######## freq_meter ########
**freq_meter: a small window of the routed layout**

Bar = 10 um. Window x 22 to 47, y 9 to 34 um. Cells in grey, sequential cells in the stronger grey; small squares are vias.
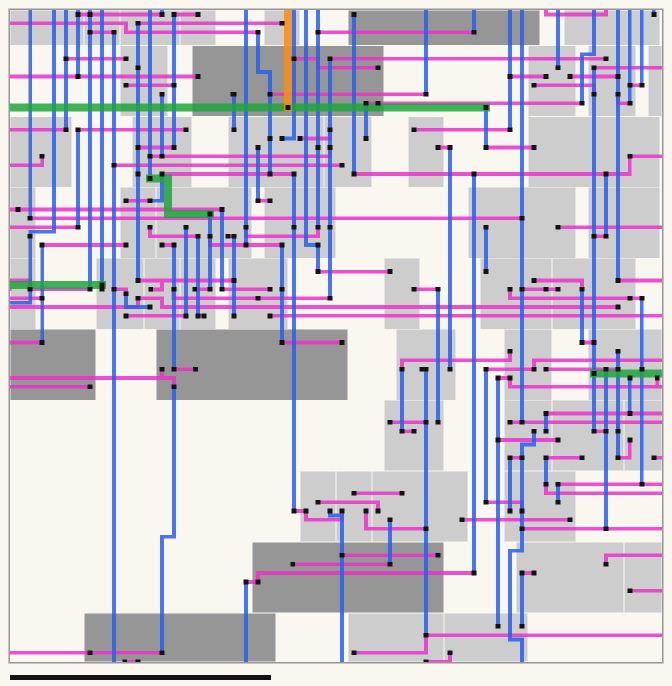
**freq_meter: gate-type map**

Bar = 20 um.
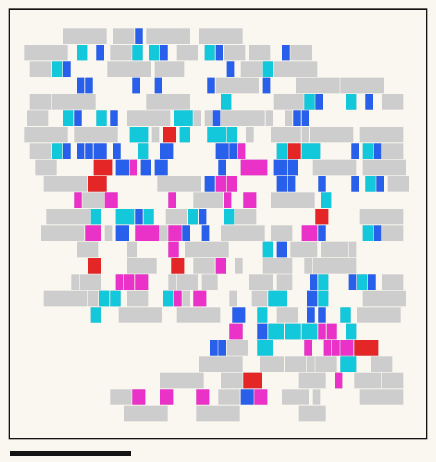
## src/rtl/freq_meter.sv

```systemverilog
// freq_meter: measures the period of a slow, possibly asynchronous signal in CLK cycles.
// Optional build macro FREQ_METER_AVG4_EN: average the result over four consecutive periods.
module freq_meter #(
  parameter int CNT_W       = 16,
  parameter int SYNC_STAGES = 2
) (
  input  logic             CLK,
  input  logic             rst,
  input  logic             sig_in,
  input  logic             start,
  output logic [CNT_W-1:0] period,
  output logic             period_valid,
  output logic             busy,
  output logic             overflow
);

`ifdef FREQ_METER_AVG4_EN
  localparam int ACC_W = CNT_W + 2;
`else
  localparam int ACC_W = CNT_W;
`endif

  localparam logic [ACC_W-1:0] ACC_ONE = ACC_W'(1);
  localparam logic [ACC_W-1:0] ACC_MAX = '1;
  localparam logic [ACC_W-1:0] ACC_TOP = ACC_MAX - ACC_ONE;

  typedef enum logic [1:0] {
    IDLE,
    ARM,
    MEAS,
    DONE
  } state_t;

  state_t                 state_q, state_d;
  logic [ACC_W-1:0]       cnt_q, cnt_d;
  logic [CNT_W-1:0]       period_q, period_d;
  logic                   ovf_q, ovf_d;
  logic [SYNC_STAGES-1:0] sync_q, sync_d;
  logic                   s_prev_q, s_prev_d;
  logic                   rise;
  logic                   last_edge;
  logic [CNT_W-1:0]       result;

`ifdef FREQ_METER_AVG4_EN
  logic [1:0]             edg_q, edg_d;
`endif

  // Synchroniser shift chain and rising-edge detect on the synchronised signal
  always_comb begin
    sync_d   = {sync_q[SYNC_STAGES-2:0], sig_in};
    s_prev_d = sync_q[SYNC_STAGES-1];
    rise     = sync_q[SYNC_STAGES-1] & ~s_prev_q;
  end

  // Decide whether the current rise closes the measurement, and the value it yields
  always_comb begin
`ifdef FREQ_METER_AVG4_EN
    last_edge = (edg_q == 2'd3);
    result    = cnt_q[CNT_W+1:2];
`else
    last_edge = 1'b1;
    result    = cnt_q;
`endif
  end

  // Next-state and datapath updates for the measurement FSM
  always_comb begin
    state_d  = state_q;
    cnt_d    = cnt_q;
    period_d = period_q;
    ovf_d    = ovf_q;
`ifdef FREQ_METER_AVG4_EN
    edg_d    = edg_q;
`endif
    unique case (state_q)
      IDLE: begin
        if (start) begin
          state_d = ARM;
          ovf_d   = 1'b0;
          cnt_d   = '0;
        end
      end
      ARM: begin
        if (rise) begin
          state_d = MEAS;
          cnt_d   = ACC_ONE;
`ifdef FREQ_METER_AVG4_EN
          edg_d   = 2'd0;
`endif
        end else if (cnt_q == ACC_TOP) begin
          ovf_d   = 1'b1;
          state_d = IDLE;
        end else begin
          cnt_d = cnt_q + ACC_ONE;
        end
      end
      MEAS: begin
        if (rise && last_edge) begin
          period_d = result;
          state_d  = DONE;
        end else if (cnt_q == ACC_MAX) begin
          ovf_d   = 1'b1;
          state_d = IDLE;
        end else begin
          cnt_d = cnt_q + ACC_ONE;
`ifdef FREQ_METER_AVG4_EN
          if (rise) edg_d = edg_q + 2'd1;
`endif
        end
      end
      DONE: begin
        state_d = IDLE;
      end
    endcase
  end

  // State and datapath registers; reset aborts any measurement in flight
  always_ff @(posedge CLK) begin
    if (rst) begin
      state_q  <= IDLE;
      cnt_q    <= '0;
      period_q <= '0;
      ovf_q    <= 1'b0;
      sync_q   <= '0;
      s_prev_q <= 1'b0;
`ifdef FREQ_METER_AVG4_EN
      edg_q    <= 2'd0;
`endif
    end else begin
      state_q  <= state_d;
      cnt_q    <= cnt_d;
      period_q <= period_d;
      ovf_q    <= ovf_d;
      sync_q   <= sync_d;
      s_prev_q <= s_prev_d;
`ifdef FREQ_METER_AVG4_EN
      edg_q    <= edg_d;
`endif
    end
  end

  assign period       = period_q;
  assign period_valid = (state_q == DONE);
  assign busy         = (state_q == ARM) || (state_q == MEAS);
  assign overflow     = ovf_q;

endmodule

```

## config.mk

```make
export PLATFORM = sky130hd
export DESIGN_NAME = freq_meter
export DESIGN_NICKNAME = d
export VERILOG_FILES = /design/src/rtl/freq_meter.sv
export SDC_FILE = /design/constraint.sdc
export NUM_CORES = 1
export LEC_CHECK = 0
export CAP_MARGIN = 10
export CORE_AREA = 2 2 67 69
export DETAILED_ROUTE_END_ITERATION = 7
export DIE_AREA = 0 0 69 71
export GPL_TIMING_DRIVEN = 0
export HOLD_SLACK_MARGIN = 0.02
export PLACE_DENSITY = 0.66
export RECOVER_POWER = 25
export SYNTH_ARGS = -nofsm -noshare
export SYNTH_HDL_FRONTEND = slang
export SYNTH_SLANG_ARGS = --single-unit
```

## constraint.sdc

```tcl
create_clock -name CLK -period 2.9 [get_ports CLK]
set_clock_uncertainty 0.2 [all_clocks]
set_input_delay 0.58 -clock CLK [delete_from_list [all_inputs] [get_ports CLK]]
set_output_delay 0.58 -clock CLK [all_outputs]
set_load 0.02 [all_outputs]
```

==> reports/results.txt <==
Outcome = completed
Vias in the first global route = 1,548
Buffers on Ports = 22
Synth Seq Share = 41.1%
Worst EP required = 2.89 ns
FILL cells = 420
Clock transition at path regs = 0.08 ns
Top class by area = logic gates
Post-route cell area = 2230 um2
Final core occ = 53.1%
FF-to-FF path depth = 8
Clk network pwr share = 35.3%
Storage cell area = 761 um2
Flop2flop setup slack = 0.28 ns
Tool warnings = 30
Critical path class = register to register
H-tree depth = 2
Fmax = 0.382 GHz
Setup Buffers After CTS = 0
About 'a small window of the routed layout' of freq_meter:
legend:
  M1:
    colour: magenta
  M4:
    colour: orange
  M3:
    colour: green
  M2:
    colour: blue
sequential cells in the window: 4
netlist names of flops here include: cnt_q (2)
most frequent: dfxtp_1 (4), clkbuf_1 (3), a32o_1 (3)
cells with their middle in the window: 38

About 'gate-type map' of freq_meter:
legend:
  aoi and oai cells:
    colour: cyan
    cells: 46
    most_used: a21oi_1
    where: spread over the die
  nand cells:
    colour: blue
    cells: 61
    most_used: nand2_1
  and/or cells:
    colour: red
    cells: 9
    most_used: or3_1
  nor cells:
    colour: magenta
    cells: 33
    most_used: nor2_1

-- synthesized netlist by cell type, drive strengths merged --
cell / n / share of area (%)
nor2b: 8 / 2.7
ha: 6 / 4.1
nor3b: 2 / 0.81
o211ai: 1 / 0.41
nand4: 7 / 2.4
a21oi: 27 / 7.5
or3: 5 / 2.0
a21boi: 2 / 0.81
o211a: 1 / 0.54
nand2: 45 / 9.1
nor4: 4 / 1.7
clkbuf: 9 / 1.8
a221o: 1 / 0.54
nand3: 7 / 1.9
mux2i: 1 / 0.54
and4: 2 / 0.95
a211oi: 2 / 0.81
nor2: 13 / 3.0
o21ai: 9 / 2.4
nand2b: 2 / 0.68
o32ai: 5 / 2.4
a32o: 10 / 5.4
and3: 1 / 0.34
and3b: 1 / 0.47
buf: 3 / 1.5
dfxtp: 38 / 41
a21o: 2 / 0.81
nor3: 6 / 1.6
inv: 9 / 1.8
-- worst max-delay path, cell delays in order (launching register included) --
cell	delay, ns
dfxtp_1	0.39
inv_1	0.09
ha_1	0.28
and3b_1	0.20
buf_6	0.13
or3_4	0.39
a21oi_2	0.34
o21ai_0	0.20
a32o_1	0.29

######## yutorina_muldiv ########
**yutorina_muldiv: clock wires, drivers and flops**

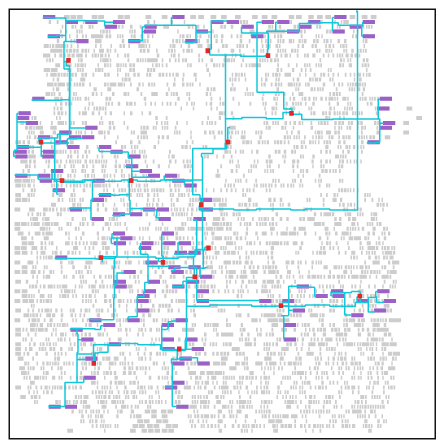
**yutorina_muldiv: placement view**

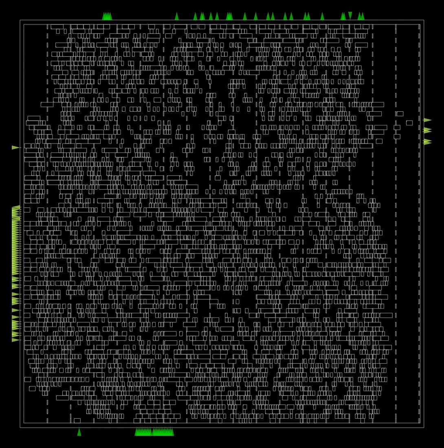
**yutorina_muldiv: a small window of the routed layout**

Bar = 10 um. Window x 108 to 133, y 60 to 85 um. Cells in grey, sequential cells in the stronger grey; small squares are vias.
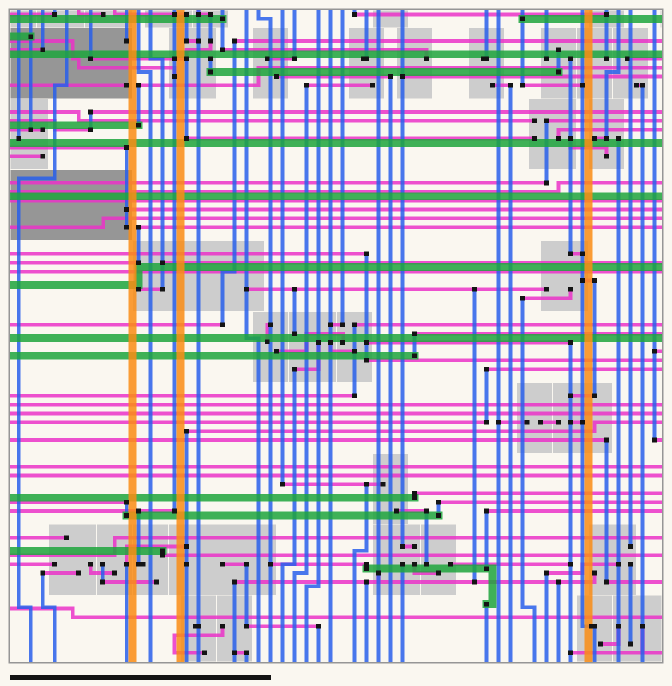
<file path="config.mk">
export PLATFORM = sky130hd
export DESIGN_NAME = yutorina_muldiv
export DESIGN_NICKNAME = d
export VERILOG_FILES = /design/src/rtl/yutorina_muldiv_pkg.sv /design/src/rtl/yutorina_muldiv_step.sv /design/src/rtl/yutorina_muldiv.sv
export SDC_FILE = /design/constraint.sdc
export NUM_CORES = 1
export LEC_CHECK = 0
export ABC_AREA = 1
export CAP_MARGIN = 20
export CORE_AREA = 2 2 238 240
export CTS_BUF_LIST = sky130_fd_sc_hd__clkbuf_2
export CTS_CLUSTER_DIAMETER = 120
export DETAILED_ROUTE_END_ITERATION = 8
export DIE_AREA = 0 0 240 242
export GPL_TIMING_DRIVEN = 0
export PLACE_DENSITY = 0.6
export SYNTH_ARGS = -nofsm -noshare
export SYNTH_HDL_FRONTEND = slang
export SYNTH_HIERARCHICAL = 1
export SYNTH_SLANG_ARGS = --single-unit
</file>
<file path="constraint.sdc">
create_clock -name clk -period 5.7 [get_ports clk]
set_clock_uncertainty 0.2 [all_clocks]
set_input_delay 1.14 -clock clk [delete_from_list [all_inputs] [get_ports clk]]
set_output_delay 1.14 -clock clk [all_outputs]
set_load 0.1 [all_outputs]
</file>
<file path="src/rtl/yutorina_muldiv_pkg.sv">
// Shared definitions for the iterative multiply/divide unit.
//   muldiv_op_e    : operation codes presented on the op port (code 3 reserved, runs as MUL)
//   muldiv_state_e : controller state encodings
//   MULDIV_CNT_W   : iteration counter width for the default 32-bit datapath
package yutorina_muldiv_pkg;

   localparam int MULDIV_CNT_W = 5;

   typedef enum logic [2:0] {
      OP_MUL   = 3'd0,
      OP_MULH  = 3'd1,
      OP_MULHU = 3'd2,
      OP_RSVD  = 3'd3,
      OP_DIV   = 3'd4,
      OP_DIVU  = 3'd5,
      OP_REM   = 3'd6,
      OP_REMU  = 3'd7
   } muldiv_op_e;

   typedef enum logic [1:0] {
      ST_IDLE = 2'd0,
      ST_CALC = 2'd1,
      ST_FIX  = 2'd2,
      ST_DONE = 2'd3
   } muldiv_state_e;

   // Operands of these ops are interpreted as two's complement.
   function automatic logic op_is_signed(input muldiv_op_e op);
      return (op == OP_MULH) || (op == OP_DIV) || (op == OP_REM);
   endfunction

endpackage

</file>
<file path="src/rtl/yutorina_muldiv_step.sv">
// One radix-2 iteration of the multiply/divide datapath (purely combinational).
//   is_div : 1 = restoring-divide step, 0 = shift-add multiply step
//   hi_i   : upper accumulator (partial product high / partial remainder)
//   lo_i   : lower accumulator (multiplier + product low / dividend + quotient)
//   b_i    : multiplicand or divisor magnitude
//   hi_o, lo_o : accumulators after this iteration
module yutorina_muldiv_step #(
   parameter int WIDTH = 32
) (
   input  logic             is_div,
   input  logic [WIDTH-1:0] hi_i,
   input  logic [WIDTH-1:0] lo_i,
   input  logic [WIDTH-1:0] b_i,
   output logic [WIDTH-1:0] hi_o,
   output logic [WIDTH-1:0] lo_o
);

   logic [WIDTH-1:0] addend;
   logic [WIDTH:0]   sum;
   logic [WIDTH:0]   shifted;
   logic [WIDTH:0]   diff;

   assign addend  = lo_i[0] ? b_i : {WIDTH{1'b0}};
   assign sum     = {1'b0, hi_i} + {1'b0, addend};
   assign shifted = {hi_i, lo_i[WIDTH-1]};
   // The partial remainder stays below the divisor, so a clear top bit of
   // diff means the subtraction did not borrow.
   assign diff    = shifted - {1'b0, b_i};

   always_comb begin
      hi_o = hi_i;
      lo_o = lo_i;
      if (is_div) begin
         if (!diff[WIDTH]) begin
            hi_o = diff[WIDTH-1:0];
            lo_o = {lo_i[WIDTH-2:0], 1'b1};
         end else begin
            hi_o = shifted[WIDTH-1:0];
            lo_o = {lo_i[WIDTH-2:0], 1'b0};
         end
      end else begin
         // Carry out of the add shifts into the high word.
         hi_o = sum[WIDTH:1];
         lo_o = {sum[0], lo_i[WIDTH-1:1]};
      end
   end

endmodule

</file>
<file path="src/rtl/yutorina_muldiv.sv">
// Iterative multiply/divide unit: MUL, MULH, MULHU, DIV, DIVU, REM, REMU,
// one result bit per clock, sign fix-up in a final cycle.
//   clk, reset     : clock, synchronous active-high reset
//   start, flush   : issue request (taken in IDLE/DONE), abort (wins over start)
//   op, lhs, rhs   : operation code and operands
//   busy, done,out : busy in CALC/FIX, one-cycle done pulse, registered result
// Optional build macro YUTORINA_MULDIV_EARLY_OUT_EN shortens CALC when the
// remaining work is trivial; results are unchanged.
//
// state | meaning
// IDLE  | waiting for start
// CALC  | one shift-add / restoring-subtract iteration per cycle
// FIX   | sign correction, result-half select, out registered
// DONE  | done pulse; a new start may be taken here
module yutorina_muldiv
   import yutorina_muldiv_pkg::*;
#(
   parameter int WIDTH = 32,
   parameter int CNT_W = MULDIV_CNT_W
) (
   input  logic             clk,
   input  logic             reset,
   input  logic             start,
   input  logic             flush,
   input  logic [2:0]       op,
   input  logic [WIDTH-1:0] lhs,
   input  logic [WIDTH-1:0] rhs,
   output logic             busy,
   output logic             done,
   output logic [WIDTH-1:0] out
);

   muldiv_state_e    state_q, state_d;
   muldiv_op_e       op_q, op_d;
   logic [CNT_W-1:0] cnt_q, cnt_d;
   logic [WIDTH-1:0] hi_q, hi_d, lo_q, lo_d, b_q, b_d, out_q, out_d;
   logic             neg_q, neg_d;
`ifdef YUTORINA_MULDIV_EARLY_OUT_EN
   logic             early_q, early_d;
   logic             mul_rest_zero;
`endif

   muldiv_op_e       op_in;
   logic             l_neg, r_neg;
   logic [WIDTH-1:0] l_mag, r_mag, step_hi, step_lo, res;
   logic [2*WIDTH-1:0] prod;

   assign op_in = muldiv_op_e'(op);
   assign l_neg = op_is_signed(op_in) & lhs[WIDTH-1];
   assign r_neg = op_is_signed(op_in) & rhs[WIDTH-1];
   assign l_mag = l_neg ? -lhs : lhs;
   assign r_mag = r_neg ? -rhs : rhs;

   yutorina_muldiv_step #(.WIDTH(WIDTH)) u_step (
      .is_div (op_q[2]),
      .hi_i   (hi_q),
      .lo_i   (lo_q),
      .b_i    (b_q),
      .hi_o   (step_hi),
      .lo_o   (step_lo)
   );

`ifdef YUTORINA_MULDIV_EARLY_OUT_EN
   // Unconsumed multiplier bits sit in lo_q[WIDTH-1-cnt:0].
   assign mul_rest_zero = ((lo_q & ({WIDTH{1'b1}} >> cnt_q)) == {WIDTH{1'b0}});
`endif

   // Result formation used in FIX.
   always_comb begin
      prod = {hi_q, lo_q};
`ifdef YUTORINA_MULDIV_EARLY_OUT_EN
      // Early multiply exit skipped pure right shifts; apply them here.
      if (!op_q[2] && early_q) prod = prod >> (WIDTH - int'(cnt_q));
`endif
      if (neg_q) prod = -prod;
      res = prod[WIDTH-1:0];
      if (op_q[2]) begin
         res = op_q[1] ? hi_q : lo_q;
         if (neg_q) res = -res;
      end else if ((op_q == OP_MULH) || (op_q == OP_MULHU)) begin
         res = prod[2*WIDTH-1:WIDTH];
      end
   end

   always_comb begin
      state_d = state_q;
      op_d    = op_q;
      cnt_d   = cnt_q;
      hi_d    = hi_q;
      lo_d    = lo_q;
      b_d     = b_q;
      neg_d   = neg_q;
      out_d   = out_q;
`ifdef YUTORINA_MULDIV_EARLY_OUT_EN
      early_d = early_q;
`endif
      if (flush) begin
         state_d = ST_IDLE;
      end else begin
         unique case (state_q)
            ST_IDLE, ST_DONE: begin
               state_d = ST_IDLE;
               if (start) begin
                  state_d = ST_CALC;
                  op_d    = (op_in == OP_RSVD) ? OP_MUL : op_in;
                  cnt_d   = '0;
                  hi_d    = '0;
`ifdef YUTORINA_MULDIV_EARLY_OUT_EN
                  early_d = 1'b0;
`endif
                  if (op_in[2]) begin
                     lo_d  = l_mag;
                     b_d   = r_mag;
                     neg_d = op_in[1] ? l_neg : (l_neg ^ r_neg);
                     if (rhs == '0) begin
                        // Preloading remainder=lhs and quotient=all-ones lets
                        // FIX produce the divide-by-zero results unchanged.
                        state_d = ST_FIX;
                        hi_d    = lhs;
                        lo_d    = '1;
                        neg_d   = 1'b0;
                     end
`ifdef YUTORINA_MULDIV_EARLY_OUT_EN
                     else if (l_mag < r_mag) begin
                        state_d = ST_FIX;
                        hi_d    = l_mag;
                        lo_d    = '0;
                     end
`endif
                  end else begin
                     lo_d  = r_mag;
                     b_d   = l_mag;
                     neg_d = (op_in == OP_MULH) ? (l_neg ^ r_neg) : 1'b0;
                  end
               end
            end
            ST_CALC: begin
`ifdef YUTORINA_MULDIV_EARLY_OUT_EN
               if (!op_q[2] && mul_rest_zero) begin
                  state_d = ST_FIX;
                  early_d = 1'b1;
               end else
`endif
               begin
                  hi_d = step_hi;
                  lo_d = step_lo;
                  if (cnt_q == CNT_W'(WIDTH - 1)) state_d = ST_FIX;
                  else cnt_d = cnt_q + 1'b1;
               end
            end
            ST_FIX: begin
               out_d   = res;
               state_d = ST_DONE;
            end
            default: state_d = ST_IDLE;
         endcase
      end
   end

   always_ff @(posedge clk) begin
      if (reset) begin
         state_q <= ST_IDLE;
         op_q    <= OP_MUL;
         cnt_q   <= '0;
         hi_q    <= '0;
         lo_q    <= '0;
         b_q     <= '0;
         neg_q   <= 1'b0;
         out_q   <= '0;
`ifdef YUTORINA_MULDIV_EARLY_OUT_EN
         early_q <= 1'b0;
`endif
      end else begin
         state_q <= state_d;
         op_q    <= op_d;
         cnt_q   <= cnt_d;
         hi_q    <= hi_d;
         lo_q    <= lo_d;
         b_q     <= b_d;
         neg_q   <= neg_d;
         out_q   <= out_d;
`ifdef YUTORINA_MULDIV_EARLY_OUT_EN
         early_q <= early_d;
`endif
      end
   end

   assign busy = (state_q == ST_CALC) || (state_q == ST_FIX);
   assign done = (state_q == ST_DONE);
   assign out  = out_q;

endmodule

</file>
==> reports/results.txt <==
Cell area after placement = 21,200 um2
Layout cells sized above 1 = 4.66%
Number of cells in Yosys stat = 3,667
Critical path class = register to output port
Outcome = completed
Syn Area/Cell = 5.25 um2
Die X = 240 um
Vias/cell = 5.44
Flop count = 139
Final setup viols = 0
Yosys synthesis chip area = 19,200 um2
MUX area fraction = 0%
Worst Tran Pin Value = 1.18 ns
Drt wl/cell = 22.0 um
Layer with the highest usage = met2
## Picture notes: 'clock wires, drivers and flops' of yutorina_muldiv
legend:
  flip-flops:
    colour: purple
    count: 139
  clock wires:
    colour: cyan
    length: 2,640 um
  clock-net drivers:
    colour: red
    count: 17
routed clock nets: 18
flops lie: spread over the die
Insertion Delay late pin: 1.02 ns
Clk network pwr share: 14.3%
power drawn by the clock network: 661 uW

## Picture notes: 'placement view' of yutorina_muldiv
n_taps: 756
core area: 55,700 um2
FILL cells: 6,521
Cell Rows: 87
Final Instance Count excl. Fillers: 4,562

## Picture notes: 'a small window of the routed layout' of yutorina_muldiv
legend:
  M1:
    colour: magenta
  M3:
    colour: green
  M2:
    colour: blue
  M4:
    colour: orange
sequential cells in the window: 2
cells with their middle in the window: 32
netlist names of flops here include: hi_q (2)
most frequent: inv_1 (10), nand2_1 (6), nand3_1 (5)

[critical path: cells and delay by family, from the launching register on]
family	cells	cell delay (ns)
buffers and inverters	3	1.28
DFF	1	0.43
adders and majority gates	1	0.34
[worst max path at each step]
stage,endpoint,cells after the start
finish,busy,4
detailed placement,hi_q[28],12
CTS,busy,4
global placement,lo_q[28],14
floorplan,lo_q[23],13
global route,busy,4
[synth_stat cells, types with 10 or more instances]
| cell | instances |
|---|---|
| nand2_1 | 1237 |
| inv_1 | 457 |
| nor2_1 | 443 |
| nand3_1 | 402 |
| a21oi_1 | 236 |
| o21ai_0 | 185 |
| dfxtp_1 | 139 |
| clkbuf_1 | 75 |
| ha_1 | 73 |
| nand4_1 | 50 |
| xor2_1 | 45 |
| nand2_2 | 33 |
| o21ai_1 | 27 |
| nand3b_1 | 24 |
| buf_2 | 23 |
| nor3_1 | 19 |
| a31oi_1 | 18 |
| xnor2_1 | 18 |
| buf_1 | 12 |
| inv_2 | 12 |
| or2_2 | 12 |
| o211ai_1 | 10 |

######## ppu_vram_arbiter ########
**ppu_vram_arbiter: clock wires, drivers and flops**

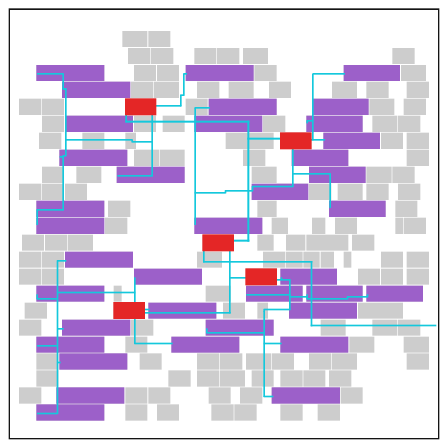
**ppu_vram_arbiter: signal metal coverage by tile**

The die is cut into 14 by 14 equal tiles; black is low, pale yellow is high, scaled to the fullest tile. Values are wire area over tile area, all layers added.
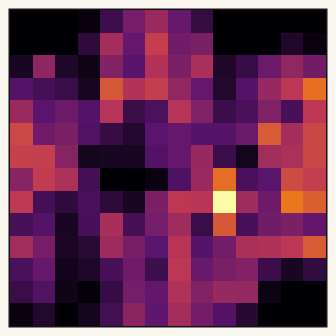
`config.mk`:
```
export PLATFORM = sky130hd
export DESIGN_NAME = ppu_vram_arbiter
export DESIGN_NICKNAME = d
export VERILOG_FILES = /design/src/rtl/ppu_vram_arbiter.sv
export SDC_FILE = /design/constraint.sdc
export NUM_CORES = 1
export LEC_CHECK = 0
export CORE_UTILIZATION = 32
export DETAILED_ROUTE_END_ITERATION = 12
export GPL_ROUTABILITY_DRIVEN = 0
export HOLD_SLACK_MARGIN = 0.06
export PLACE_DENSITY = 0.76
export SLEW_MARGIN = 25
export SYNTH_ARGS = -nofsm -noshare
export SYNTH_HDL_FRONTEND = slang
export SYNTH_SLANG_ARGS = --single-unit
```
`constraint.sdc`:
```
create_clock -name clk -period 2.9 [get_ports clk]
set_input_delay 0.58 -clock clk [delete_from_list [all_inputs] [get_ports clk]]
set_output_delay 0.58 -clock clk [all_outputs]
set_load 0.01 [all_outputs]
```
`src/rtl/ppu_vram_arbiter.sv`:
```
// PPU VRAM arbiter: the renderer always owns VRAM, and a single pending CPU PPUDATA access runs in the idle gaps.
// Optional PPU_READ_BUFFER_EN enables the PPUDATA read buffer (delayed reads below the palette range).
module ppu_vram_arbiter (
    input  logic        clk,
    input  logic        reset,
    input  logic        render_active,
    input  logic [15:0] render_addr,
    input  logic        cpu_req,
    input  logic        cpu_we,
    input  logic [15:0] cpu_addr,
    input  logic [7:0]  cpu_wdata,
    output logic        cpu_busy,
    output logic        cpu_ack,
    output logic [7:0]  cpu_rdata,
    output logic        cpu_drop,
    output logic [15:0] vram_addr,
    output logic [7:0]  vram_wdata,
    output logic        vram_we,
    input  logic [7:0]  vram_rdata
);

    typedef enum logic [1:0] {
        IDLE,
        CPU_ADDR,
        CPU_DATA
    } state_t;

    state_t      state_q, state_d;
    logic        pend_vld_q, pend_vld_d;
    logic        pend_we_q, pend_we_d;
    logic [15:0] pend_addr_q, pend_addr_d;
    logic [7:0]  pend_wdata_q, pend_wdata_d;
    logic [7:0]  cpu_rdata_q, cpu_rdata_d;
    logic        cpu_drop_q, cpu_drop_d;
    logic        accept;
    logic [7:0]  rd_result;
`ifdef PPU_READ_BUFFER_EN
    logic [7:0]  rbuf_q, rbuf_d;
`endif

    always_comb begin
        state_d      = state_q;
        pend_vld_d   = pend_vld_q;
        pend_we_d    = pend_we_q;
        pend_addr_d  = pend_addr_q;
        pend_wdata_d = pend_wdata_q;
        cpu_rdata_d  = cpu_rdata_q;
        cpu_drop_d   = cpu_drop_q;
        cpu_ack      = 1'b0;
        vram_we      = 1'b0;
`ifdef PPU_READ_BUFFER_EN
        rbuf_d       = rbuf_q;
        rd_result    = (pend_addr_q < 16'h3F00) ? rbuf_q : vram_rdata;
`else
        rd_result    = vram_rdata;
`endif

        // Busy drops in the ack cycle so a back-to-back request can be taken.
        cpu_busy = pend_vld_q && (state_q != CPU_DATA);
        accept   = cpu_req && !cpu_busy;

        case (state_q)
            IDLE: begin
                if (pend_vld_q && !render_active) state_d = CPU_ADDR;
            end
            CPU_ADDR: begin
                if (render_active) begin
                    state_d = IDLE;
                end else begin
                    vram_we = pend_we_q;
                    state_d = CPU_DATA;
                end
            end
            CPU_DATA: begin
                cpu_ack    = 1'b1;
                pend_vld_d = 1'b0;
                if (!pend_we_q) begin
                    cpu_rdata_d = rd_result;
`ifdef PPU_READ_BUFFER_EN
                    rbuf_d      = vram_rdata;
`endif
                end
                state_d = IDLE;
            end
            default: state_d = IDLE;
        endcase

        if (accept) begin
            pend_vld_d   = 1'b1;
            pend_we_d    = cpu_we;
            pend_addr_d  = cpu_addr;
            pend_wdata_d = cpu_wdata;
        end
        if (cpu_req && cpu_busy) cpu_drop_d = 1'b1;

        cpu_rdata  = cpu_rdata_d;
        cpu_drop   = cpu_drop_q;
        vram_addr  = render_active ? render_addr : pend_addr_q;
        vram_wdata = pend_wdata_q;
    end

    always_ff @(posedge clk or posedge reset) begin
        if (reset) begin
            state_q     <= IDLE;
            pend_vld_q  <= 1'b0;
            cpu_rdata_q <= 8'h00;
            cpu_drop_q  <= 1'b0;
`ifdef PPU_READ_BUFFER_EN
            rbuf_q      <= 8'h00;
`endif
        end else begin
            state_q     <= state_d;
            pend_vld_q  <= pend_vld_d;
            cpu_rdata_q <= cpu_rdata_d;
            cpu_drop_q  <= cpu_drop_d;
`ifdef PPU_READ_BUFFER_EN
            rbuf_q      <= rbuf_d;
`endif
        end
    end

    // Request payload is only meaningful while pend_vld_q is set, so it carries no reset.
    always_ff @(posedge clk) begin
        pend_we_q    <= pend_we_d;
        pend_addr_q  <= pend_addr_d;
        pend_wdata_q <= pend_wdata_d;
    end

endmodule

```
==> reports/results.txt <==
FF-to-FF End = pend_addr_q[15]
Metal1 wirelength = 1100 um
CP bufs+invs = 3
Post-synthesis cell area = 1420 um2
Syn-to-layout area delta = 73.9%
Synth Seq Share = 74.1%
Cell mode on critical path = clkdlybuf4s50_1
Worst rel slew slack = 70.7%
Flop2flop setup slack = 1.35 ns
Power Internal = 1040 uW
MUX area fraction = 19.1%
Largest Pwr Group = sequential cells
Outcome = completed
First-pass GRT wire length = 4550 um
Num CTS Buffers = 5
Layout clock area frac = 3.35%
Die height = 68.6 um
# resized after CTS = 0
Inst Count DP = 212
About 'clock wires, drivers and flops' of ppu_vram_arbiter:
legend:
  flip-flops:
    colour: purple
    count: 37
  clock wires:
    colour: cyan
    length: 416 um
  clock-net drivers:
    colour: red
    count: 5
routed clock nets: 6

About 'signal metal coverage by tile' of ppu_vram_arbiter:
nearly empty tiles: 12%
densest ninth of the die: right middle
tiles over half the peak: 10%
mean over tiles: 0.11
fullest tile: 0.41

## Yosys cell counts, drive strengths merged
cell | number | share of area (%)
edfxtp | 25 | 53
mux2 | 24 | 19
dfrtp | 12 | 21
and2 | 2 | 0.88
buf | 2 | 0.71
inv | 2 | 0.53
nor3b | 2 | 1.9
a21boi | 1 | 0.53
a21o | 1 | 0.53
a31o | 1 | 0.62
nor4b | 1 | 0.62
or2b | 1 | 0.53
## per-layer routing
layer | up-vias | global-route usage (%)
met5 | - | 0
met4 | 0 | 5.47
met3 | 5 | 6.74
met2 | 52 | 25.0
met1 | 468 | 14.0
li1 | 467 | -
## per-stage QoR
stage | instance area, um2 | power (uW) | hold slack [ns] | setup slack, ns | utilization, %
CTS | 2460 | 1370 | 0.474 | 0.169 | 59.9
global route | 2460 | 1430 | 0.485 | 0.0866 | 59.9
global placement | 2380 | 1020 | 0.460 | 0.225 | 57.9
detailed placement | 2380 | 1040 | 0.457 | 0.171 | 57.9
finish | 2460 | 1350 | 0.468 | 0.178 | 59.9
floorplan | 1420 | 801 | 0.445 | 0.549 | -

######## uart_tx_fifo ########
**uart_tx_fifo: a small window of the routed layout**

Bar = 10 um. Window x 36 to 61, y 16 to 41 um. Cells in grey, sequential cells in the stronger grey; small squares are vias.
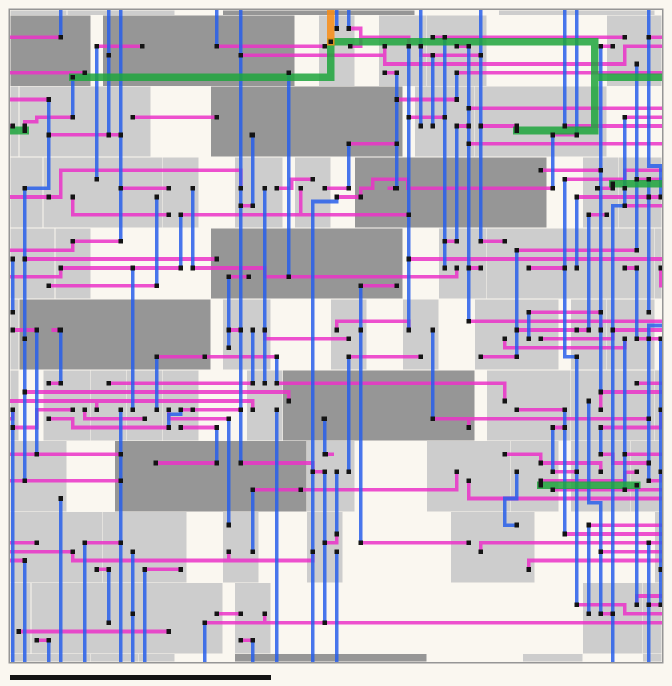
**uart_tx_fifo: gate-type map**

Bar = 20 um.
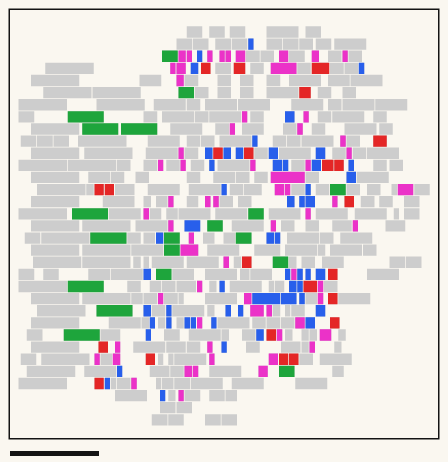
**uart_tx_fifo: signal metal coverage by tile**

The die is cut into 19 by 19 equal tiles; black is low, pale yellow is high, scaled to the fullest tile. Values are wire area over tile area, all layers added.
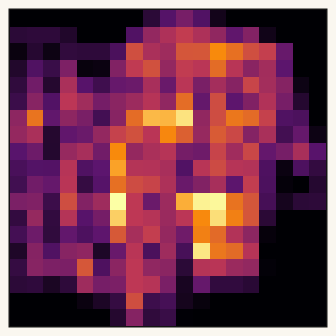
<file path="src/rtl/uart_tx_fifo.sv">
// UART transmitter fed by a small word FIFO.
// Frame format and bit period are latched per frame at pop time.
module uart_tx_fifo #(
  parameter int MAX_WIDTH  = 8,
  parameter int FIFO_DEPTH = 4,
  parameter int PRESCALE_W = 16
) (
  input  logic                          clk,
  input  logic                          rst_n,
  input  logic [MAX_WIDTH-1:0]          P_Data,
  input  logic                          Data_Valid,
  output logic                          Data_Ready,
  input  logic [1:0]                    Data_Len,
  input  logic                          Parity_EN,
  input  logic                          Parity_type,
  input  logic                          Stop2,
  input  logic [PRESCALE_W-1:0]         Prescale,
  output logic                          TX_Out,
  output logic                          Busy,
  output logic [$clog2(FIFO_DEPTH):0]   FIFO_Count
);

  localparam int AW = $clog2(FIFO_DEPTH);

  typedef enum logic [2:0] {
    IDLE,
    START,
    DATA,
    PARITY,
    STOP
  } state_t;

  state_t state, state_n;

  logic [MAX_WIDTH-1:0]  mem [FIFO_DEPTH];
  logic [AW-1:0]         wr_ptr, rd_ptr;
  logic                  full, empty, push, pop;
  logic [MAX_WIDTH-1:0]  head, mask;

  logic [PRESCALE_W-1:0] cnt, cnt_n;
  logic [PRESCALE_W-1:0] p_max, p_max_n;
  logic [2:0]            bit_idx, bit_idx_n;
  logic [2:0]            last_bit, last_bit_n;
  logic                  stop_idx, stop_idx_n;
  logic                  stop2_q, stop2_n;
  logic                  par_en_q, par_en_n;
  logic                  par_q, par_n;
  logic [MAX_WIDTH-1:0]  sh, sh_n;
  logic                  tick, tx_n;

  assign full       = (FIFO_Count == (AW+1)'(FIFO_DEPTH));
  assign empty      = (FIFO_Count == '0);
  assign Data_Ready = rst_n && !full;
  assign push       = Data_Valid && Data_Ready;
  assign head       = mem[rd_ptr];
  assign Busy       = (state != IDLE);

  always_comb begin
    mask = '0;
    for (int i = 0; i < MAX_WIDTH; i++)
      mask[i] = (i < (int'(Data_Len) + 5));
  end

  always_comb begin
    state_n    = state;
    cnt_n      = cnt;
    bit_idx_n  = bit_idx;
    stop_idx_n = stop_idx;
    sh_n       = sh;
    p_max_n    = p_max;
    last_bit_n = last_bit;
    stop2_n    = stop2_q;
    par_en_n   = par_en_q;
    par_n      = par_q;
    pop        = 1'b0;
    tx_n       = 1'b1;
    tick       = (cnt == p_max);

    if (state != IDLE)
      cnt_n = tick ? '0 : cnt + 1'b1;

    unique case (state)
      IDLE: state_n = IDLE;
      START: begin
        if (tick) begin
          state_n   = DATA;
          bit_idx_n = '0;
        end
      end
      DATA: begin
        if (tick) begin
          sh_n = sh >> 1;
          if (bit_idx == last_bit) begin
            state_n    = par_en_q ? PARITY : STOP;
            stop_idx_n = 1'b0;
          end else begin
            bit_idx_n = bit_idx + 3'd1;
          end
        end
      end
      PARITY: begin
        if (tick) begin
          state_n    = STOP;
          stop_idx_n = 1'b0;
        end
      end
      STOP: begin
        if (tick) begin
          if (stop_idx == stop2_q)
            state_n = IDLE;
          else
            stop_idx_n = 1'b1;
        end
      end
      default: state_n = IDLE;
    endcase

    // Heading to IDLE with work queued: chain straight into START
    if (state_n == IDLE && !empty) begin
      pop        = 1'b1;
      state_n    = START;
      cnt_n      = '0;
      sh_n       = head;
      p_max_n    = (Prescale == '0) ? '0 : Prescale - 1'b1;
      last_bit_n = {1'b0, Data_Len} + 3'd4;
      stop2_n    = Stop2;
      par_en_n   = Parity_EN;
      par_n      = (^(head & mask)) ^ Parity_type;
    end

    unique case (1'b1)
      (state_n == START):  tx_n = 1'b0;
      (state_n == DATA):   tx_n = sh_n[0];
      (state_n == PARITY): tx_n = par_n;
      default:             tx_n = 1'b1;
    endcase
  end

  always_ff @(posedge clk) begin
    if (push)
      mem[wr_ptr] <= P_Data;
  end

  always_ff @(posedge clk) begin
    if (!rst_n) begin
      state      <= IDLE;
      cnt        <= '0;
      bit_idx    <= '0;
      stop_idx   <= 1'b0;
      sh         <= '0;
      p_max      <= '0;
      last_bit   <= '0;
      stop2_q    <= 1'b0;
      par_en_q   <= 1'b0;
      par_q      <= 1'b0;
      TX_Out     <= 1'b1;
      wr_ptr     <= '0;
      rd_ptr     <= '0;
      FIFO_Count <= '0;
    end else begin
      state      <= state_n;
      cnt        <= cnt_n;
      bit_idx    <= bit_idx_n;
      stop_idx   <= stop_idx_n;
      sh         <= sh_n;
      p_max      <= p_max_n;
      last_bit   <= last_bit_n;
      stop2_q    <= stop2_n;
      par_en_q   <= par_en_n;
      par_q      <= par_n;
      TX_Out     <= tx_n;
      wr_ptr     <= wr_ptr + AW'(push);
      rd_ptr     <= rd_ptr + AW'(pop);
      FIFO_Count <= FIFO_Count + (AW+1)'(push)
                    - (AW+1)'(pop);
    end
  end

endmodule

</file>
<file path="config.mk">
export PLATFORM = sky130hd
export DESIGN_NAME = uart_tx_fifo
export DESIGN_NICKNAME = d
export VERILOG_FILES = /design/src/rtl/uart_tx_fifo.sv
export SDC_FILE = /design/constraint.sdc
export NUM_CORES = 1
export LEC_CHECK = 0
export ABC_CLOCK_PERIOD_IN_PS = 5020
export CAP_MARGIN = 0
export CORE_MARGIN = 1.5
export CORE_UTILIZATION = 50
export DETAILED_ROUTE_END_ITERATION = 8
export PLACE_DENSITY = 0.8
export SLEW_MARGIN = 25
export SYNTH_ARGS = -nofsm -noshare
export SYNTH_HDL_FRONTEND = slang
export SYNTH_SLANG_ARGS = --single-unit
</file>
<file path="constraint.sdc">
create_clock -name clk -period 5.02 [get_ports clk]
set_input_delay 1.004 -clock clk [delete_from_list [all_inputs] [get_ports clk]]
set_output_delay 1.004 -clock clk [all_outputs]
set_load 0.01 [all_outputs]
</file>
==> reports/results.txt <==
Remaining antenna violation count = 0
DRC Markers = 0
CTS root buf = clkbuf_8
Worst EP required = 5.27 ns
Vias in the first global route = 2,813
Most common logic cells in the final layout = 61 x dfxtp_1, 45 x nor2_1, 40 x xnor2_1
Final Max Slew Viols = 0
CP top delay family = simple AND/OR/NAND/NOR gates
Seq pwr = 1050 uW
Initial antenna violation count = 0
GR Util met3 = 4.82%
H-tree depth = 3
Min-Delay Endpoint = sh[6]
Die X = 96.1 um
Worst rel slew slack = 49.6%
FP Util = 52.2%
Drt first pass iters = 4
Buffers on Ports = 37
Worst Path Max Fanout = 21
# resized after CTS = 0
Worst-case clock buffer depth = 2
Critical path class = register to register
Layout Nets = 473
Largest Pwr Group = sequential cells
Outcome = completed
Hold buffers post-CTS = 0
## Picture notes: 'a small window of the routed layout' of uart_tx_fifo
legend:
  M2:
    colour: blue
  M4:
    colour: orange
  M3:
    colour: green
  M1:
    colour: magenta
netlist names of flops here include: last_bit (3)
most frequent: nor2_1 (7), nand2_1 (7), dfxtp_1 (7)
cells with their middle in the window: 52
sequential cells in the window: 7

## Picture notes: 'gate-type map' of uart_tx_fifo
legend:
  and/or cells:
    colour: red
    cells: 23
  nand cells:
    colour: blue
    cells: 54
    most_used: nand2_1
  mux cells:
    colour: green
    cells: 19
    most_used: mux2i_1
  nor cells:
    colour: magenta
    cells: 64
    most_used: nor2_1

## Picture notes: 'signal metal coverage by tile' of uart_tx_fifo
emptiest ninth of the die: bottom right
fullest tile: 0.46
tiles over half the peak: 18%
DRT Wirelength: 8030 um
drt wl/cell: 14.8 um
detailed-route via count: 2,957
GRT Util Overall: 19.0%

-- cell usage after synthesis, types with 2 or more instances --
cell,instances,share of area (%)
a31oi_1,2,0.29
nor2_1,45,3.9
and2_1,7,1.0
buf_4,2,0.35
a211oi_1,7,1.2
ha_1,7,2.0
a21oi_1,15,1.7
a22oi_1,3,0.52
and3_1,7,1.0
or3_1,2,0.29
or4_1,2,0.35
mux4_2,8,4.2
nand3_2,2,0.46
nand3_1,11,1.3
nand2_1,30,2.6
dfxtp_1,61,28
nor2b_1,5,0.72
nand4_1,8,1.2
o2bb2ai_1,14,2.8
edfxtp_1,32,22
buf_2,7,0.81
nand2b_1,2,0.29
xnor2_1,40,8.1
inv_1,9,0.78
o21ai_0,4,0.46
mux2i_1,11,2.5
nor3_1,6,0.69
nor4_1,2,0.29
clkbuf_1,6,0.52
xor2_1,20,4.0
-- state kept, by name (all words and copies together), names as in the netlist, 2 cells and up --
register    count
mem            32
cnt            16
p_max          16
sh              8
FIFO_Count      3
bit_idx         3
last_bit        3
state           3
rd_ptr          2
wr_ptr          2

######## fetch_stage_flat ########
**fetch_stage_flat: a small window of the routed layout**

Bar = 10 um. Window x 39 to 64, y 18 to 43 um. Cells in grey, sequential cells in the stronger grey; small squares are vias.
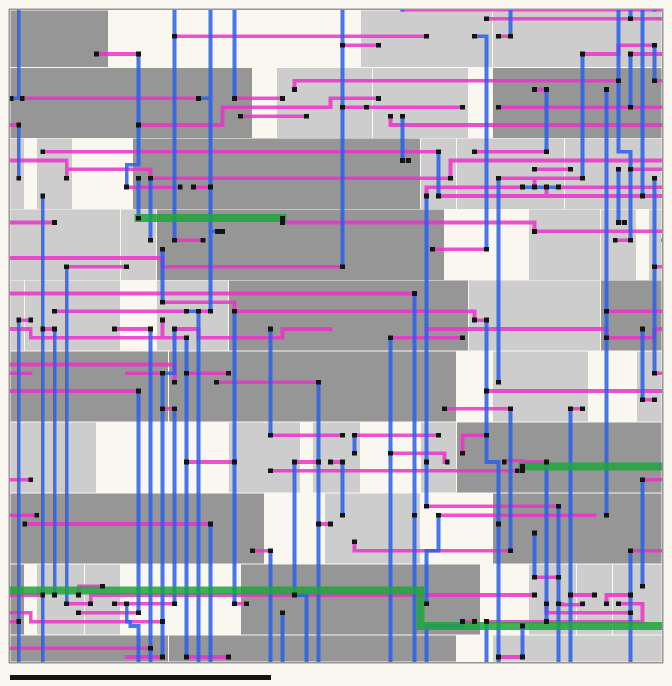
<file path="config.mk">
export PLATFORM = sky130hd
export DESIGN_NAME = fetch_stage_flat
export DESIGN_NICKNAME = d
export VERILOG_FILES = /design/src/rtl/fetch_stage_if.sv /design/src/rtl/fetch_stage.sv /design/src/flat_wrapper.sv
export SDC_FILE = /design/constraint.sdc
export NUM_CORES = 1
export LEC_CHECK = 0
export CAP_MARGIN = 20
export CORE_MARGIN = 1.5
export CORE_UTILIZATION = 50
export CTS_CLUSTER_SIZE = 20
export DETAILED_ROUTE_END_ITERATION = 6
export GPL_TIMING_DRIVEN = 0
export PLACE_DENSITY_LB_ADDON = 0.08
export SLEW_MARGIN = 5
export SYNTH_ARGS = -nofsm -noshare
export SYNTH_HDL_FRONTEND = slang
export SYNTH_SLANG_ARGS = --single-unit
</file>
<file path="constraint.sdc">
create_clock -name clk -period 5.7 [get_ports clk]
set_input_delay 1.14 -clock clk [delete_from_list [all_inputs] [get_ports clk]]
set_output_delay 1.14 -clock clk [all_outputs]
set_load 0.01 [all_outputs]
</file>
<file path="src/rtl/fetch_stage_if.sv">
// Instruction-memory request/response bus between the fetch stage and instruction memory.
// The memory accepts every request; responses come back in order.
interface fetch_stage_if;
    logic        imem_req;
    logic [15:0] imem_addr;
    logic [15:0] imem_rdata;
    logic        imem_valid;

    modport master (output imem_req, output imem_addr, input imem_rdata, input imem_valid);
    modport slave  (input imem_req, input imem_addr, output imem_rdata, output imem_valid);
endinterface

</file>
<file path="src/rtl/fetch_stage.sv">
// Instruction-fetch stage: owns the PC, keeps one memory request in flight, and feeds the IF/ID
// register through a one-entry skid buffer. It stops after HLT and flushes on redirect.
module fetch_stage #(
    parameter logic [15:0] RESET_PC = 16'h0000
) (
    input  logic                 clk,
    input  logic                 rst_n,
    fetch_stage_if.master        imem,
    input  logic                 id_stall,
    input  logic                 redirect_valid,
    input  logic [15:0]          redirect_pc,
    output logic                 if_valid,
    output logic [15:0]          if_instr,
    output logic [15:0]          if_pc,
    output logic [15:0]          if_pc_plus2,
    output logic                 if_halted
);

    function automatic logic [15:0] pc_inc2(input logic [15:0] pc);
        return pc + 16'd2;
    endfunction

    logic        r_started;
    logic [15:0] r_pc;
    logic [15:0] r_req_pc;
    logic        r_outstanding;
    logic        r_discard;
    logic        r_skid_valid;
    logic [15:0] r_skid_instr;
    logic [15:0] r_skid_pc;
    logic        r_halted;
    logic        r_if_valid;
    logic [15:0] r_if_instr;
    logic [15:0] r_if_pc;
    logic [15:0] r_if_pc_plus2;

    logic w_resp;
    logic w_accept;
    logic w_resp_hlt;
    logic w_ifid_free;
    logic w_to_skid;
    logic w_issue;

    always_comb begin
        w_resp      = imem.imem_valid & r_outstanding & ~r_discard;
        // A response landing in a redirect cycle belongs to the old path and is dropped.
        w_accept    = w_resp & ~redirect_valid;
        w_resp_hlt  = w_resp & (imem.imem_rdata[15:12] == 4'hF);
        w_ifid_free = ~r_if_valid | ~id_stall;
        w_to_skid   = w_accept & ~r_skid_valid & ~w_ifid_free;
        w_issue     = r_started & ~r_halted & ~redirect_valid & ~r_discard & ~r_skid_valid &
                      (~r_outstanding | imem.imem_valid) & ~w_resp_hlt & ~w_to_skid;
    end

    assign imem.imem_req  = w_issue;
    assign imem.imem_addr = w_issue ? r_pc : 16'h0000;

    always_ff @(posedge clk or negedge rst_n) begin
        if (!rst_n) begin
            r_started     <= 1'b0;
            r_pc          <= RESET_PC;
            r_outstanding <= 1'b0;
            r_discard     <= 1'b0;
            r_skid_valid  <= 1'b0;
            r_halted      <= 1'b0;
            r_if_valid    <= 1'b0;
            r_if_instr    <= 16'h0000;
            r_if_pc       <= 16'h0000;
            r_if_pc_plus2 <= 16'h0000;
        end else begin
            r_started <= 1'b1;

            if (w_issue) begin
                r_outstanding <= 1'b1;
            end else if (imem.imem_valid) begin
                r_outstanding <= 1'b0;
            end

            if (redirect_valid) begin
                r_pc         <= {redirect_pc[15:1], 1'b0};
                r_if_valid   <= 1'b0;
                r_skid_valid <= 1'b0;
                r_halted     <= 1'b0;
                if (r_outstanding && !imem.imem_valid) begin
                    r_discard <= 1'b1;
                end else if (imem.imem_valid) begin
                    r_discard <= 1'b0;
                end
            end else begin
                if (w_issue) begin
                    r_pc <= pc_inc2(r_pc);
                end
                if (w_resp_hlt) begin
                    r_halted <= 1'b1;
                end
                if (imem.imem_valid && r_discard) begin
                    r_discard <= 1'b0;
                end

                // The skid entry is older than any response, so it always drains first.
                if (w_ifid_free) begin
                    if (r_skid_valid) begin
                        r_if_valid    <= 1'b1;
                        r_if_instr    <= r_skid_instr;
                        r_if_pc       <= r_skid_pc;
                        r_if_pc_plus2 <= pc_inc2(r_skid_pc);
                        r_skid_valid  <= 1'b0;
                    end else if (w_accept) begin
                        r_if_valid    <= 1'b1;
                        r_if_instr    <= imem.imem_rdata;
                        r_if_pc       <= r_req_pc;
                        r_if_pc_plus2 <= pc_inc2(r_req_pc);
                    end else begin
                        r_if_valid    <= 1'b0;
                    end
                end else if (w_to_skid) begin
                    r_skid_valid <= 1'b1;
                end
            end
        end
    end

    always_ff @(posedge clk) begin
        if (w_issue) begin
            r_req_pc <= r_pc;
        end
        if (w_to_skid) begin
            r_skid_instr <= imem.imem_rdata;
            r_skid_pc    <= r_req_pc;
        end
    end

    assign if_valid    = r_if_valid;
    assign if_instr    = r_if_instr;
    assign if_pc       = r_if_pc;
    assign if_pc_plus2 = r_if_pc_plus2;
    assign if_halted   = r_halted;

endmodule

</file>
<file path="src/flat_wrapper.sv">
// flat-port wrapper written by rule: the top's interface ports become plain ports
module fetch_stage_flat 
#(
    parameter logic [15:0] RESET_PC = 16'h0000
)
  (clk, rst_n, id_stall, redirect_valid, redirect_pc, if_valid, if_instr, if_pc, if_pc_plus2, if_halted, imem_imem_req, imem_imem_addr, imem_imem_rdata, imem_imem_valid);
  fetch_stage_if imem_i ();
  input  logic clk;
  input  logic rst_n;
  input  logic id_stall;
  input  logic redirect_valid;
  input  logic [15:0] redirect_pc;
  output logic if_valid;
  output logic [15:0] if_instr;
  output logic [15:0] if_pc;
  output logic [15:0] if_pc_plus2;
  output logic if_halted;
  output wire logic [$bits(imem_i.imem_req)-1:0] imem_imem_req;
  output wire logic [$bits(imem_i.imem_addr)-1:0] imem_imem_addr;
  input wire logic [$bits(imem_i.imem_rdata)-1:0] imem_imem_rdata;
  input wire logic [$bits(imem_i.imem_valid)-1:0] imem_imem_valid;
  assign imem_imem_req = imem_i.imem_req;
  assign imem_imem_addr = imem_i.imem_addr;
  assign imem_i.imem_rdata = imem_imem_rdata;
  assign imem_i.imem_valid = imem_imem_valid;
  fetch_stage #(.RESET_PC(RESET_PC)) u_core (.clk(clk), .rst_n(rst_n), .imem(imem_i), .id_stall(id_stall), .redirect_valid(redirect_valid), .redirect_pc(redirect_pc), .if_valid(if_valid), .if_instr(if_instr), .if_pc(if_pc), .if_pc_plus2(if_pc_plus2), .if_halted(if_halted));
endmodule
</file>
==> reports/results.txt <==
First DRT Iteration DRCs = 138
Final core occ = 70.0%
Final min period = 5.11 ns
FP Util = 51.3%
Outcome = completed
Max Cap Viol = 0
Worst rel slew slack = 43.0%
DRT Wirelength = 10,800 um
CP bufs+invs = 6
Tot Pwr = 2660 uW
Met1 usage = 29.5%
Syn Area/Cell = 11.8 um2
FF-to-FF End = u_core.r_skid_pc[11]
Comb area share = 25.8%
Count of inverters not on the clock network in the layout = 10
CP cell instances = clkdlybuf4s50_1, nor4b_1, o21ai_0, or2_1, clkbuf_1, inv_1, clkbuf_1, buf_6, and2_1, clkdlybuf4s50_1
Crit end category = output port
About 'a small window of the routed layout' of fetch_stage_flat:
legend:
  M3:
    colour: green
  M1:
    colour: magenta
  M2:
    colour: blue
netlist names of flops here include: u_core.if_instr (4), u_core.r_skid_instr (3), u_core.r_skid_pc (3)
sequential cells in the window: 11
most frequent: edfxtp_1 (6), mux2i_1 (5), dfrtp_1 (5)
cells with their middle in the window: 35

==> power by group <==
| group | internal, uW | switching [uW] | leakage, uW |
|---|---|---|---|
| clock network | 699 | 347 | 0.000286 |
| logic | 299 | 231 | 0.00111 |
| registers | 990 | 91.5 | 0.00126 |
| total | 1990 | 670 | 0.00265 |
==> layer usage <==
layer,vias up,wire [um]
met5,-,0
met2,105,5400
li1,1779,-
met4,0,56
met3,4,500
met1,1753,4870
==> worst min-delay path by stage <==
stage | endpoint | slack, ns | cells past startpoint
5_1_grt | u_core.r_skid_pc[15] | 0.46 | 0
4_1_cts | u_core.r_skid_pc[15] | 0.45 | 0
2_1_floorplan | u_core.r_skid_pc[14] | 0.43 | 0
6_report | u_core.r_skid_pc[15] | 0.44 | 0
3_5_place_dp | u_core.r_skid_pc[15] | 0.44 | 0
3_3_place_gp | u_core.r_skid_pc[14] | 0.44 | 0
==> cell families after synthesis <==
logic type | after synthesis | share of synthesized area, %
and+or+nand+nor | 129 | 13.1
DFF | 113 | 61.5
AOI/OAI and AO/OA | 93 | 11.8
buffers and inverters | 36 | 3.50
muxes | 34 | 7.05
xor gates and xnor gates | 13 | 2.29
adders and majority gates | 2 | 0.504
other | 2 | 0.151

######## note_sequencer ########
### src/rtl/audio_pkg.sv
// audio_pkg: constants and types shared by the PWM synth core and the
// note sequencer that feeds it.
package audio_pkg;

    // Widths of the synth core inputs driven by the sequencer.
    localparam int FREQ_W  = 12;
    localparam int LEN_W   = 3;
    localparam int ENTRY_W = 1 + LEN_W + FREQ_W;

    // One pattern step as stored in the pattern RAM and written by the host.
    typedef struct packed {
        logic              rest;
        logic [LEN_W-1:0]  len;
        logic [FREQ_W-1:0] freq;
    } seq_entry_t;

    // Sequencer control states.
    typedef enum logic [1:0] {
        IDLE  = 2'd0,
        FETCH = 2'd1,
        PLAY  = 2'd2,
        DONE  = 2'd3
    } seq_state_t;

endpackage

### src/rtl/seq_pattern_ram.sv
// seq_pattern_ram: STEPS-deep pattern store with one synchronous write port
// and one registered read port. A read and write to the same address in the
// same cycle returns the old entry.
module seq_pattern_ram
    import audio_pkg::*;
#(
    parameter int STEPS  = 16,
    parameter int ADDR_W = $clog2(STEPS)
) (
    input  logic              clk,
    input  logic              wr_en,
    input  logic [ADDR_W-1:0] wr_addr,
    input  seq_entry_t        wr_data,
    input  logic [ADDR_W-1:0] rd_addr,
    output seq_entry_t        rd_data
);

    // NOTE: the storage array has no reset; the host must program every step
    // it plays, and leaving it unreset lets synthesis map it onto RAM cells.
    seq_entry_t mem [STEPS];

    // Write the addressed entry and register the read data every cycle.
    always_ff @(posedge clk) begin
        // NOTE: non-blocking assignments make the read below see the entry
        // as it was before this edge's write, giving read-old-data behaviour.
        if (wr_en) begin
            mem[wr_addr] <= wr_data;
        end
        rd_data <= mem[rd_addr];
    end

endmodule

### src/rtl/note_sequencer.sv
// note_sequencer: plays a host-programmed pattern of notes, paced by a tempo
// divider, and drives the synth core's frequency, note-length and trigger
// inputs. Each step lasts (len+1) ticks of max(tempo_div,1) clocks plus one
// fetch cycle.
module note_sequencer
    import audio_pkg::*;
#(
    parameter int STEPS   = 16,
    parameter int TEMPO_W = 16,
    parameter int ADDR_W  = $clog2(STEPS)
) (
    input  logic               clk,
    input  logic               reset,
    input  logic               wr_en,
    input  logic [ADDR_W-1:0]  wr_addr,
    input  logic [ENTRY_W-1:0] wr_data,
    input  logic               run,
    input  logic               loop_en,
    input  logic [ADDR_W-1:0]  last_step,
    input  logic [TEMPO_W-1:0] tempo_div,
    output logic [FREQ_W-1:0]  frequency,
    output logic [LEN_W-1:0]   note_length,
    output logic               trigger,
    output logic [ADDR_W-1:0]  step_idx,
    output logic               busy,
    output logic               done
);

    // State codes kept as plain constants so the state register stays a
    // simple vector; values track the shared enum.
    localparam logic [1:0] ST_IDLE  = IDLE;
    localparam logic [1:0] ST_FETCH = FETCH;
    localparam logic [1:0] ST_PLAY  = PLAY;
    localparam logic [1:0] ST_DONE  = DONE;

    logic [1:0]         state;
    logic [1:0]         state_d;
    logic [ADDR_W-1:0]  step_idx_d;

    // Pattern configuration captured when playback starts.
    logic [ADDR_W-1:0]  last_step_q;
    logic               loop_q;

    // Entry read from the pattern RAM and the length of the step in play.
    seq_entry_t         ram_q;
    logic [LEN_W-1:0]   cur_len;

    // Tempo and duration counters.
    logic [TEMPO_W-1:0] tick_cnt;
    logic [TEMPO_W-1:0] tick_limit;
    logic [LEN_W-1:0]   dur_cnt;
    logic               tick_wrap;
    logic               step_end;
    logic               at_last;
    logic               playing;
    logic               fetching;

    // The RAM is addressed with the next step index, so the entry for a new
    // step is already registered when the FSM enters FETCH.
    seq_pattern_ram #(
        .STEPS  (STEPS),
        .ADDR_W (ADDR_W)
    ) u_ram (
        .clk     (clk),
        .wr_en   (wr_en),
        .wr_addr (wr_addr),
        .wr_data (seq_entry_t'(wr_data)),
        .rd_addr (step_idx_d),
        .rd_data (ram_q)
    );

    // A tempo_div of zero behaves like one: a tick on every PLAY cycle.
    // Comparing with >= means a tempo lowered mid-tick wraps at once instead
    // of running the counter all the way round.
    assign tick_limit = (tempo_div == '0) ? '0 : tempo_div - TEMPO_W'(1);
    assign tick_wrap  = (tick_cnt >= tick_limit);
    assign step_end   = tick_wrap && (dur_cnt == cur_len);
    assign at_last    = (step_idx == last_step_q);
    assign playing    = (state == ST_PLAY)  && run;
    assign fetching   = (state == ST_FETCH) && run;
    assign busy       = (state == ST_FETCH) || (state == ST_PLAY);

    // Next-state and next-step-index decode.
    always_comb begin
        // NOTE: default every always_comb output first so no path through
        // the case statement can leave a latch behind.
        state_d    = state;
        step_idx_d = step_idx;
        case (state)
            ST_IDLE: begin
                if (run) begin
                    state_d    = ST_FETCH;
                    step_idx_d = '0;
                end
            end
            ST_FETCH: begin
                if (!run) begin
                    state_d    = ST_IDLE;
                    step_idx_d = '0;
                end else begin
                    state_d    = ST_PLAY;
                end
            end
            ST_PLAY: begin
                if (!run) begin
                    state_d    = ST_IDLE;
                    step_idx_d = '0;
                end else if (step_end) begin
                    if (!at_last) begin
                        state_d    = ST_FETCH;
                        step_idx_d = step_idx + ADDR_W'(1);
                    end else if (loop_q) begin
                        state_d    = ST_FETCH;
                        step_idx_d = '0;
                    end else begin
                        state_d    = ST_DONE;
                    end
                end
            end
            ST_DONE: begin
                // Hold until run is released; no automatic restart.
                if (!run) begin
                    state_d = ST_IDLE;
                end
            end
            default: begin
                state_d    = ST_IDLE;
                step_idx_d = '0;
            end
        endcase
    end

    // State, step index and the pattern configuration sampled at start.
    always_ff @(posedge clk) begin
        if (reset) begin
            state       <= ST_IDLE;
            step_idx    <= '0;
            last_step_q <= '0;
            loop_q      <= 1'b0;
        end else begin
            state    <= state_d;
            step_idx <= step_idx_d;
            if ((state == ST_IDLE) && run) begin
                last_step_q <= last_step;
                loop_q      <= loop_en;
            end
        end
    end

    // Tick and duration counters: cleared on fetch, advanced during play.
    always_ff @(posedge clk) begin
        if (reset) begin
            tick_cnt <= '0;
            dur_cnt  <= '0;
        end else if (state == ST_FETCH) begin
            tick_cnt <= '0;
            dur_cnt  <= '0;
        end else if (playing) begin
            if (tick_wrap) begin
                tick_cnt <= '0;
                if (!step_end) begin
                    dur_cnt <= dur_cnt + LEN_W'(1);
                end
            end else begin
                tick_cnt <= tick_cnt + TEMPO_W'(1);
            end
        end
    end

    // Output registers: load the note on fetch, pulse trigger and done.
    always_ff @(posedge clk) begin
        if (reset) begin
            frequency   <= '0;
            note_length <= '0;
            cur_len     <= '0;
            trigger     <= 1'b0;
            done        <= 1'b0;
        end else begin
            trigger <= 1'b0;
            done    <= 1'b0;
            if (fetching) begin
                cur_len <= ram_q.len;
                trigger <= !ram_q.rest;
                // A rest keeps the previous note on the synth inputs.
                if (!ram_q.rest) begin
                    frequency   <= ram_q.freq;
                    note_length <= ram_q.len;
                end
            end
            if (playing && step_end && at_last && !loop_q) begin
                done <= 1'b1;
            end
        end
    end

endmodule
### config.mk
export PLATFORM = sky130hd
export DESIGN_NAME = note_sequencer
export DESIGN_NICKNAME = d
export VERILOG_FILES = /design/src/rtl/audio_pkg.sv /design/src/rtl/seq_pattern_ram.sv /design/src/rtl/note_sequencer.sv
export SDC_FILE = /design/constraint.sdc
export NUM_CORES = 1
export LEC_CHECK = 0
export CORE_MARGIN = 5
export CORE_UTILIZATION = 54
export CTS_BUF_LIST = sky130_fd_sc_hd__clkbuf_16
export DETAILED_ROUTE_END_ITERATION = 7
export PLACE_DENSITY = 0.81
export SLEW_MARGIN = 20
export SYNTH_ARGS = -nofsm -noshare
export SYNTH_HDL_FRONTEND = slang
export SYNTH_SLANG_ARGS = --single-unit
### constraint.sdc
create_clock -name clk -period 5.84 [get_ports clk]
set_input_delay 1.168 -clock clk [delete_from_list [all_inputs] [get_ports clk]]
set_output_delay 1.168 -clock clk [all_outputs]
set_load 0.05 [all_outputs]
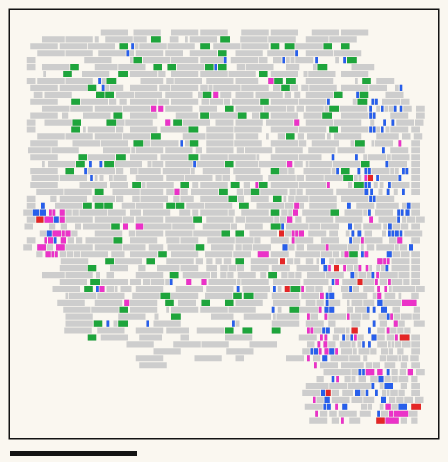
**Above:** note_sequencer (gate-type map).
Bar = 50 um.
legend:
  nor cells:
    colour: magenta
    cells: 97
    most_used: nor2_1
  and/or cells:
    colour: red
    cells: 12
  nand cells:
    colour: blue
    cells: 136
    most_used: nand2_1
    where: spread over the die
  mux cells:
    colour: green
    cells: 114
    most_used: mux2i_1

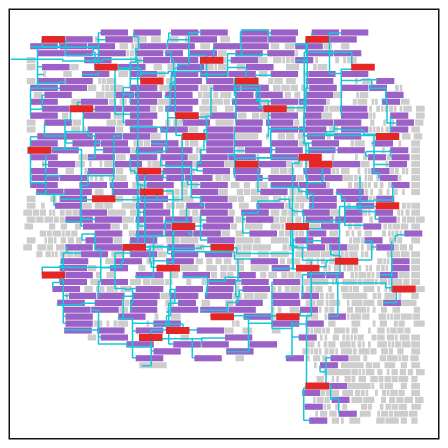
**Above:** note_sequencer (clock wires, drivers and flops).
legend:
  flip-flops:
    colour: purple
    count: 322
  clock wires:
    colour: cyan
    length: 3,460 um
  clock-net drivers:
    colour: red
    count: 34
routed clock nets: 35

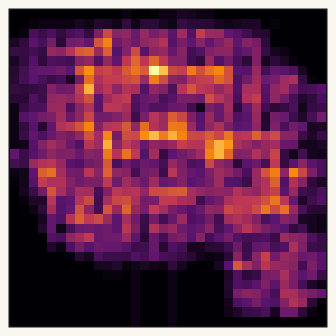
**Above:** note_sequencer (signal metal coverage by tile).
The die is cut into 34 by 34 equal tiles; black is low, pale yellow is high, scaled to the fullest tile. Values are wire area over tile area, all layers added.
nearly empty tiles: 21%
tiles over half the peak: 11%
densest ninth of the die: middle
mean over tiles: 0.18
emptiest ninth of the die: bottom left
fullest tile: 0.73
GRT Util Overall: 21.4%
detailed-route via count: 8,497
drt wl/cell: 21.1 um
DRT Wirelength: 30,800 um

==> reports/results.txt <==
Cell area after placement = 15,100 um2
Final setup viols = 0
Final Instance Count excl. Fillers = 1,458
TritonCTS Sinks = 322
Crit-path max cell delay = 0.56 ns
FF-to-FF path depth = 16
Setup TNS = 0 ns
Main flop type = edfxtp_1
CP bufs+invs = 6
Min-Delay Path Class = register to register
Clock transition at path regs = 0.06 ns
Core area = 24,500 um2
Outcome = completed
Die X = 168 um
Yosys synthesis chip area = 13,500 um2
Cell Rows = 57
Comb area share = 26.2%
Insertion Delay late pin = 0.52 ns
Top class by area = registers
Largest net degree at the start of global routing = 36
First-pass GRT wire length = 47,600 um
==> cell families after synthesis <==
kind of cell | after synthesis | synth area share [%]
adders and majority gates | 26 | 2.42
and+or+nand+nor | 245 | 8.28
AOI/OAI and AO/OA | 156 | 9.05
muxes | 114 | 8.77
xor gates and xnor gates | 34 | 2.21
DFF | 322 | 66.9
buffers and inverters | 59 | 2.39
==> per-layer routing <==
layer / up-vias / share of wire [%] / track usage, % / wire [um]
li1: 3902 / - / - / -
met1: 4157 / 42 / 29.3 / 12800
met2: 376 / 47 / 34.0 / 14400
met3: 62 / 9.2 / 5.53 / 2830
met4: 0 / 2.3 / 6.39 / 716
met5: - / 0 / 0 / 0
==> power breakdown <==
group	internal (uW)	leakage (uW)	switching, uW
combinational	77.0	0.00290	120
sequential	2520	0.00285	16.2
clock	1150	0.000555	851
==> registers in the layout, summed over array words and instances (netlist names) <==
register and count:
cur_len 3, u_ram.rd_data 16, trigger 1, state 2, last_step_q 4, frequency 12
done 1, tick_cnt 16, note_length 3, u_ram.mem 256, dur_cnt 3, step_idx 4
loop_q 1

######## dense_argmax ########
File: config.mk
export PLATFORM = sky130hd
export DESIGN_NAME = dense_argmax
export DESIGN_NICKNAME = d
export VERILOG_FILES = /design/src/rtl/dense_pkg.sv /design/src/rtl/dense_argmax_cmp.sv /design/src/rtl/dense_argmax.sv
export SDC_FILE = /design/constraint.sdc
export NUM_CORES = 2
export LEC_CHECK = 0
export CAP_MARGIN = 20
export CELL_PAD_IN_SITES_DETAIL_PLACEMENT = 0
export CELL_PAD_IN_SITES_GLOBAL_PLACEMENT = 1
export CORE_AREA = 2 2 631 633
export CTS_CLUSTER_DIAMETER = 120
export CTS_CLUSTER_SIZE = 28
export DETAILED_ROUTE_END_ITERATION = 10
export DIE_AREA = 0 0 633 635
export PLACE_DENSITY_LB_ADDON = 0.1
export SETUP_SLACK_MARGIN = 0.2
export SYNTH_ARGS = -nofsm -noshare
export SYNTH_HDL_FRONTEND = slang
export SYNTH_HIERARCHICAL = 1
export SYNTH_SLANG_ARGS = --single-unit
File: constraint.sdc
create_clock -name clk -period 69.3 [get_ports clk]
set_clock_uncertainty 0.1 [all_clocks]
set_input_delay 20.79 -clock clk [delete_from_list [all_inputs] [get_ports clk]]
set_output_delay 20.79 -clock clk [all_outputs]
set_load 0.1 [all_outputs]
File: src/rtl/dense_pkg.sv
// Shared types for the dense-layer classifier head: Q1.15 score type,
// saturation limits, argmax FSM states and the margin saturation helper.
package dense_pkg;

    typedef logic signed [15:0] q15_t;

    localparam q15_t Q15_MAX = 16'sh7FFF;
    localparam q15_t Q15_MIN = 16'sh8000;

    typedef enum logic [1:0] {
        IDLE,
        SCAN,
        DONE
    } argmax_state_t;

    // best >= second always holds, so only the positive overflow needs clamping.
    function automatic q15_t sat_margin(input q15_t best, input q15_t second);
        logic signed [16:0] diff;
        diff = $signed({best[15], best}) - $signed({second[15], second});
        return (diff > 17'sd32767) ? Q15_MAX : q15_t'(diff[15:0]);
    endfunction

endpackage

File: src/rtl/dense_argmax_cmp.sv
// argmax_cmp: combinational best/second update for one candidate score.
// Second-best tracking exists only when DENSE_ARGMAX_MARGIN_EN is defined.
module argmax_cmp
    import dense_pkg::*;
#(
    parameter int unsigned IDX_W = 7
) (
    input  q15_t             best_i,
    input  logic [IDX_W-1:0] best_idx_i,
`ifdef DENSE_ARGMAX_MARGIN_EN
    input  q15_t             second_i,
    output q15_t             second_o,
`endif
    input  q15_t             cand_i,
    input  logic [IDX_W-1:0] cand_idx_i,
    output q15_t             best_o,
    output logic [IDX_W-1:0] best_idx_o
);

    always_comb begin
        best_o     = best_i;
        best_idx_o = best_idx_i;
`ifdef DENSE_ARGMAX_MARGIN_EN
        second_o   = second_i;
`endif
        // Strict compare keeps the earliest index on ties.
        if (cand_i > best_i) begin
            best_o     = cand_i;
            best_idx_o = cand_idx_i;
`ifdef DENSE_ARGMAX_MARGIN_EN
            second_o   = best_i;
        end else if (cand_i > second_i) begin
            second_o   = cand_i;
`endif
        end
    end

endmodule

File: src/rtl/dense_argmax.sv
// dense_argmax: snapshots N Q1.15 scores on the rising edge of in_valid, scans
// one per cycle and presents the argmax on a valid/ready port.
// Optional margin output enabled by DENSE_ARGMAX_MARGIN_EN.
module dense_argmax
    import dense_pkg::*;
#(
    parameter int unsigned N     = 100,
    parameter int unsigned IDX_W = 7
) (
    input  logic                 clk,
    input  logic                 rst,
    input  logic [16*N-1:0]      y_in,
    input  logic                 in_valid,
    input  logic                 out_ready,
    output logic [IDX_W-1:0]     class_idx,
    output logic [15:0]          max_val,
`ifdef DENSE_ARGMAX_MARGIN_EN
    output logic [15:0]          margin,
`endif
    output logic                 out_valid,
    output logic                 busy
);

    localparam int unsigned CNT_W = (N > 1) ? $clog2(N) : 1;

    argmax_state_t    state_q;
    q15_t             snap_q [N];
    q15_t             best_q;
    logic [IDX_W-1:0] best_idx_q;
    logic [CNT_W-1:0] cnt_q;
    logic             in_valid_q;
    logic [IDX_W-1:0] class_idx_q;
    q15_t             max_val_q;

    q15_t             cand;
    logic [IDX_W-1:0] cand_idx;
    q15_t             best_d;
    logic [IDX_W-1:0] best_idx_d;
    logic             start;

`ifdef DENSE_ARGMAX_MARGIN_EN
    q15_t             second_q;
    q15_t             second_d;
    q15_t             margin_q;
`endif

    assign start    = in_valid & ~in_valid_q;
    assign cand_idx = IDX_W'(cnt_q);

    if (N > 1) begin : g_scan
        assign cand = snap_q[cnt_q];
    end else begin : g_single
        assign cand = snap_q[0];
    end

    argmax_cmp #(
        .IDX_W (IDX_W)
    ) u_cmp (
        .best_i     (best_q),
        .best_idx_i (best_idx_q),
`ifdef DENSE_ARGMAX_MARGIN_EN
        .second_i   (second_q),
        .second_o   (second_d),
`endif
        .cand_i     (cand),
        .cand_idx_i (cand_idx),
        .best_o     (best_d),
        .best_idx_o (best_idx_d)
    );

    always_ff @(posedge clk or posedge rst) begin
        if (rst) begin
            state_q     <= IDLE;
            in_valid_q  <= 1'b0;
            best_q      <= '0;
            best_idx_q  <= '0;
            cnt_q       <= '0;
            class_idx_q <= '0;
            max_val_q   <= '0;
            for (int unsigned k = 0; k < N; k++) snap_q[k] <= '0;
`ifdef DENSE_ARGMAX_MARGIN_EN
            second_q    <= Q15_MIN;
            margin_q    <= '0;
`endif
        end else begin
            in_valid_q <= in_valid;
            unique case (state_q)
                IDLE: begin
                    if (start) begin
                        for (int unsigned k = 0; k < N; k++) snap_q[k] <= y_in[16*k +: 16];
                        best_q     <= y_in[15:0];
                        best_idx_q <= '0;
                        cnt_q      <= CNT_W'(1);
`ifdef DENSE_ARGMAX_MARGIN_EN
                        second_q   <= Q15_MIN;
`endif
                        if (N == 1) begin
                            state_q     <= DONE;
                            class_idx_q <= '0;
                            max_val_q   <= y_in[15:0];
`ifdef DENSE_ARGMAX_MARGIN_EN
                            margin_q    <= Q15_MAX;
`endif
                        end else begin
                            state_q <= SCAN;
                        end
                    end
                end
                SCAN: begin
                    best_q     <= best_d;
                    best_idx_q <= best_idx_d;
                    cnt_q      <= cnt_q + 1'b1;
`ifdef DENSE_ARGMAX_MARGIN_EN
                    second_q   <= second_d;
`endif
                    // Final element: publish the post-update result directly.
                    if (cnt_q == CNT_W'(N - 1)) begin
                        state_q     <= DONE;
                        class_idx_q <= best_idx_d;
                        max_val_q   <= best_d;
`ifdef DENSE_ARGMAX_MARGIN_EN
                        margin_q    <= sat_margin(best_d, second_d);
`endif
                    end
                end
                DONE: begin
                    if (out_ready) state_q <= IDLE;
                end
                default: state_q <= IDLE;
            endcase
        end
    end

    assign class_idx = class_idx_q;
    assign max_val   = max_val_q;
    assign out_valid = (state_q == DONE);
    assign busy      = (state_q != IDLE);
`ifdef DENSE_ARGMAX_MARGIN_EN
    assign margin    = margin_q;
`endif

endmodule
==> reports/results.txt <==
Vias in the first global route = 67,800
H-tree depth = 3
Flop count = 1,656
Crit end category = register
PwrDens = 44.0 nW/um2
Final setup viols = 0
First DRT Iteration DRCs = 4,337
Yosys top cell by area = dfrtp_1
Post-route cell area = 102,000 um2
Met3 wire length = 18,200 um
Remaining antenna violation count = 0
Layout clock area frac = 3.72%
Met2 track utilization from global routing = 38.4%
Syn-to-layout area delta = 32.9%
YS warnings = 6
Outcome = completed
Worst rel slew slack = 12.7%
Tool warnings = 60
DP Worst Slack = 42.25 ns
CTS root buf = clkbuf_16
FP Util = 19.3%
Synthesized registers = 1,656
Final hold viol count = 0
R2R Path Start = cand_idx[0]
N_taps = 5,242
FF-to-FF path depth = 17
Slowest CP cell = buf_4
## how the worst max path moves through the flow
stage,end,slack [ns],cells after the start
after floorplan,best_idx_q[0],1.67,1
after global routing,snap_q[147],42.66,10
after CTS,snap_q[147],43.22,10
final,snap_q[335],43.16,10
after global placement,snap_q[154],42.33,10
after detailed placement,snap_q[335],42.25,10
## worst max-delay path, delay by kind of cell
kind	cells	cell delay (ns)
buffers and inverters	7	4.85
AND/OR/NAND/NOR	3	0.95
## kinds of logic after synthesis
logic type               after synthesis  share of synthesized area [%]
AND/OR/NAND/NOR                     5146                           25.6
flip-flops                          1656                           54.3
multiplexers                         689                           13.1
buffers and inverters                556                           3.77
AND-OR/OR-AND                        300                           2.91
adder cells (fa/ha/maj)               17                          0.279
XOR/XNOR                               1                         0.0115
## power groups by stage
| stage | sequential [uW] | combinational, uW | clock, uW |
|---|---|---|---|
| after CTS | 1680 | 2100 | 802 |
| after global routing | 1740 | 2230 | 828 |
| after global placement | 1690 | 2080 | 0 |
| after floorplan | 1630 | 1240 | 0 |
| final | 1680 | 2020 | 764 |
| after detailed placement | 1710 | 2090 | 0 |
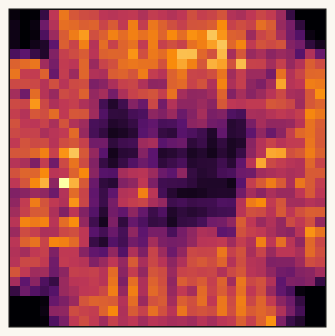
**Above:** dense_argmax (signal metal coverage by tile).
The die is cut into 32 by 32 equal tiles; black is low, pale yellow is high, scaled to the fullest tile. Values are wire area over tile area, all layers added.
densest ninth of the die: top middle
nearly empty tiles: 3.1%
mean over tiles: 0.17
tiles over half the peak: 43%
fullest tile: 0.39
emptiest ninth of the die: middle
GRT Util Overall: 21.0%
DRT Wirelength: 432,000 um
detailed-route via count: 64,200

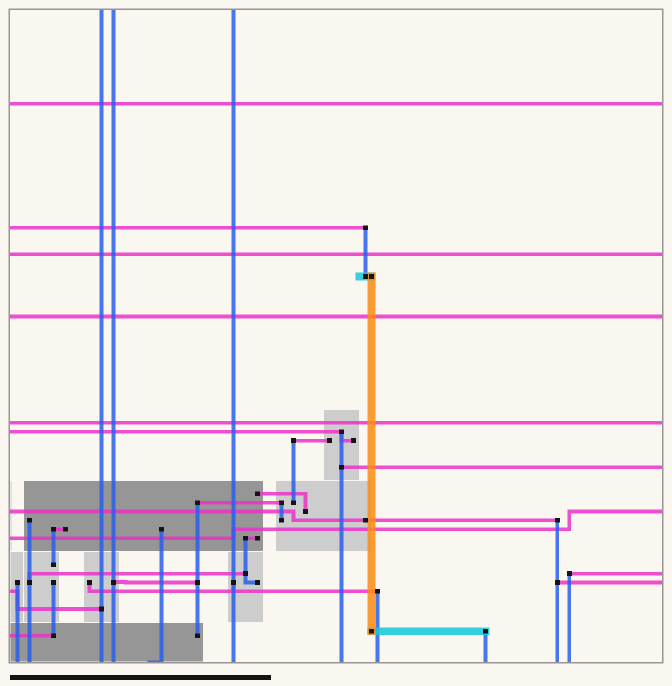
**Above:** dense_argmax (a small window of the routed layout).
Bar = 10 um. Window x 304 to 329, y 178 to 203 um. Cells in grey, sequential cells in the stronger grey; small squares are vias.
legend:
  M1:
    colour: magenta
  M2:
    colour: blue
  M4:
    colour: orange
  M3:
    colour: cyan
cells with their middle in the window: 7
sequential cells in the window: 2
most frequent: nand2_1 (4), dfrtp_1 (2), mux2i_1 (1)
netlist names of flops here include: snap_q (2)

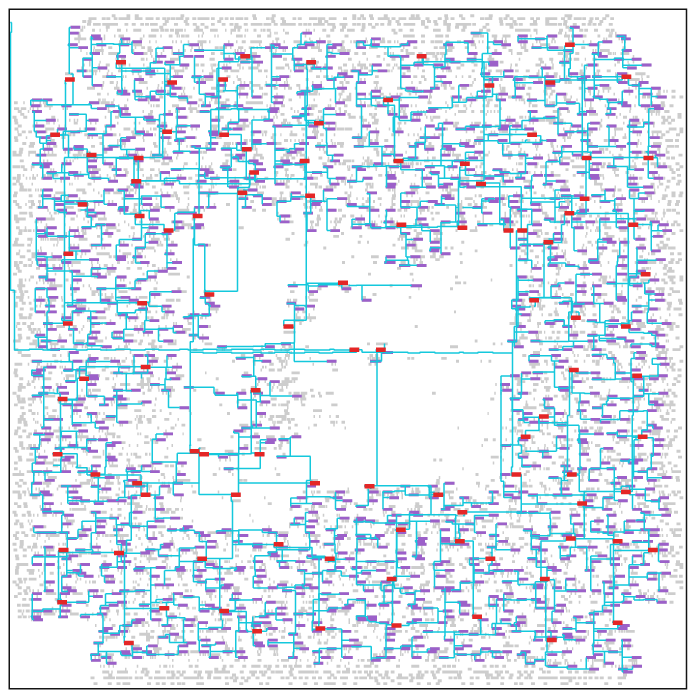
**Above:** dense_argmax (clock wires, drivers and flops).
legend:
  clock-net drivers:
    colour: red
    count: 102
  clock wires:
    colour: cyan
    length: 28.0 mm
  flip-flops:
    colour: purple
    count: 1,656
flops lie: spread over the die
routed clock nets: 103
Insertion Delay late pin: 0.90 ns
power drawn by the clock network: 764 uW
Clk network pwr share: 17.1%


######## vga_pattern_gen_flat ########
[config.mk]
export PLATFORM = sky130hd
export DESIGN_NAME = vga_pattern_gen_flat
export DESIGN_NICKNAME = d
export VERILOG_FILES = /design/src/rtl/vga_pattern_gen_if.sv /design/src/rtl/vga_pattern_gen.sv /design/src/flat_wrapper.sv
export SDC_FILE = /design/constraint.sdc
export NUM_CORES = 1
export LEC_CHECK = 0
export CAP_MARGIN = 20
export CORE_MARGIN = 4
export CORE_UTILIZATION = 39
export DETAILED_ROUTE_END_ITERATION = 8
export GPL_TIMING_DRIVEN = 0
export PLACE_DENSITY = 0.64
export REMOVE_ABC_BUFFERS = 1
export SETUP_SLACK_MARGIN = 0.4
export SLEW_MARGIN = 20
export SYNTH_ARGS = -nofsm -noshare
export SYNTH_HDL_FRONTEND = slang
export SYNTH_SLANG_ARGS = --single-unit
[constraint.sdc]
create_clock -name clk -period 2.4 [get_ports clk]
set_clock_uncertainty 0.2 [all_clocks]
set_input_delay 0.24 -clock clk [delete_from_list [all_inputs] [get_ports clk]]
set_output_delay 0.24 -clock clk [all_outputs]
set_load 0.03 [all_outputs]
[src/rtl/vga_pattern_gen_if.sv]
// vga_pattern_gen_if
//   Groups the pixel-timing inputs and the pattern outputs of vga_pattern_gen.
//   master : the timing source / observer (drives the i_* strobes, reads o_*).
//   slave  : the pattern generator itself.
//   Signals:
//     i_px_clk       pixel enable, one clk wide per pixel
//     i_haddr_en     horizontal active region
//     i_vaddr_en     vertical active region
//     i_mode_next    request to advance the pattern (single-clk pulse)
//     o_vga_red/green/blue  registered 4-bit colour
//     o_px_x/o_px_y  next pixel coordinate to be drawn
//     o_frame_start  one-clk pulse at the first active pixel of a frame
//     o_mode         pattern currently displayed
interface vga_pattern_gen_if;
  logic       i_px_clk;
  logic       i_haddr_en;
  logic       i_vaddr_en;
  logic       i_mode_next;
  logic [3:0] o_vga_red;
  logic [3:0] o_vga_green;
  logic [3:0] o_vga_blue;
  logic [9:0] o_px_x;
  logic [9:0] o_px_y;
  logic       o_frame_start;
  logic [1:0] o_mode;

  modport master (
    output i_px_clk, i_haddr_en, i_vaddr_en, i_mode_next,
    input  o_vga_red, o_vga_green, o_vga_blue, o_px_x, o_px_y, o_frame_start, o_mode
  );

  modport slave (
    input  i_px_clk, i_haddr_en, i_vaddr_en, i_mode_next,
    output o_vga_red, o_vga_green, o_vga_blue, o_px_x, o_px_y, o_frame_start, o_mode
  );
endinterface

[src/rtl/vga_pattern_gen.sv]
// vga_pattern_gen
//   Test-pattern source for the 640x480 VGA pixel stage. Tracks the pixel
//   coordinate from the active-area enables, renders one of four patterns
//   (colour bars, checkerboard, gradient, border) and registers 4-bit RGB.
//   Pattern changes requested via i_mode_next take effect on the first pixel
//   of the next frame only.
//   Ports:
//     clk       system clock
//     i_sclr_n  asynchronous active-low reset
//     bus       vga_pattern_gen_if.slave (timing strobes in, RGB/coords out)
module vga_pattern_gen #(
  parameter int H_ACTIVE = 640,
  parameter int V_ACTIVE = 480,
  parameter int BAR_W    = 80,
  parameter int CHK_LOG2 = 5
) (
  input logic              clk,
  input logic              i_sclr_n,
  vga_pattern_gen_if.slave bus
);

  logic [9:0]  x_q, y_q;
  logic [11:0] rgb_q;
  logic        fs_q;
  logic [1:0]  mode_q;
  logic        pending_q;
  logic        h_prev_q, v_prev_q;
  logic        armed_q;

  logic        tick, active, sof_cond, sof;
  logic [1:0]  mode_eff;
  logic [2:0]  bar;
  logic        border;
  logic [11:0] colour;

  assign tick   = bus.i_px_clk;
  assign active = tick & bus.i_haddr_en & bus.i_vaddr_en;

  // armed_q covers reset and vertical blanking seen on earlier ticks;
  // ~v_prev_q covers a blanking tick immediately before this active tick.
  assign sof_cond = armed_q | ~v_prev_q;
  assign sof      = active & sof_cond;

  // The advanced mode already colours the first pixel of the new frame.
  assign mode_eff = (sof && pending_q) ? mode_q + 2'd1 : mode_q;

  always_comb begin
    bar = 3'd0;
    for (int i = 1; i < 8; i++) begin
      if (x_q >= 10'(i * BAR_W)) bar = 3'(i);
    end
  end

  assign border = (x_q == 10'd0) || (x_q == 10'(H_ACTIVE - 1)) ||
                  (y_q == 10'd0) || (y_q == 10'(V_ACTIVE - 1));

  always_comb begin
    colour = 12'h000;
    unique case (mode_eff)
      2'd0: colour = {{4{bar[2]}}, {4{bar[1]}}, {4{bar[0]}}};
      2'd1: colour = {12{x_q[CHK_LOG2] ^ y_q[CHK_LOG2]}};
      2'd2: colour = {x_q[9:6], y_q[8:5], 4'h0};
      2'd3: colour = border ? 12'hFFF : 12'h00F;
      default: colour = 12'h000;
    endcase
  end

  always_ff @(posedge clk or negedge i_sclr_n) begin
    if (!i_sclr_n) begin
      x_q       <= '0;
      y_q       <= '0;
      rgb_q     <= '0;
      fs_q      <= 1'b0;
      mode_q    <= '0;
      pending_q <= 1'b0;
      h_prev_q  <= 1'b0;
      v_prev_q  <= 1'b0;
      armed_q   <= 1'b1;
    end else begin
      fs_q <= sof;

      // A request landing on the frame-start tick belongs to the next frame.
      if (sof)                  pending_q <= bus.i_mode_next;
      else if (bus.i_mode_next) pending_q <= 1'b1;

      if (tick) begin
        h_prev_q <= bus.i_haddr_en;
        v_prev_q <= bus.i_vaddr_en;
        armed_q  <= active ? 1'b0 : sof_cond;
        mode_q   <= mode_eff;
        rgb_q    <= active ? colour : 12'h000;

        if (!bus.i_haddr_en)
          x_q <= '0;
        else if (active && x_q != 10'(H_ACTIVE - 1))
          x_q <= x_q + 10'd1;

        if (!bus.i_vaddr_en)
          y_q <= '0;
        else if (h_prev_q && !bus.i_haddr_en && y_q != 10'(V_ACTIVE - 1))
          y_q <= y_q + 10'd1;
      end
    end
  end

  assign bus.o_vga_red     = rgb_q[11:8];
  assign bus.o_vga_green   = rgb_q[7:4];
  assign bus.o_vga_blue    = rgb_q[3:0];
  assign bus.o_px_x        = x_q;
  assign bus.o_px_y        = y_q;
  assign bus.o_frame_start = fs_q;
  assign bus.o_mode        = mode_q;

endmodule

[src/flat_wrapper.sv]
// flat-port wrapper written by rule: the top's interface ports become plain ports
module vga_pattern_gen_flat 
#(
  parameter int H_ACTIVE = 640,
  parameter int V_ACTIVE = 480,
  parameter int BAR_W    = 80,
  parameter int CHK_LOG2 = 5
)
  (clk, i_sclr_n, bus_i_px_clk, bus_i_haddr_en, bus_i_vaddr_en, bus_i_mode_next, bus_o_vga_red, bus_o_vga_green, bus_o_vga_blue, bus_o_px_x, bus_o_px_y, bus_o_frame_start, bus_o_mode);
  vga_pattern_gen_if bus_i ();
  input logic clk;
  input logic i_sclr_n;
  input wire logic [$bits(bus_i.i_px_clk)-1:0] bus_i_px_clk;
  input wire logic [$bits(bus_i.i_haddr_en)-1:0] bus_i_haddr_en;
  input wire logic [$bits(bus_i.i_vaddr_en)-1:0] bus_i_vaddr_en;
  input wire logic [$bits(bus_i.i_mode_next)-1:0] bus_i_mode_next;
  output wire logic [$bits(bus_i.o_vga_red)-1:0] bus_o_vga_red;
  output wire logic [$bits(bus_i.o_vga_green)-1:0] bus_o_vga_green;
  output wire logic [$bits(bus_i.o_vga_blue)-1:0] bus_o_vga_blue;
  output wire logic [$bits(bus_i.o_px_x)-1:0] bus_o_px_x;
  output wire logic [$bits(bus_i.o_px_y)-1:0] bus_o_px_y;
  output wire logic [$bits(bus_i.o_frame_start)-1:0] bus_o_frame_start;
  output wire logic [$bits(bus_i.o_mode)-1:0] bus_o_mode;
  assign bus_i.i_px_clk = bus_i_px_clk;
  assign bus_i.i_haddr_en = bus_i_haddr_en;
  assign bus_i.i_vaddr_en = bus_i_vaddr_en;
  assign bus_i.i_mode_next = bus_i_mode_next;
  assign bus_o_vga_red = bus_i.o_vga_red;
  assign bus_o_vga_green = bus_i.o_vga_green;
  assign bus_o_vga_blue = bus_i.o_vga_blue;
  assign bus_o_px_x = bus_i.o_px_x;
  assign bus_o_px_y = bus_i.o_px_y;
  assign bus_o_frame_start = bus_i.o_frame_start;
  assign bus_o_mode = bus_i.o_mode;
  vga_pattern_gen #(.H_ACTIVE(H_ACTIVE), .V_ACTIVE(V_ACTIVE), .BAR_W(BAR_W), .CHK_LOG2(CHK_LOG2)) u_core (.clk(clk), .i_sclr_n(i_sclr_n), .bus(bus_i));
endmodule
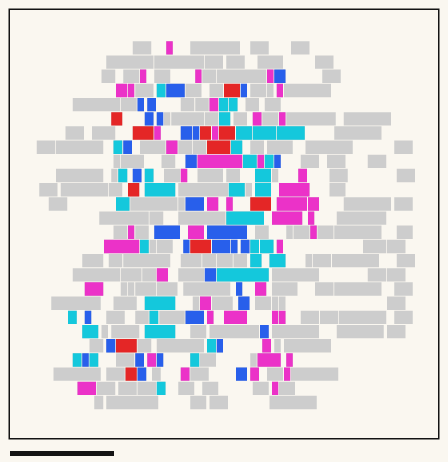
**Above:** vga_pattern_gen_flat (gate-type map).
Bar = 20 um.
legend:
  aoi and oai cells:
    colour: cyan
    cells: 35
    most_used: a21oi_1
  nor cells:
    colour: magenta
    cells: 46
    most_used: nor2_1
  nand cells:
    colour: blue
    cells: 33
    most_used: nand2_1
  and/or cells:
    colour: red
    cells: 11
    most_used: and3_4

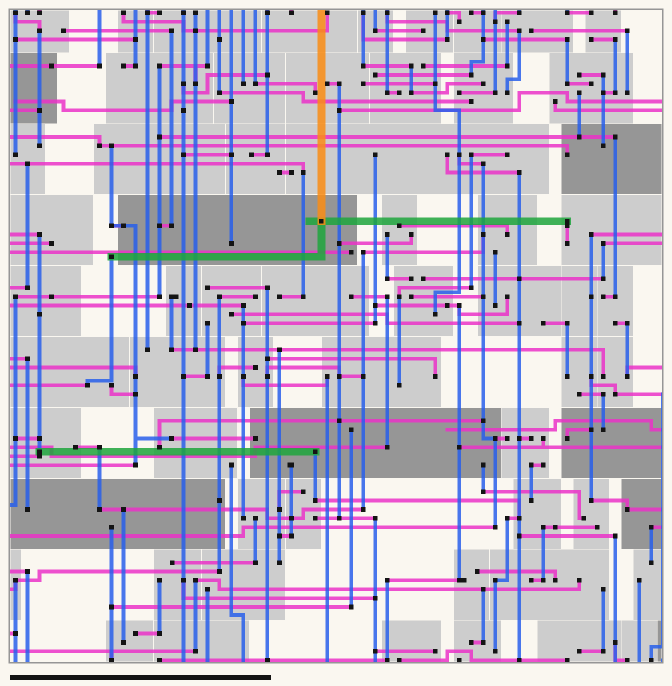
**Above:** vga_pattern_gen_flat (a small window of the routed layout).
Bar = 10 um. Window x 29 to 54, y 12 to 37 um. Cells in grey, sequential cells in the stronger grey; small squares are vias.
legend:
  M4:
    colour: orange
  M1:
    colour: magenta
  M3:
    colour: green
  M2:
    colour: blue
netlist names of flops here include: u_core.bus.o_px_y (3)
sequential cells in the window: 3
most frequent: nor2_1 (6), nand2_1 (4)
cells with their middle in the window: 56

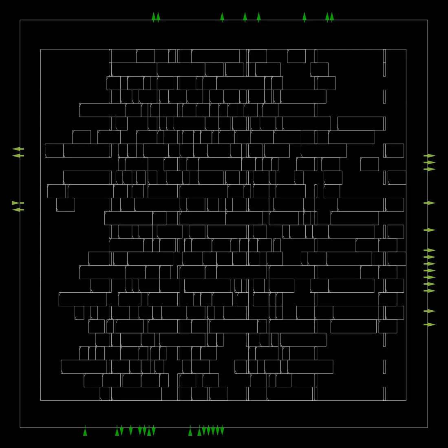
**Above:** vga_pattern_gen_flat (placement view).
core area: 5200 um2
n_taps: 70
Final Instance Count excl. Fillers: 358
Cell Rows: 26
flop count: 36

==> reports/results.txt <==
Outcome = completed
CP bufs+invs = 0
Seq pwr = 832 uW
Total die size = 6730 um2
Unrepaired setup endpoints after global routing = true
Min-Delay Endpoint = u_core.rgb_q[3]
Syn-to-layout area delta = 42.0%
Crit end category = register
Yosys synthesis chip area = 2140 um2
CTS tree = done
R2R Path Start = u_core.bus.o_px_y[1]
Num CTS Buffers = 5
Setup TNS = 0 ns
Reg power frac = 40.3%
Final hold viol count = 0
Crit path arrival time = 2.01 ns
Synthesized registers = 36
Post-Synthesis Cells = 225
Max-area cell share = 40.9%
Clk network pwr share = 23.4%
Power Internal = 1280 uW
Setup Buffers After CTS = 11
Top class by area = logic gates
Non-clock buffers = 70
FILL cells = 447
[layer usage]
layer	track usage, %	vias up	wire (um)
met2	26.7	46	2700
li1	-	923	-
met3	3.73	10	246
met4	7.31	0	121
met5	0	-	0
met1	20.8	927	2470
[per-stage QoR]
step / total power (uW) / instances
floorplan: 1220 / 209
global placement: 1470 / 319
detailed placement: 1480 / 320
CTS: 2030 / 341
global route: 2180 / 358
finish: 2070 / 358
[kinds of logic after synthesis]
logic type,synth area share (%)
adders and majority gates,2.34
buffers and inverters,8.83
and+or+nand+nor,24.1
AOI/OAI and AO/OA,15.4
DFF,42.2
xor gates and xnor gates,6.14
muxes,1.05
[how the worst max path moves through the flow]
stage | start | to | slack (ns) | depth (start not counted)
floorplan | u_core.bus.o_px_y[1] | u_core.bus.o_px_y[9] | 0.20 | 7
global placement | bus_i_px_clk | u_core.bus.o_px_x[9] | -0.27 | 7
detailed placement | bus_i_px_clk | u_core.bus.o_px_x[9] | -0.27 | 7
CTS | u_core.bus.o_mode[1] | bus_o_mode[1] | 0.38 | 1
global route | u_core.bus.o_px_y[1] | u_core.bus.o_px_y[3] | 0.27 | 8
finish | u_core.bus.o_px_y[1] | u_core.bus.o_px_y[7] | 0.37 | 7

######## dna_pattern_search ########
**dna_pattern_search: a small window of the routed layout**

Bar = 10 um. Window x 51 to 76, y 29 to 54 um. Cells in grey, sequential cells in the stronger grey; small squares are vias.
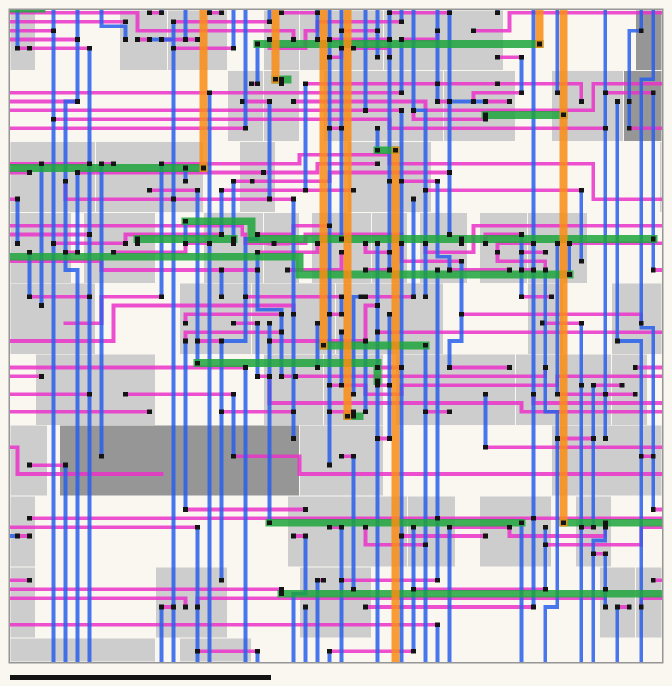
**src/rtl/dna_pattern_search.sv**
```systemverilog
// dna_pattern_search
//
// Scans a nucleotide sequence held in an external synchronous-read memory
// (2 bits per nucleotide, one nucleotide per address) for a PAT_LEN-nucleotide
// pattern. It can stop at the first match or scan the whole sequence. Matches
// may overlap and are all counted. The position of the first match is reported.
// Requests whose length is shorter than the pattern, or whose range runs past
// the top of the address space, are rejected without touching memory.
//
// Ports:
//   clock, reset_N   rising-edge clock, asynchronous active-low reset
//   ready            start request, sampled in IDLE; must drop in DONE before
//                    another search can be accepted
//   find_all         0 = stop at first match, 1 = scan the whole sequence
//   dna_start        address of nucleotide 0
//   dna_length       number of nucleotides to scan
//   pattern          bits [1:0] = last nucleotide, MS pair = first nucleotide
//   mem_addr/mem_re  read request to the sequence memory
//   mem_data         read data, valid exactly one cycle after mem_re
//   done             search complete (held while in DONE)
//   found_it         at least one match found
//   error            request rejected
//   match_pos        address of the first nucleotide of the first match
//   match_count      number of matches (overlaps included), saturating
//   fsm_state        current FSM state, for observation only
//
// Memory handshake: mem_re=1 in a cycle is a read of mem_addr. The memory
// never stalls, and mem_data holds that nucleotide for exactly the following
// cycle. There is no ready/backpressure signal on this interface. mem_re also
// depends on mem_data through the match compare, so that a first-match stop
// withdraws the read that would otherwise go out in the same cycle.
module dna_pattern_search #(
  parameter int ADDR_W  = 16,
  parameter int PAT_LEN = 8,
  parameter int CNT_W   = 16
) (
  input  logic                   clock,
  input  logic                   reset_N,
  input  logic                   ready,
  input  logic                   find_all,
  input  logic [ADDR_W-1:0]      dna_start,
  input  logic [ADDR_W-1:0]      dna_length,
  input  logic [2*PAT_LEN-1:0]   pattern,
  output logic [ADDR_W-1:0]      mem_addr,
  output logic                   mem_re,
  input  logic [1:0]             mem_data,
  output logic                   done,
  output logic                   found_it,
  output logic                   error,
  output logic [ADDR_W-1:0]      match_pos,
  output logic [CNT_W-1:0]       match_count,
  output logic [1:0]             fsm_state
);

  typedef enum logic [1:0] {
    IDLE  = 2'd0,
    CHECK = 2'd1,
    SCAN  = 2'd2,
    DONE  = 2'd3
  } state_t;

  // The window keeps the previous PAT_LEN-1 nucleotides; the incoming one
  // completes the word being compared.
  localparam int                WIN_W     = 2*PAT_LEN - 2;
  localparam logic [ADDR_W-1:0] PAT_LEN_A = ADDR_W'(PAT_LEN);
  localparam logic [ADDR_W-1:0] PL_M1     = ADDR_W'(PAT_LEN - 1);
  localparam logic [ADDR_W:0]   ADDR_SPAN = {1'b1, {ADDR_W{1'b0}}};
  localparam logic [CNT_W-1:0]  CNT_MAX   = {CNT_W{1'b1}};

  state_t               state_q, state_d;
  logic                 find_all_q;
  logic [ADDR_W-1:0]    start_q, len_q;
  logic [2*PAT_LEN-1:0] pattern_q;
  logic [WIN_W-1:0]     window_q;
  logic                 re_q;      // read stream still running
  logic                 vld_q;     // mem_data carries a requested nucleotide
  logic [ADDR_W-1:0]    iss_idx;   // index currently on mem_addr
  logic [ADDR_W-1:0]    cmp_idx;   // index currently on mem_data

  logic [ADDR_W:0]      end_sum;
  logic                 req_err;
  logic [ADDR_W-1:0]    last_idx;
  logic [2*PAT_LEN-1:0] cmp_word;
  logic                 hit;
  logic                 last_cmp;

  // Range check is done one bit wider so start+length = 2^ADDR_W is legal.
  assign end_sum  = {1'b0, start_q} + {1'b0, len_q};
  assign req_err  = (len_q < PAT_LEN_A) || (end_sum > ADDR_SPAN);
  assign last_idx = len_q - ADDR_W'(1);

  assign cmp_word = {window_q, mem_data};
  // Only a full window (index >= PAT_LEN-1) may produce a match.
  assign hit      = (state_q == SCAN) && vld_q && (cmp_idx >= PL_M1) &&
                    (cmp_word == pattern_q);
  assign last_cmp = vld_q && (cmp_idx == last_idx);

  // A first-match stop suppresses the read being issued in the same cycle.
  assign mem_re    = re_q && !(hit && !find_all_q);
  assign fsm_state = state_q;

  // State register
  always_ff @(posedge clock or negedge reset_N) begin
    if (!reset_N) state_q <= IDLE;
    else          state_q <= state_d;
  end

  // Next-state logic
  always_comb begin
    state_d = state_q;
    case (state_q)
      IDLE:    if (ready) state_d = CHECK;
      CHECK:   state_d = req_err ? DONE : SCAN;
      SCAN:    if ((hit && !find_all_q) || last_cmp) state_d = DONE;
      DONE:    if (!ready) state_d = IDLE;
      default: state_d = IDLE;
    endcase
  end

  // Datapath and registered outputs
  always_ff @(posedge clock or negedge reset_N) begin
    if (!reset_N) begin
      find_all_q  <= 1'b0;
      start_q     <= '0;
      len_q       <= '0;
      pattern_q   <= '0;
      window_q    <= '0;
      re_q        <= 1'b0;
      vld_q       <= 1'b0;
      iss_idx     <= '0;
      cmp_idx     <= '0;
      mem_addr    <= '0;
      done        <= 1'b0;
      found_it    <= 1'b0;
      error       <= 1'b0;
      match_pos   <= '0;
      match_count <= '0;
    end else begin
      case (state_q)
        IDLE: begin
          if (ready) begin
            find_all_q  <= find_all;
            start_q     <= dna_start;
            len_q       <= dna_length;
            pattern_q   <= pattern;
            found_it    <= 1'b0;
            error       <= 1'b0;
            match_pos   <= '0;
            match_count <= '0;
          end
        end
        CHECK: begin
          iss_idx  <= '0;
          cmp_idx  <= '0;
          window_q <= '0;
          vld_q    <= 1'b0;
          if (req_err) begin
            error <= 1'b1;
            done  <= 1'b1;
          end else begin
            mem_addr <= start_q;
            re_q     <= 1'b1;
          end
        end
        SCAN: begin
          vld_q <= mem_re;
          // The address stays on the last issued index when the stream ends.
          if (mem_re) begin
            if (iss_idx == last_idx) begin
              re_q <= 1'b0;
            end else begin
              iss_idx  <= iss_idx + ADDR_W'(1);
              mem_addr <= mem_addr + ADDR_W'(1);
            end
          end
          if (vld_q) begin
            window_q <= cmp_word[WIN_W-1:0];
            cmp_idx  <= cmp_idx + ADDR_W'(1);
          end
          if (hit) begin
            if (!found_it) begin
              found_it  <= 1'b1;
              match_pos <= start_q + cmp_idx - PL_M1;
            end
            if (match_count != CNT_MAX) match_count <= match_count + CNT_W'(1);
          end
          if (state_d == DONE) begin
            done  <= 1'b1;
            re_q  <= 1'b0;
            vld_q <= 1'b0;
          end
        end
        DONE: begin
          if (!ready) done <= 1'b0;
        end
        default: ;
      endcase
    end
  end

endmodule

```
**config.mk**
```make
export PLATFORM = sky130hd
export DESIGN_NAME = dna_pattern_search
export DESIGN_NICKNAME = d
export VERILOG_FILES = /design/src/rtl/dna_pattern_search.sv
export SDC_FILE = /design/constraint.sdc
export NUM_CORES = 1
export LEC_CHECK = 0
export CORE_ASPECT_RATIO = 1.1
export CORE_UTILIZATION = 58
export DETAILED_ROUTE_END_ITERATION = 12
export PLACE_DENSITY = 0.92
export RECOVER_POWER = 25
export SETUP_SLACK_MARGIN = 0.02
export SLEW_MARGIN = 20
export SYNTH_ARGS = -nofsm -noshare
export SYNTH_HDL_FRONTEND = slang
export SYNTH_SLANG_ARGS = --single-unit
```
**constraint.sdc**
```tcl
create_clock -name clock -period 4.6 [get_ports clock]
set_input_delay 0.92 -clock clock [delete_from_list [all_inputs] [get_ports clock]]
set_output_delay 0.92 -clock clock [all_outputs]
set_load 0.1 [all_outputs]
```
==> reports/results.txt <==
Outcome = finished with violations
Failing checks = capacitance limit, slew limit
Most frequent logic cell in the layout = dfrtp_1
Reg power frac = 24.4%
Syn Area/Cell = 9.40 um2
Slowest CP cell = or4_4
Insertion Delay late pin = 0.44 ns
Ao+oa area frac = 17.5%
Core area = 16,500 um2
Tool warnings = 31
Max Cap Viol = 1
Yosys synthesis chip area = 9860 um2
Post-Syn Nets = 1,159
CTS root buf = clkbuf_16
Sw Pwr = 4790 uW
Worst Tran Pin Value = 2.76 ns
CTS tree = done
Clk network pwr share = 14.9%
Final Max Slew Viols = 108
Final hold viol count = 0
Worst Slack Setup Final = 0.324 ns
FF-to-FF End = mem_addr[10]
Main flop type = dfrtp_1
WHS = 0.475 ns
## Picture notes: 'a small window of the routed layout' of dna_pattern_search
legend:
  M2:
    colour: blue
  M1:
    colour: magenta
  M3:
    colour: green
  M4:
    colour: orange
netlist names of flops here include: start_q (1)
cells with their middle in the window: 47
most frequent: ha_1 (6), inv_1 (5), a21o_1 (4)
sequential cells in the window: 1

## worst register-to-register path, cell delays in order, from the launching register on
cell and delay [ns]:
dfrtp_1 0.52, ha_1 0.29, fa_1 0.42, a211oi_2 0.36, o21ai_0 0.26, a21o_1 0.22
a211oi_2 0.23, o2111ai_1 0.17, or4_4 0.60, a32oi_4 0.52, o21ai_0 0.19, a221o_1 0.39
## power by group through the flow
| stage | combinational [uW] | clock (uW) | sequential, uW |
|---|---|---|---|
| final | 5700 | 1400 | 2300 |
| after global routing | 6140 | 1470 | 2330 |
| after CTS | 5640 | 1410 | 2270 |
| after detailed placement | 5570 | 0 | 2290 |
| after global placement | 5450 | 0 | 2270 |
| after floorplan | 3400 | 0 | 3030 |
## layout make-up
cell class / count / area [um2]
Clock inverter: 13 / 134
Clock buffer: 19 / 443
Timing Repair Buffer: 124 / 1190
Fill cell: 1188 / 4790
Multi-Input combinational cell: 767 / 5590
Inverter: 87 / 327
Tap cell: 204 / 255
Sequential cell: 150 / 3750
## state kept, by name (all words and copies together) (netlist names), 2 cells and up
register,cells
cmp_idx,16
iss_idx,16
len_q,16
match_count,16
match_pos,16
mem_addr,16
pattern_q,16
start_q,16
window_q,14
fsm_state,2

######## gcd_stream_unit_flat ########
**gcd_stream_unit_flat: placement view**

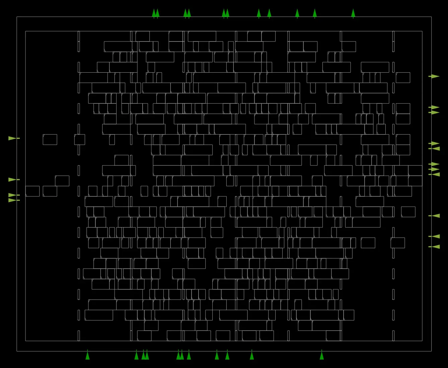
**gcd_stream_unit_flat: signal metal coverage by tile**

The die is cut into 22 by 18 equal tiles; black is low, pale yellow is high, scaled to the fullest tile. Values are wire area over tile area, all layers added.
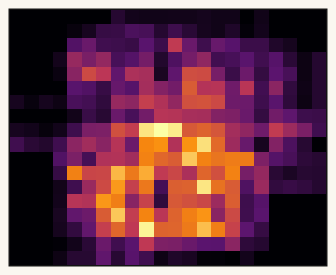
**gcd_stream_unit_flat: clock wires, drivers and flops**

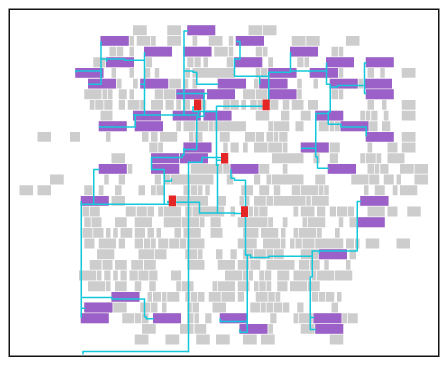
==> src/rtl/gcd_stream_if.sv <==
// Handshake bundle between operand sources, the GCD engine and result consumers.
// master = source/consumer side, slave = engine side.
interface gcd_stream_if #(
  parameter int WIDTH  = 8,
  parameter int ITER_W = 6
);
  logic              in_valid;
  logic              in_ready;
  logic [WIDTH-1:0]  in_a;
  logic [WIDTH-1:0]  in_b;
  logic              out_valid;
  logic              out_ready;
  logic [WIDTH-1:0]  out_result;
  logic [ITER_W-1:0] out_iters;
  logic              busy;

  modport master (
    output in_valid, in_a, in_b, out_ready,
    input  in_ready, out_valid, out_result, out_iters, busy
  );

  modport slave (
    input  in_valid, in_a, in_b, out_ready,
    output in_ready, out_valid, out_result, out_iters, busy
  );
endinterface

==> src/rtl/gcd_stream_unit.sv <==
// Binary (Stein) GCD engine with valid/ready or change-triggered start, and an iteration count.
// state | meaning: IDLE = waiting for a pair, RUN = one Stein step per cycle, DONE = result presented
module gcd_stream_unit #(
  parameter int WIDTH  = 8,
  parameter int ITER_W = 6,
  parameter int AUTO   = 0
) (
  input logic        clk,
  input logic        rst,
  gcd_stream_if.slave s
);
  localparam int K_W = $clog2(WIDTH) + 1;
  localparam logic [ITER_W-1:0] ITER_MAX = '1;
  localparam bit AUTO_MODE = (AUTO != 0);

  typedef enum logic [1:0] {S_IDLE, S_RUN, S_DONE} state_t;

  state_t              state_q, state_nxt;
  logic [WIDTH-1:0]    a_q, a_nxt, b_q, b_nxt;
  logic [WIDTH-1:0]    res_q, res_nxt;
  logic [K_W-1:0]      k_q, k_nxt;
  logic [ITER_W-1:0]   iters_q, iters_nxt;
  logic [2*WIDTH-1:0]  last_q;
  logic                out_valid_q;
  logic [WIDTH-1:0]    out_result_q;
  logic [ITER_W-1:0]   out_iters_q;
  logic                start;

  // AUTO compares against the last accepted pair, so edits made while busy retrigger from IDLE
  assign start = (state_q == S_IDLE) &&
                 (AUTO_MODE ? ({s.in_a, s.in_b} != last_q) : s.in_valid);

  always_comb begin
    state_nxt = state_q;
    a_nxt     = a_q;
    b_nxt     = b_q;
    k_nxt     = k_q;
    iters_nxt = iters_q;
    res_nxt   = res_q;
    unique case (state_q)
      S_IDLE: begin
        if (start) begin
          a_nxt     = s.in_a;
          b_nxt     = s.in_b;
          k_nxt     = '0;
          iters_nxt = '0;
          state_nxt = S_RUN;
        end
      end
      S_RUN: begin
        if (a_q == '0 || b_q == '0) begin
          res_nxt   = (a_q | b_q) << k_q;
          state_nxt = S_DONE;
        end else if (a_q == b_q) begin
          res_nxt   = a_q << k_q;
          state_nxt = S_DONE;
        end else begin
          iters_nxt = (iters_q == ITER_MAX) ? iters_q : iters_q + ITER_W'(1);
          if (!a_q[0] && !b_q[0]) begin
            a_nxt = a_q >> 1;
            b_nxt = b_q >> 1;
            k_nxt = k_q + K_W'(1);
          end else if (!a_q[0]) begin
            a_nxt = a_q >> 1;
          end else if (!b_q[0]) begin
            b_nxt = b_q >> 1;
          end else if (a_q > b_q) begin
            a_nxt = (a_q - b_q) >> 1;
          end else begin
            b_nxt = (b_q - a_q) >> 1;
          end
        end
      end
      S_DONE: begin
        if (AUTO_MODE) begin
          if (out_valid_q) state_nxt = S_IDLE;
        end else if (out_valid_q && s.out_ready) begin
          state_nxt = S_IDLE;
        end
      end
      default: state_nxt = S_IDLE;
    endcase
  end

  always_ff @(posedge clk) begin
    if (rst) begin
      state_q      <= S_IDLE;
      a_q          <= '0;
      b_q          <= '0;
      k_q          <= '0;
      iters_q      <= '0;
      res_q        <= '0;
      last_q       <= '0;
      out_valid_q  <= 1'b0;
      out_result_q <= '0;
      out_iters_q  <= '0;
    end else begin
      state_q <= state_nxt;
      a_q     <= a_nxt;
      b_q     <= b_nxt;
      k_q     <= k_nxt;
      iters_q <= iters_nxt;
      res_q   <= res_nxt;
      if (start) last_q <= {s.in_a, s.in_b};
      // First DONE cycle publishes the result; out_result then holds until the next completion
      if (state_q == S_DONE && !out_valid_q) begin
        out_valid_q  <= 1'b1;
        out_result_q <= res_q;
        out_iters_q  <= iters_q;
      end else if (state_q == S_DONE && state_nxt == S_IDLE) begin
        out_valid_q <= 1'b0;
      end
    end
  end

  assign s.in_ready   = (state_q == S_IDLE);
  assign s.busy       = (state_q == S_RUN) || (state_q == S_DONE);
  assign s.out_valid  = out_valid_q;
  assign s.out_result = out_result_q;
  assign s.out_iters  = out_iters_q;
endmodule
==> src/flat_wrapper.sv <==
// flat-port wrapper written by rule: the top's interface ports become plain ports
module gcd_stream_unit_flat 
#(
  parameter int WIDTH  = 8,
  parameter int ITER_W = 6,
  parameter int AUTO   = 0
)
  (clk, rst, s_in_valid, s_in_a, s_in_b, s_out_ready, s_in_ready, s_out_valid, s_out_result, s_out_iters, s_busy);
  gcd_stream_if #(.WIDTH(WIDTH), .ITER_W(ITER_W)) s_i ();
  input logic clk;
  input logic rst;
  input wire logic [$bits(s_i.in_valid)-1:0] s_in_valid;
  input wire logic [$bits(s_i.in_a)-1:0] s_in_a;
  input wire logic [$bits(s_i.in_b)-1:0] s_in_b;
  input wire logic [$bits(s_i.out_ready)-1:0] s_out_ready;
  output wire logic [$bits(s_i.in_ready)-1:0] s_in_ready;
  output wire logic [$bits(s_i.out_valid)-1:0] s_out_valid;
  output wire logic [$bits(s_i.out_result)-1:0] s_out_result;
  output wire logic [$bits(s_i.out_iters)-1:0] s_out_iters;
  output wire logic [$bits(s_i.busy)-1:0] s_busy;
  assign s_i.in_valid = s_in_valid;
  assign s_i.in_a = s_in_a;
  assign s_i.in_b = s_in_b;
  assign s_i.out_ready = s_out_ready;
  assign s_in_ready = s_i.in_ready;
  assign s_out_valid = s_i.out_valid;
  assign s_out_result = s_i.out_result;
  assign s_out_iters = s_i.out_iters;
  assign s_busy = s_i.busy;
  gcd_stream_unit #(.WIDTH(WIDTH), .ITER_W(ITER_W), .AUTO(AUTO)) u_core (.clk(clk), .rst(rst), .s(s_i));
endmodule
==> config.mk <==
export PLATFORM = sky130hd
export DESIGN_NAME = gcd_stream_unit_flat
export DESIGN_NICKNAME = d
export VERILOG_FILES = /design/src/rtl/gcd_stream_if.sv /design/src/rtl/gcd_stream_unit.sv /design/src/flat_wrapper.sv
export SDC_FILE = /design/constraint.sdc
export NUM_CORES = 1
export LEC_CHECK = 0
export CAP_MARGIN = 20
export CORE_ASPECT_RATIO = 0.8
export CORE_MARGIN = 2
export CORE_UTILIZATION = 39
export CTS_BUF_LIST = sky130_fd_sc_hd__clkbuf_2
export DETAILED_ROUTE_END_ITERATION = 12
export HOLD_SLACK_MARGIN = 0.15
export PLACE_DENSITY = 0.65
export SYNTH_ARGS = -nofsm -noshare
export SYNTH_HDL_FRONTEND = slang
export SYNTH_SLANG_ARGS = --single-unit
==> constraint.sdc <==
create_clock -name clk -period 3.8 [get_ports clk]
set_input_delay 0.38 -clock clk [delete_from_list [all_inputs] [get_ports clk]]
set_output_delay 0.38 -clock clk [all_outputs]
set_load 0.02 [all_outputs]
==> reports/results.txt <==
Synth Seq Share = 29.6%
Syn Area/Cell = 8.17 um2
Worst-case clock buffer depth = 2
First DRT Iteration DRCs = 225
Inst Count DP = 556
FILL cells = 867
Number of cells in Yosys stat = 422
Post-synthesis cell area = 3450 um2
Core area = 8520 um2
Critical Path End = u_core.b_q[4]
PwrDens = 1030 nW/um2
Crit path arrival time = 3.64 ns
Synthesized registers = 51
FF-to-FF path depth = 9
Final setup viols = 0
Total die size = 9620 um2
Max Cap Viol = 0
GRT overflow = 0
FF-to-FF End = u_core.b_q[4]
# resized after CTS = 0
Outcome = completed
Most frequent cell after synthesis = nand2_1
CTS root buf = clkbuf_2
## Picture notes: 'placement view' of gcd_stream_unit_flat
final core occ: 46.9%
flop count: 51
flop share of the area: 25.5%

## Picture notes: 'signal metal coverage by tile' of gcd_stream_unit_flat
fullest tile: 0.56
emptiest ninth of the die: top left
nearly empty tiles: 23%
mean over tiles: 0.14
drt wl/cell: 15.5 um
GRT Util Overall: 19.6%
DRT Wirelength: 8740 um
detailed-route via count: 3,127

## Picture notes: 'clock wires, drivers and flops' of gcd_stream_unit_flat
legend:
  flip-flops:
    colour: purple
    count: 51
  clock-net drivers:
    colour: red
    count: 5
  clock wires:
    colour: cyan
    length: 664 um
flops lie: spread over the die

[worst register-to-register path, cell delays in order, from the launching register on]
cell and delay [ns]:
dfxtp_1 0.51, inv_1 0.12, ha_1 0.40, or4_4 0.58, or4b_4 0.55, a31oi_4 0.33, a211oi_1 0.19, o21ai_2 0.16
and2_4 0.22, o2bb2ai_1 0.12
[area by class of cell]
type | count | area [um2] | share of cell area, %
flip-flops and latches | 51 | 1020 | 25.5
multi-input cells | 318 | 2210 | 55.3
clock buffers | 5 | 25.0 | 0.626
inverters | 33 | 124 | 3.10
well taps | 112 | 140 | 3.51
clock inverters | 3 | 71.3 | 1.78
repair buffers | 42 | 405 | 10.1
[power groups by stage]
stage / clock [uW] / sequential [uW] / combinational, uW
6_report: 373 / 838 / 2920
3_5_place_dp: 0 / 845 / 2860
5_1_grt: 402 / 860 / 3240
4_1_cts: 381 / 834 / 2890
3_3_place_gp: 0 / 844 / 2830
2_1_floorplan: 0 / 799 / 2270
[flip-flops by register name, summed over array words and instances, names as in the netlist]
register and cells:
u_core.k_q 4, u_core.a_q 8, u_core.s.out_iters 6, u_core.s.out_valid 1, u_core.s.out_result 8, u_core.state_q 2
u_core.b_q 8, u_core.iters_q 6, u_core.res_q 8

######## uart_tx_sched ########
**uart_tx_sched: signal metal coverage by tile**

The die is cut into 13 by 13 equal tiles; black is low, pale yellow is high, scaled to the fullest tile. Values are wire area over tile area, all layers added.
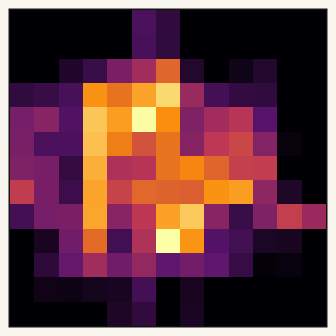
**uart_tx_sched: a small window of the routed layout**

Bar = 10 um. Window x 19 to 44, y 7 to 32 um. Cells in grey, sequential cells in the stronger grey; small squares are vias.
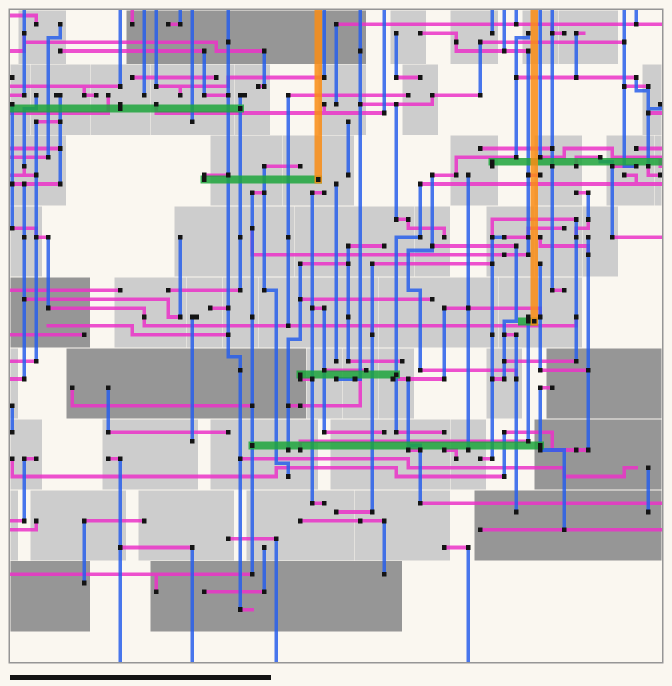
**uart_tx_sched: placement view**

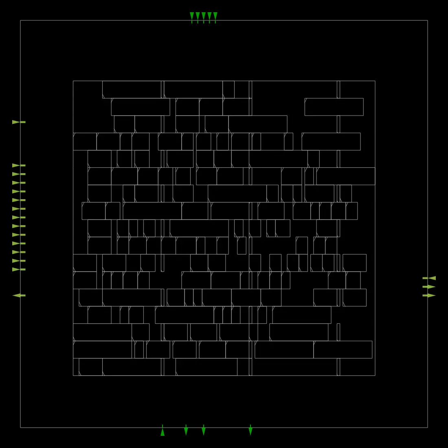
<file path="src/rtl/uart_tx_sched.sv">
// Round-robin scheduler that shares one UART TX line among N_REQ byte sources.
// Frames are 8N1/8N2; the external baud generator is restarted at every frame start.
//
// state | meaning
// IDLE  | line high, waiting for any request
// START | start bit on the line, waiting for first baud tick
// DATA  | shifting data bits LSB first, one per tick
// STOP  | stop bit(s) on the line, counting ticks
module uart_tx_sched #(
   parameter int N_REQ     = 2,
   parameter int DATA_W    = 8,
   parameter int STOP_BITS = 1,
   parameter int ID_W      = 1
) (
   input  logic                    i_clk,
   input  logic                    i_rst,
   input  logic [N_REQ-1:0]        i_req,
   input  logic [N_REQ*DATA_W-1:0] i_data,
   output logic [N_REQ-1:0]        o_ack,
   input  logic                    i_baud_tick,
   output logic                    o_baud_srst,
   output logic                    o_txd,
   output logic                    o_busy,
   output logic [ID_W-1:0]         o_grant_id
);

   localparam int BIT_W = $clog2(DATA_W + 1);

   typedef enum logic [1:0] {
      ST_IDLE,
      ST_START,
      ST_DATA,
      ST_STOP
   } state_t;

   state_t state, state_nxt;

   logic              txd_nxt;
   logic [N_REQ-1:0]  ack_nxt;
   logic              srst_nxt;
   logic              busy_nxt;
   logic [ID_W-1:0]   gid_nxt;
   logic [ID_W-1:0]   rr_ptr, rr_nxt;
   logic [DATA_W-1:0] shreg, shreg_nxt, shifted;
   logic [BIT_W-1:0]  bitcnt, bitcnt_nxt;
   logic              stopcnt, stopcnt_nxt;

   logic              hi_valid, lo_valid, grant_valid;
   logic [ID_W-1:0]   hi_idx, lo_idx, grant_idx;
   logic [N_REQ-1:0]  grant_onehot;
   logic [DATA_W-1:0] grant_data;
   logic              tick_ok;

   // Scanning downward leaves the lowest set index; the "hi" search only
   // considers requesters at or after the pointer, "lo" is the wrap-around fallback.
   always_comb begin
      hi_valid = 1'b0;
      hi_idx   = '0;
      lo_valid = 1'b0;
      lo_idx   = '0;
      for (int k = N_REQ - 1; k >= 0; k--) begin
         if (i_req[k]) begin
            lo_valid = 1'b1;
            lo_idx   = ID_W'(k);
            if (ID_W'(k) >= rr_ptr) begin
               hi_valid = 1'b1;
               hi_idx   = ID_W'(k);
            end
         end
      end
   end

   assign grant_valid = lo_valid;
   assign grant_idx   = hi_valid ? hi_idx : lo_idx;

   always_comb begin
      grant_onehot = '0;
      grant_data   = '0;
      for (int k = 0; k < N_REQ; k++) begin
         if (ID_W'(k) == grant_idx) begin
            grant_onehot[k] = 1'b1;
            grant_data      = i_data[k*DATA_W +: DATA_W];
         end
      end
   end

   // A tick landing while the generator is being restarted belongs to the old phase.
   assign tick_ok = i_baud_tick && !o_baud_srst;
   assign shifted = shreg >> 1;

   always_comb begin
      state_nxt   = state;
      txd_nxt     = o_txd;
      ack_nxt     = '0;
      srst_nxt    = 1'b0;
      busy_nxt    = o_busy;
      gid_nxt     = o_grant_id;
      rr_nxt      = rr_ptr;
      shreg_nxt   = shreg;
      bitcnt_nxt  = bitcnt;
      stopcnt_nxt = stopcnt;
      case (state)
         ST_IDLE: begin
            if (grant_valid) begin
               state_nxt = ST_START;
               txd_nxt   = 1'b0;
               ack_nxt   = grant_onehot;
               srst_nxt  = 1'b1;
               busy_nxt  = 1'b1;
               gid_nxt   = grant_idx;
               shreg_nxt = grant_data;
               rr_nxt    = (grant_idx == ID_W'(N_REQ - 1)) ? '0 : grant_idx + 1'b1;
            end
         end
         ST_START: begin
            if (tick_ok) begin
               state_nxt  = ST_DATA;
               txd_nxt    = shreg[0];
               bitcnt_nxt = '0;
            end
         end
         ST_DATA: begin
            if (tick_ok) begin
               if (bitcnt == BIT_W'(DATA_W - 1)) begin
                  state_nxt   = ST_STOP;
                  txd_nxt     = 1'b1;
                  stopcnt_nxt = 1'b0;
               end else begin
                  shreg_nxt  = shifted;
                  txd_nxt    = shifted[0];
                  bitcnt_nxt = bitcnt + 1'b1;
               end
            end
         end
         ST_STOP: begin
            if (tick_ok) begin
               if (stopcnt == 1'(STOP_BITS - 1)) begin
                  state_nxt = ST_IDLE;
                  busy_nxt  = 1'b0;
               end else begin
                  stopcnt_nxt = stopcnt + 1'b1;
               end
            end
         end
         default: begin
            state_nxt = ST_IDLE;
            txd_nxt   = 1'b1;
            busy_nxt  = 1'b0;
         end
      endcase
   end

   always_ff @(posedge i_clk or posedge i_rst) begin
      if (i_rst) begin
         state       <= ST_IDLE;
         o_txd       <= 1'b1;
         o_ack       <= '0;
         o_baud_srst <= 1'b0;
         o_busy      <= 1'b0;
         o_grant_id  <= '0;
         rr_ptr      <= '0;
         shreg       <= '0;
         bitcnt      <= '0;
         stopcnt     <= 1'b0;
      end else begin
         state       <= state_nxt;
         o_txd       <= txd_nxt;
         o_ack       <= ack_nxt;
         o_baud_srst <= srst_nxt;
         o_busy      <= busy_nxt;
         o_grant_id  <= gid_nxt;
         rr_ptr      <= rr_nxt;
         shreg       <= shreg_nxt;
         bitcnt      <= bitcnt_nxt;
         stopcnt     <= stopcnt_nxt;
      end
   end

endmodule

</file>
<file path="config.mk">
export PLATFORM = sky130hd
export DESIGN_NAME = uart_tx_sched
export DESIGN_NICKNAME = d
export VERILOG_FILES = /design/src/rtl/uart_tx_sched.sv
export SDC_FILE = /design/constraint.sdc
export NUM_CORES = 1
export LEC_CHECK = 0
export CAP_MARGIN = 20
export CORE_MARGIN = 8
export CORE_UTILIZATION = 53
export DETAILED_ROUTE_END_ITERATION = 16
export PLACE_DENSITY = 0.83
export SLEW_MARGIN = 20
export SYNTH_ARGS = -nofsm -noshare
export SYNTH_HDL_FRONTEND = slang
export SYNTH_SLANG_ARGS = --single-unit
</file>
<file path="constraint.sdc">
create_clock -name i_clk -period 5.3 [get_ports i_clk]
set_input_delay 1.325 -clock i_clk [delete_from_list [all_inputs] [get_ports i_clk]]
set_output_delay 1.325 -clock i_clk [all_outputs]
set_load 0.005 [all_outputs]
</file>
==> reports/results.txt <==
Inst Count DP = 173
Comb area share = 41.7%
Cell area after placement = 1470 um2
Largest Pwr Group = combinational logic
#MultiIn Comb = 91
Worst-case clock buffer depth = 2
PwrDens = 525 nW/um2
H-tree depth = 1
Hold buffers post-CTS = 0
N_taps = 28
Most common logic cells in the final layout = 26 x clkdlybuf4s50_1, 20 x dfrtp_1, 14 x o21ai_0
Dpl hpwl = 2130 um
Clk network pwr share = 9.7%
Outcome = completed
Worst Path Max Fanout = 15
FF-to-FF End = state[1]
CP cell instances = clkdlybuf4s50_1, nor3b_2, nor2_1, o21ai_4, mux2_2
Fin Clk Skew = 0.00465 ns
Synthesized registers = 21
CP bufs+invs = 1
Yosys xor share = 0%
Switching Fraction = 38.8%
R2R Path Start = state[0]
Cell Rows = 17
GRT overflow = 0
Notes on 'signal metal coverage by tile' of uart_tx_sched above:
emptiest ninth of the die: top right
densest ninth of the die: middle
mean over tiles: 0.11
DRT Wirelength: 2790 um
drt wl/cell: 15.7 um
detailed-route via count: 1,044

Notes on 'a small window of the routed layout' of uart_tx_sched above:
legend:
  M1:
    colour: magenta
  M2:
    colour: blue
  M3:
    colour: green
  M4:
    colour: orange
sequential cells in the window: 5
netlist names of flops here include: state (2)
cells with their middle in the window: 47
most frequent: nor2_1 (6), o21ai_0 (5)

Notes on 'placement view' of uart_tx_sched above:
final core occ: 68.4%
core area: 2190 um2
flop share of the area: 35.1%

==> cells in the mapped netlist (all sizes together) <==
master,instances
dfrtp,20
o21ai,15
nand2,9
a21oi,8
mux2,8
a31oi,7
inv,7
nor2,7
a2bb2oi,5
ha,5
a22oi,3
buf,3
clkbuf,3
nand2b,3
nand3,3
nor3,3
a21boi,2
a22o,1
a32o,1
and2b,1
and3,1
and3b,1
dfstp,1
nor2b,1
nor3b,1
nor4,1
o211ai,1
o21a,1
o21bai,1
o22a,1
o22ai,1
==> worst max path at each step <==
stage                   from  endpoint  cells past startpoint  slack [ns]
global placement    i_req[1]  shreg[6]                      5        2.21
global route        i_req[1]  shreg[5]                      5        2.37
finish              i_req[1]  shreg[5]                      5        2.42
CTS                 i_req[1]  shreg[5]                      5        2.44
floorplan           i_req[0]  shreg[0]                      4        3.02
detailed placement  i_req[1]  shreg[5]                      5        2.11


==> layout pictures side by side <==
Clock wires, drivers and flops.
panel A
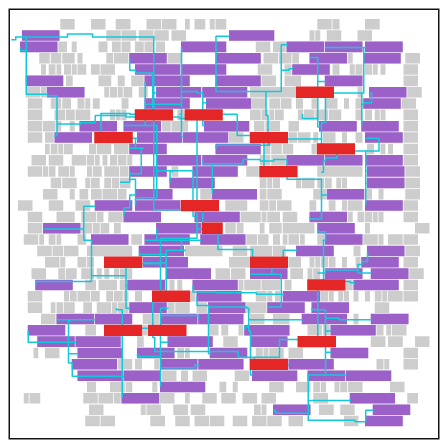
panel B
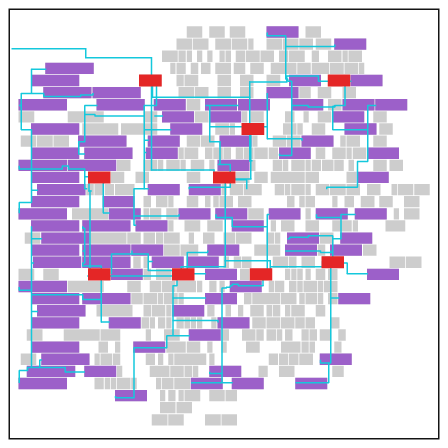
panel C
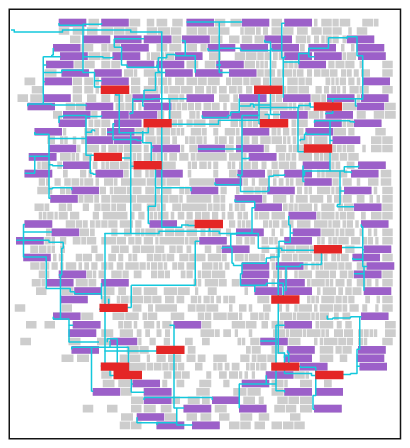
panel D
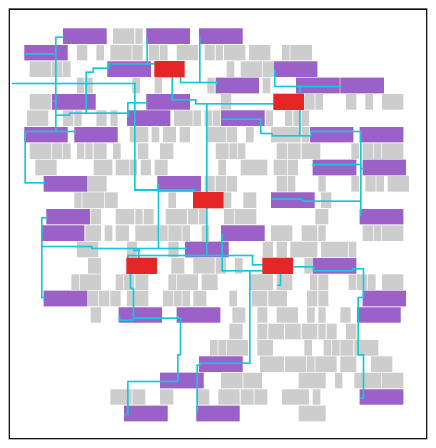
panel E
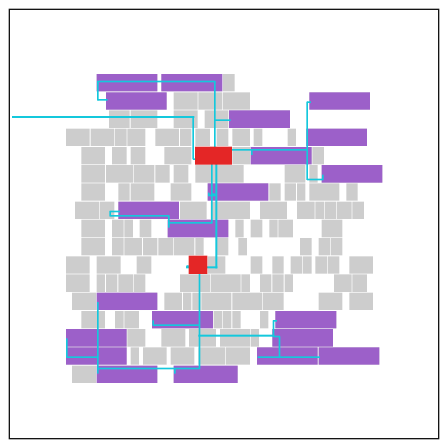
panel F
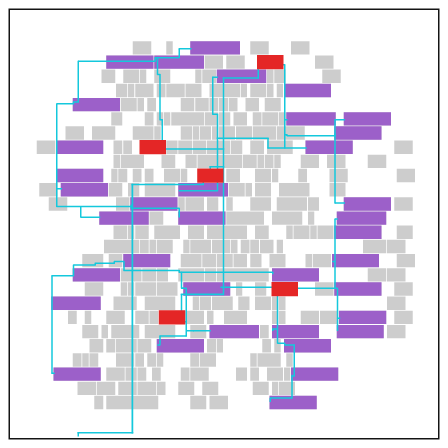
The one with the fewest sequential cells is panel E.
The one with the most sequential cells is panel C.
For uart_tx_sched, see panel E.
For fetch_stage_flat, see panel A.
For vga_pattern_gen_flat, see panel F.
For dna_pattern_search, see panel C.
For uart_tx_fifo, see panel B.
For freq_meter, see panel D.

Key to panel A:
legend:
  flip-flops:
    colour: purple
    count: 113
  clock-net drivers:
    colour: red
    count: 17
  clock wires:
    colour: cyan
    length: 1,350 um
routed clock nets: 18


==> layout pictures side by side <==
Placement view.
image #1
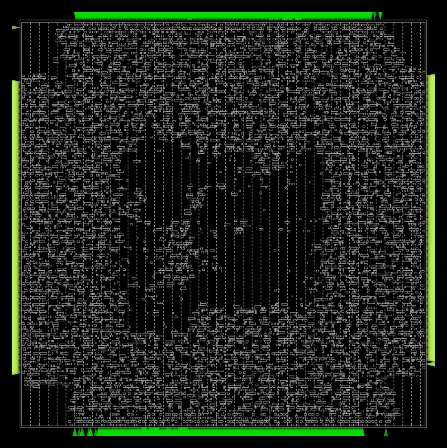
image #2
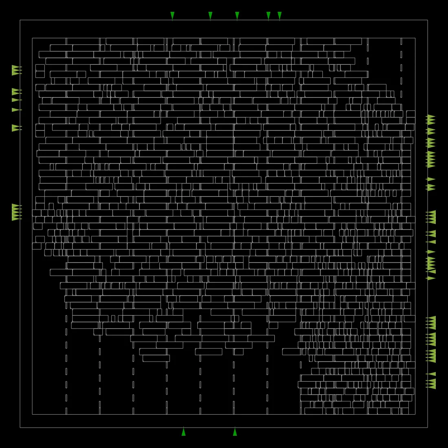
image #3
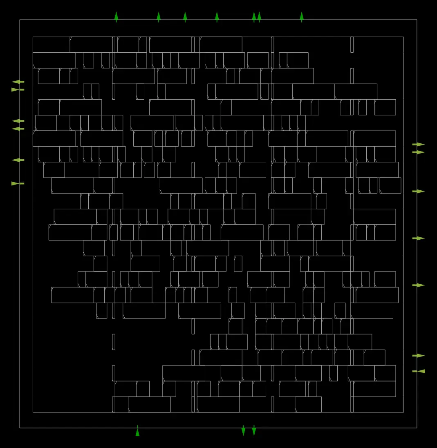
image #4
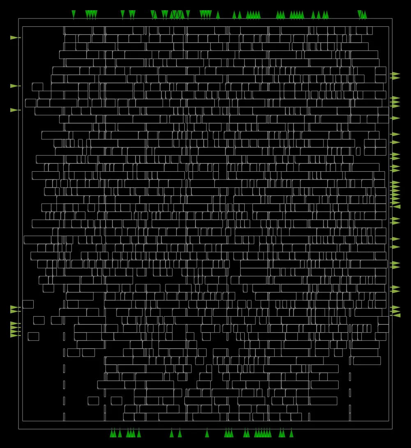
image #5
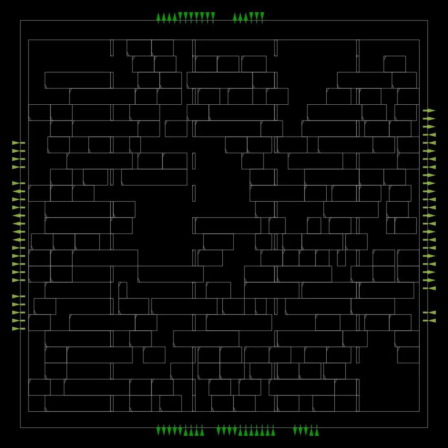
image #6
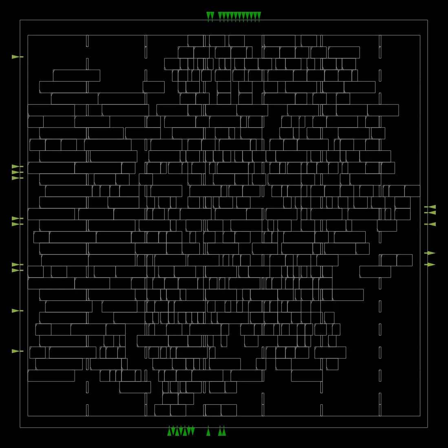
image #6 -> uart_tx_fifo
image #1 -> dense_argmax
image #5 -> ppu_vram_arbiter
image #2 -> note_sequencer
image #4 -> dna_pattern_search
image #3 -> freq_meter
Of these, fewest cells: image #5
Of these, most sequential cells: image #1

Power figures rest on the tool's default switching activity, not on a simulated workload.
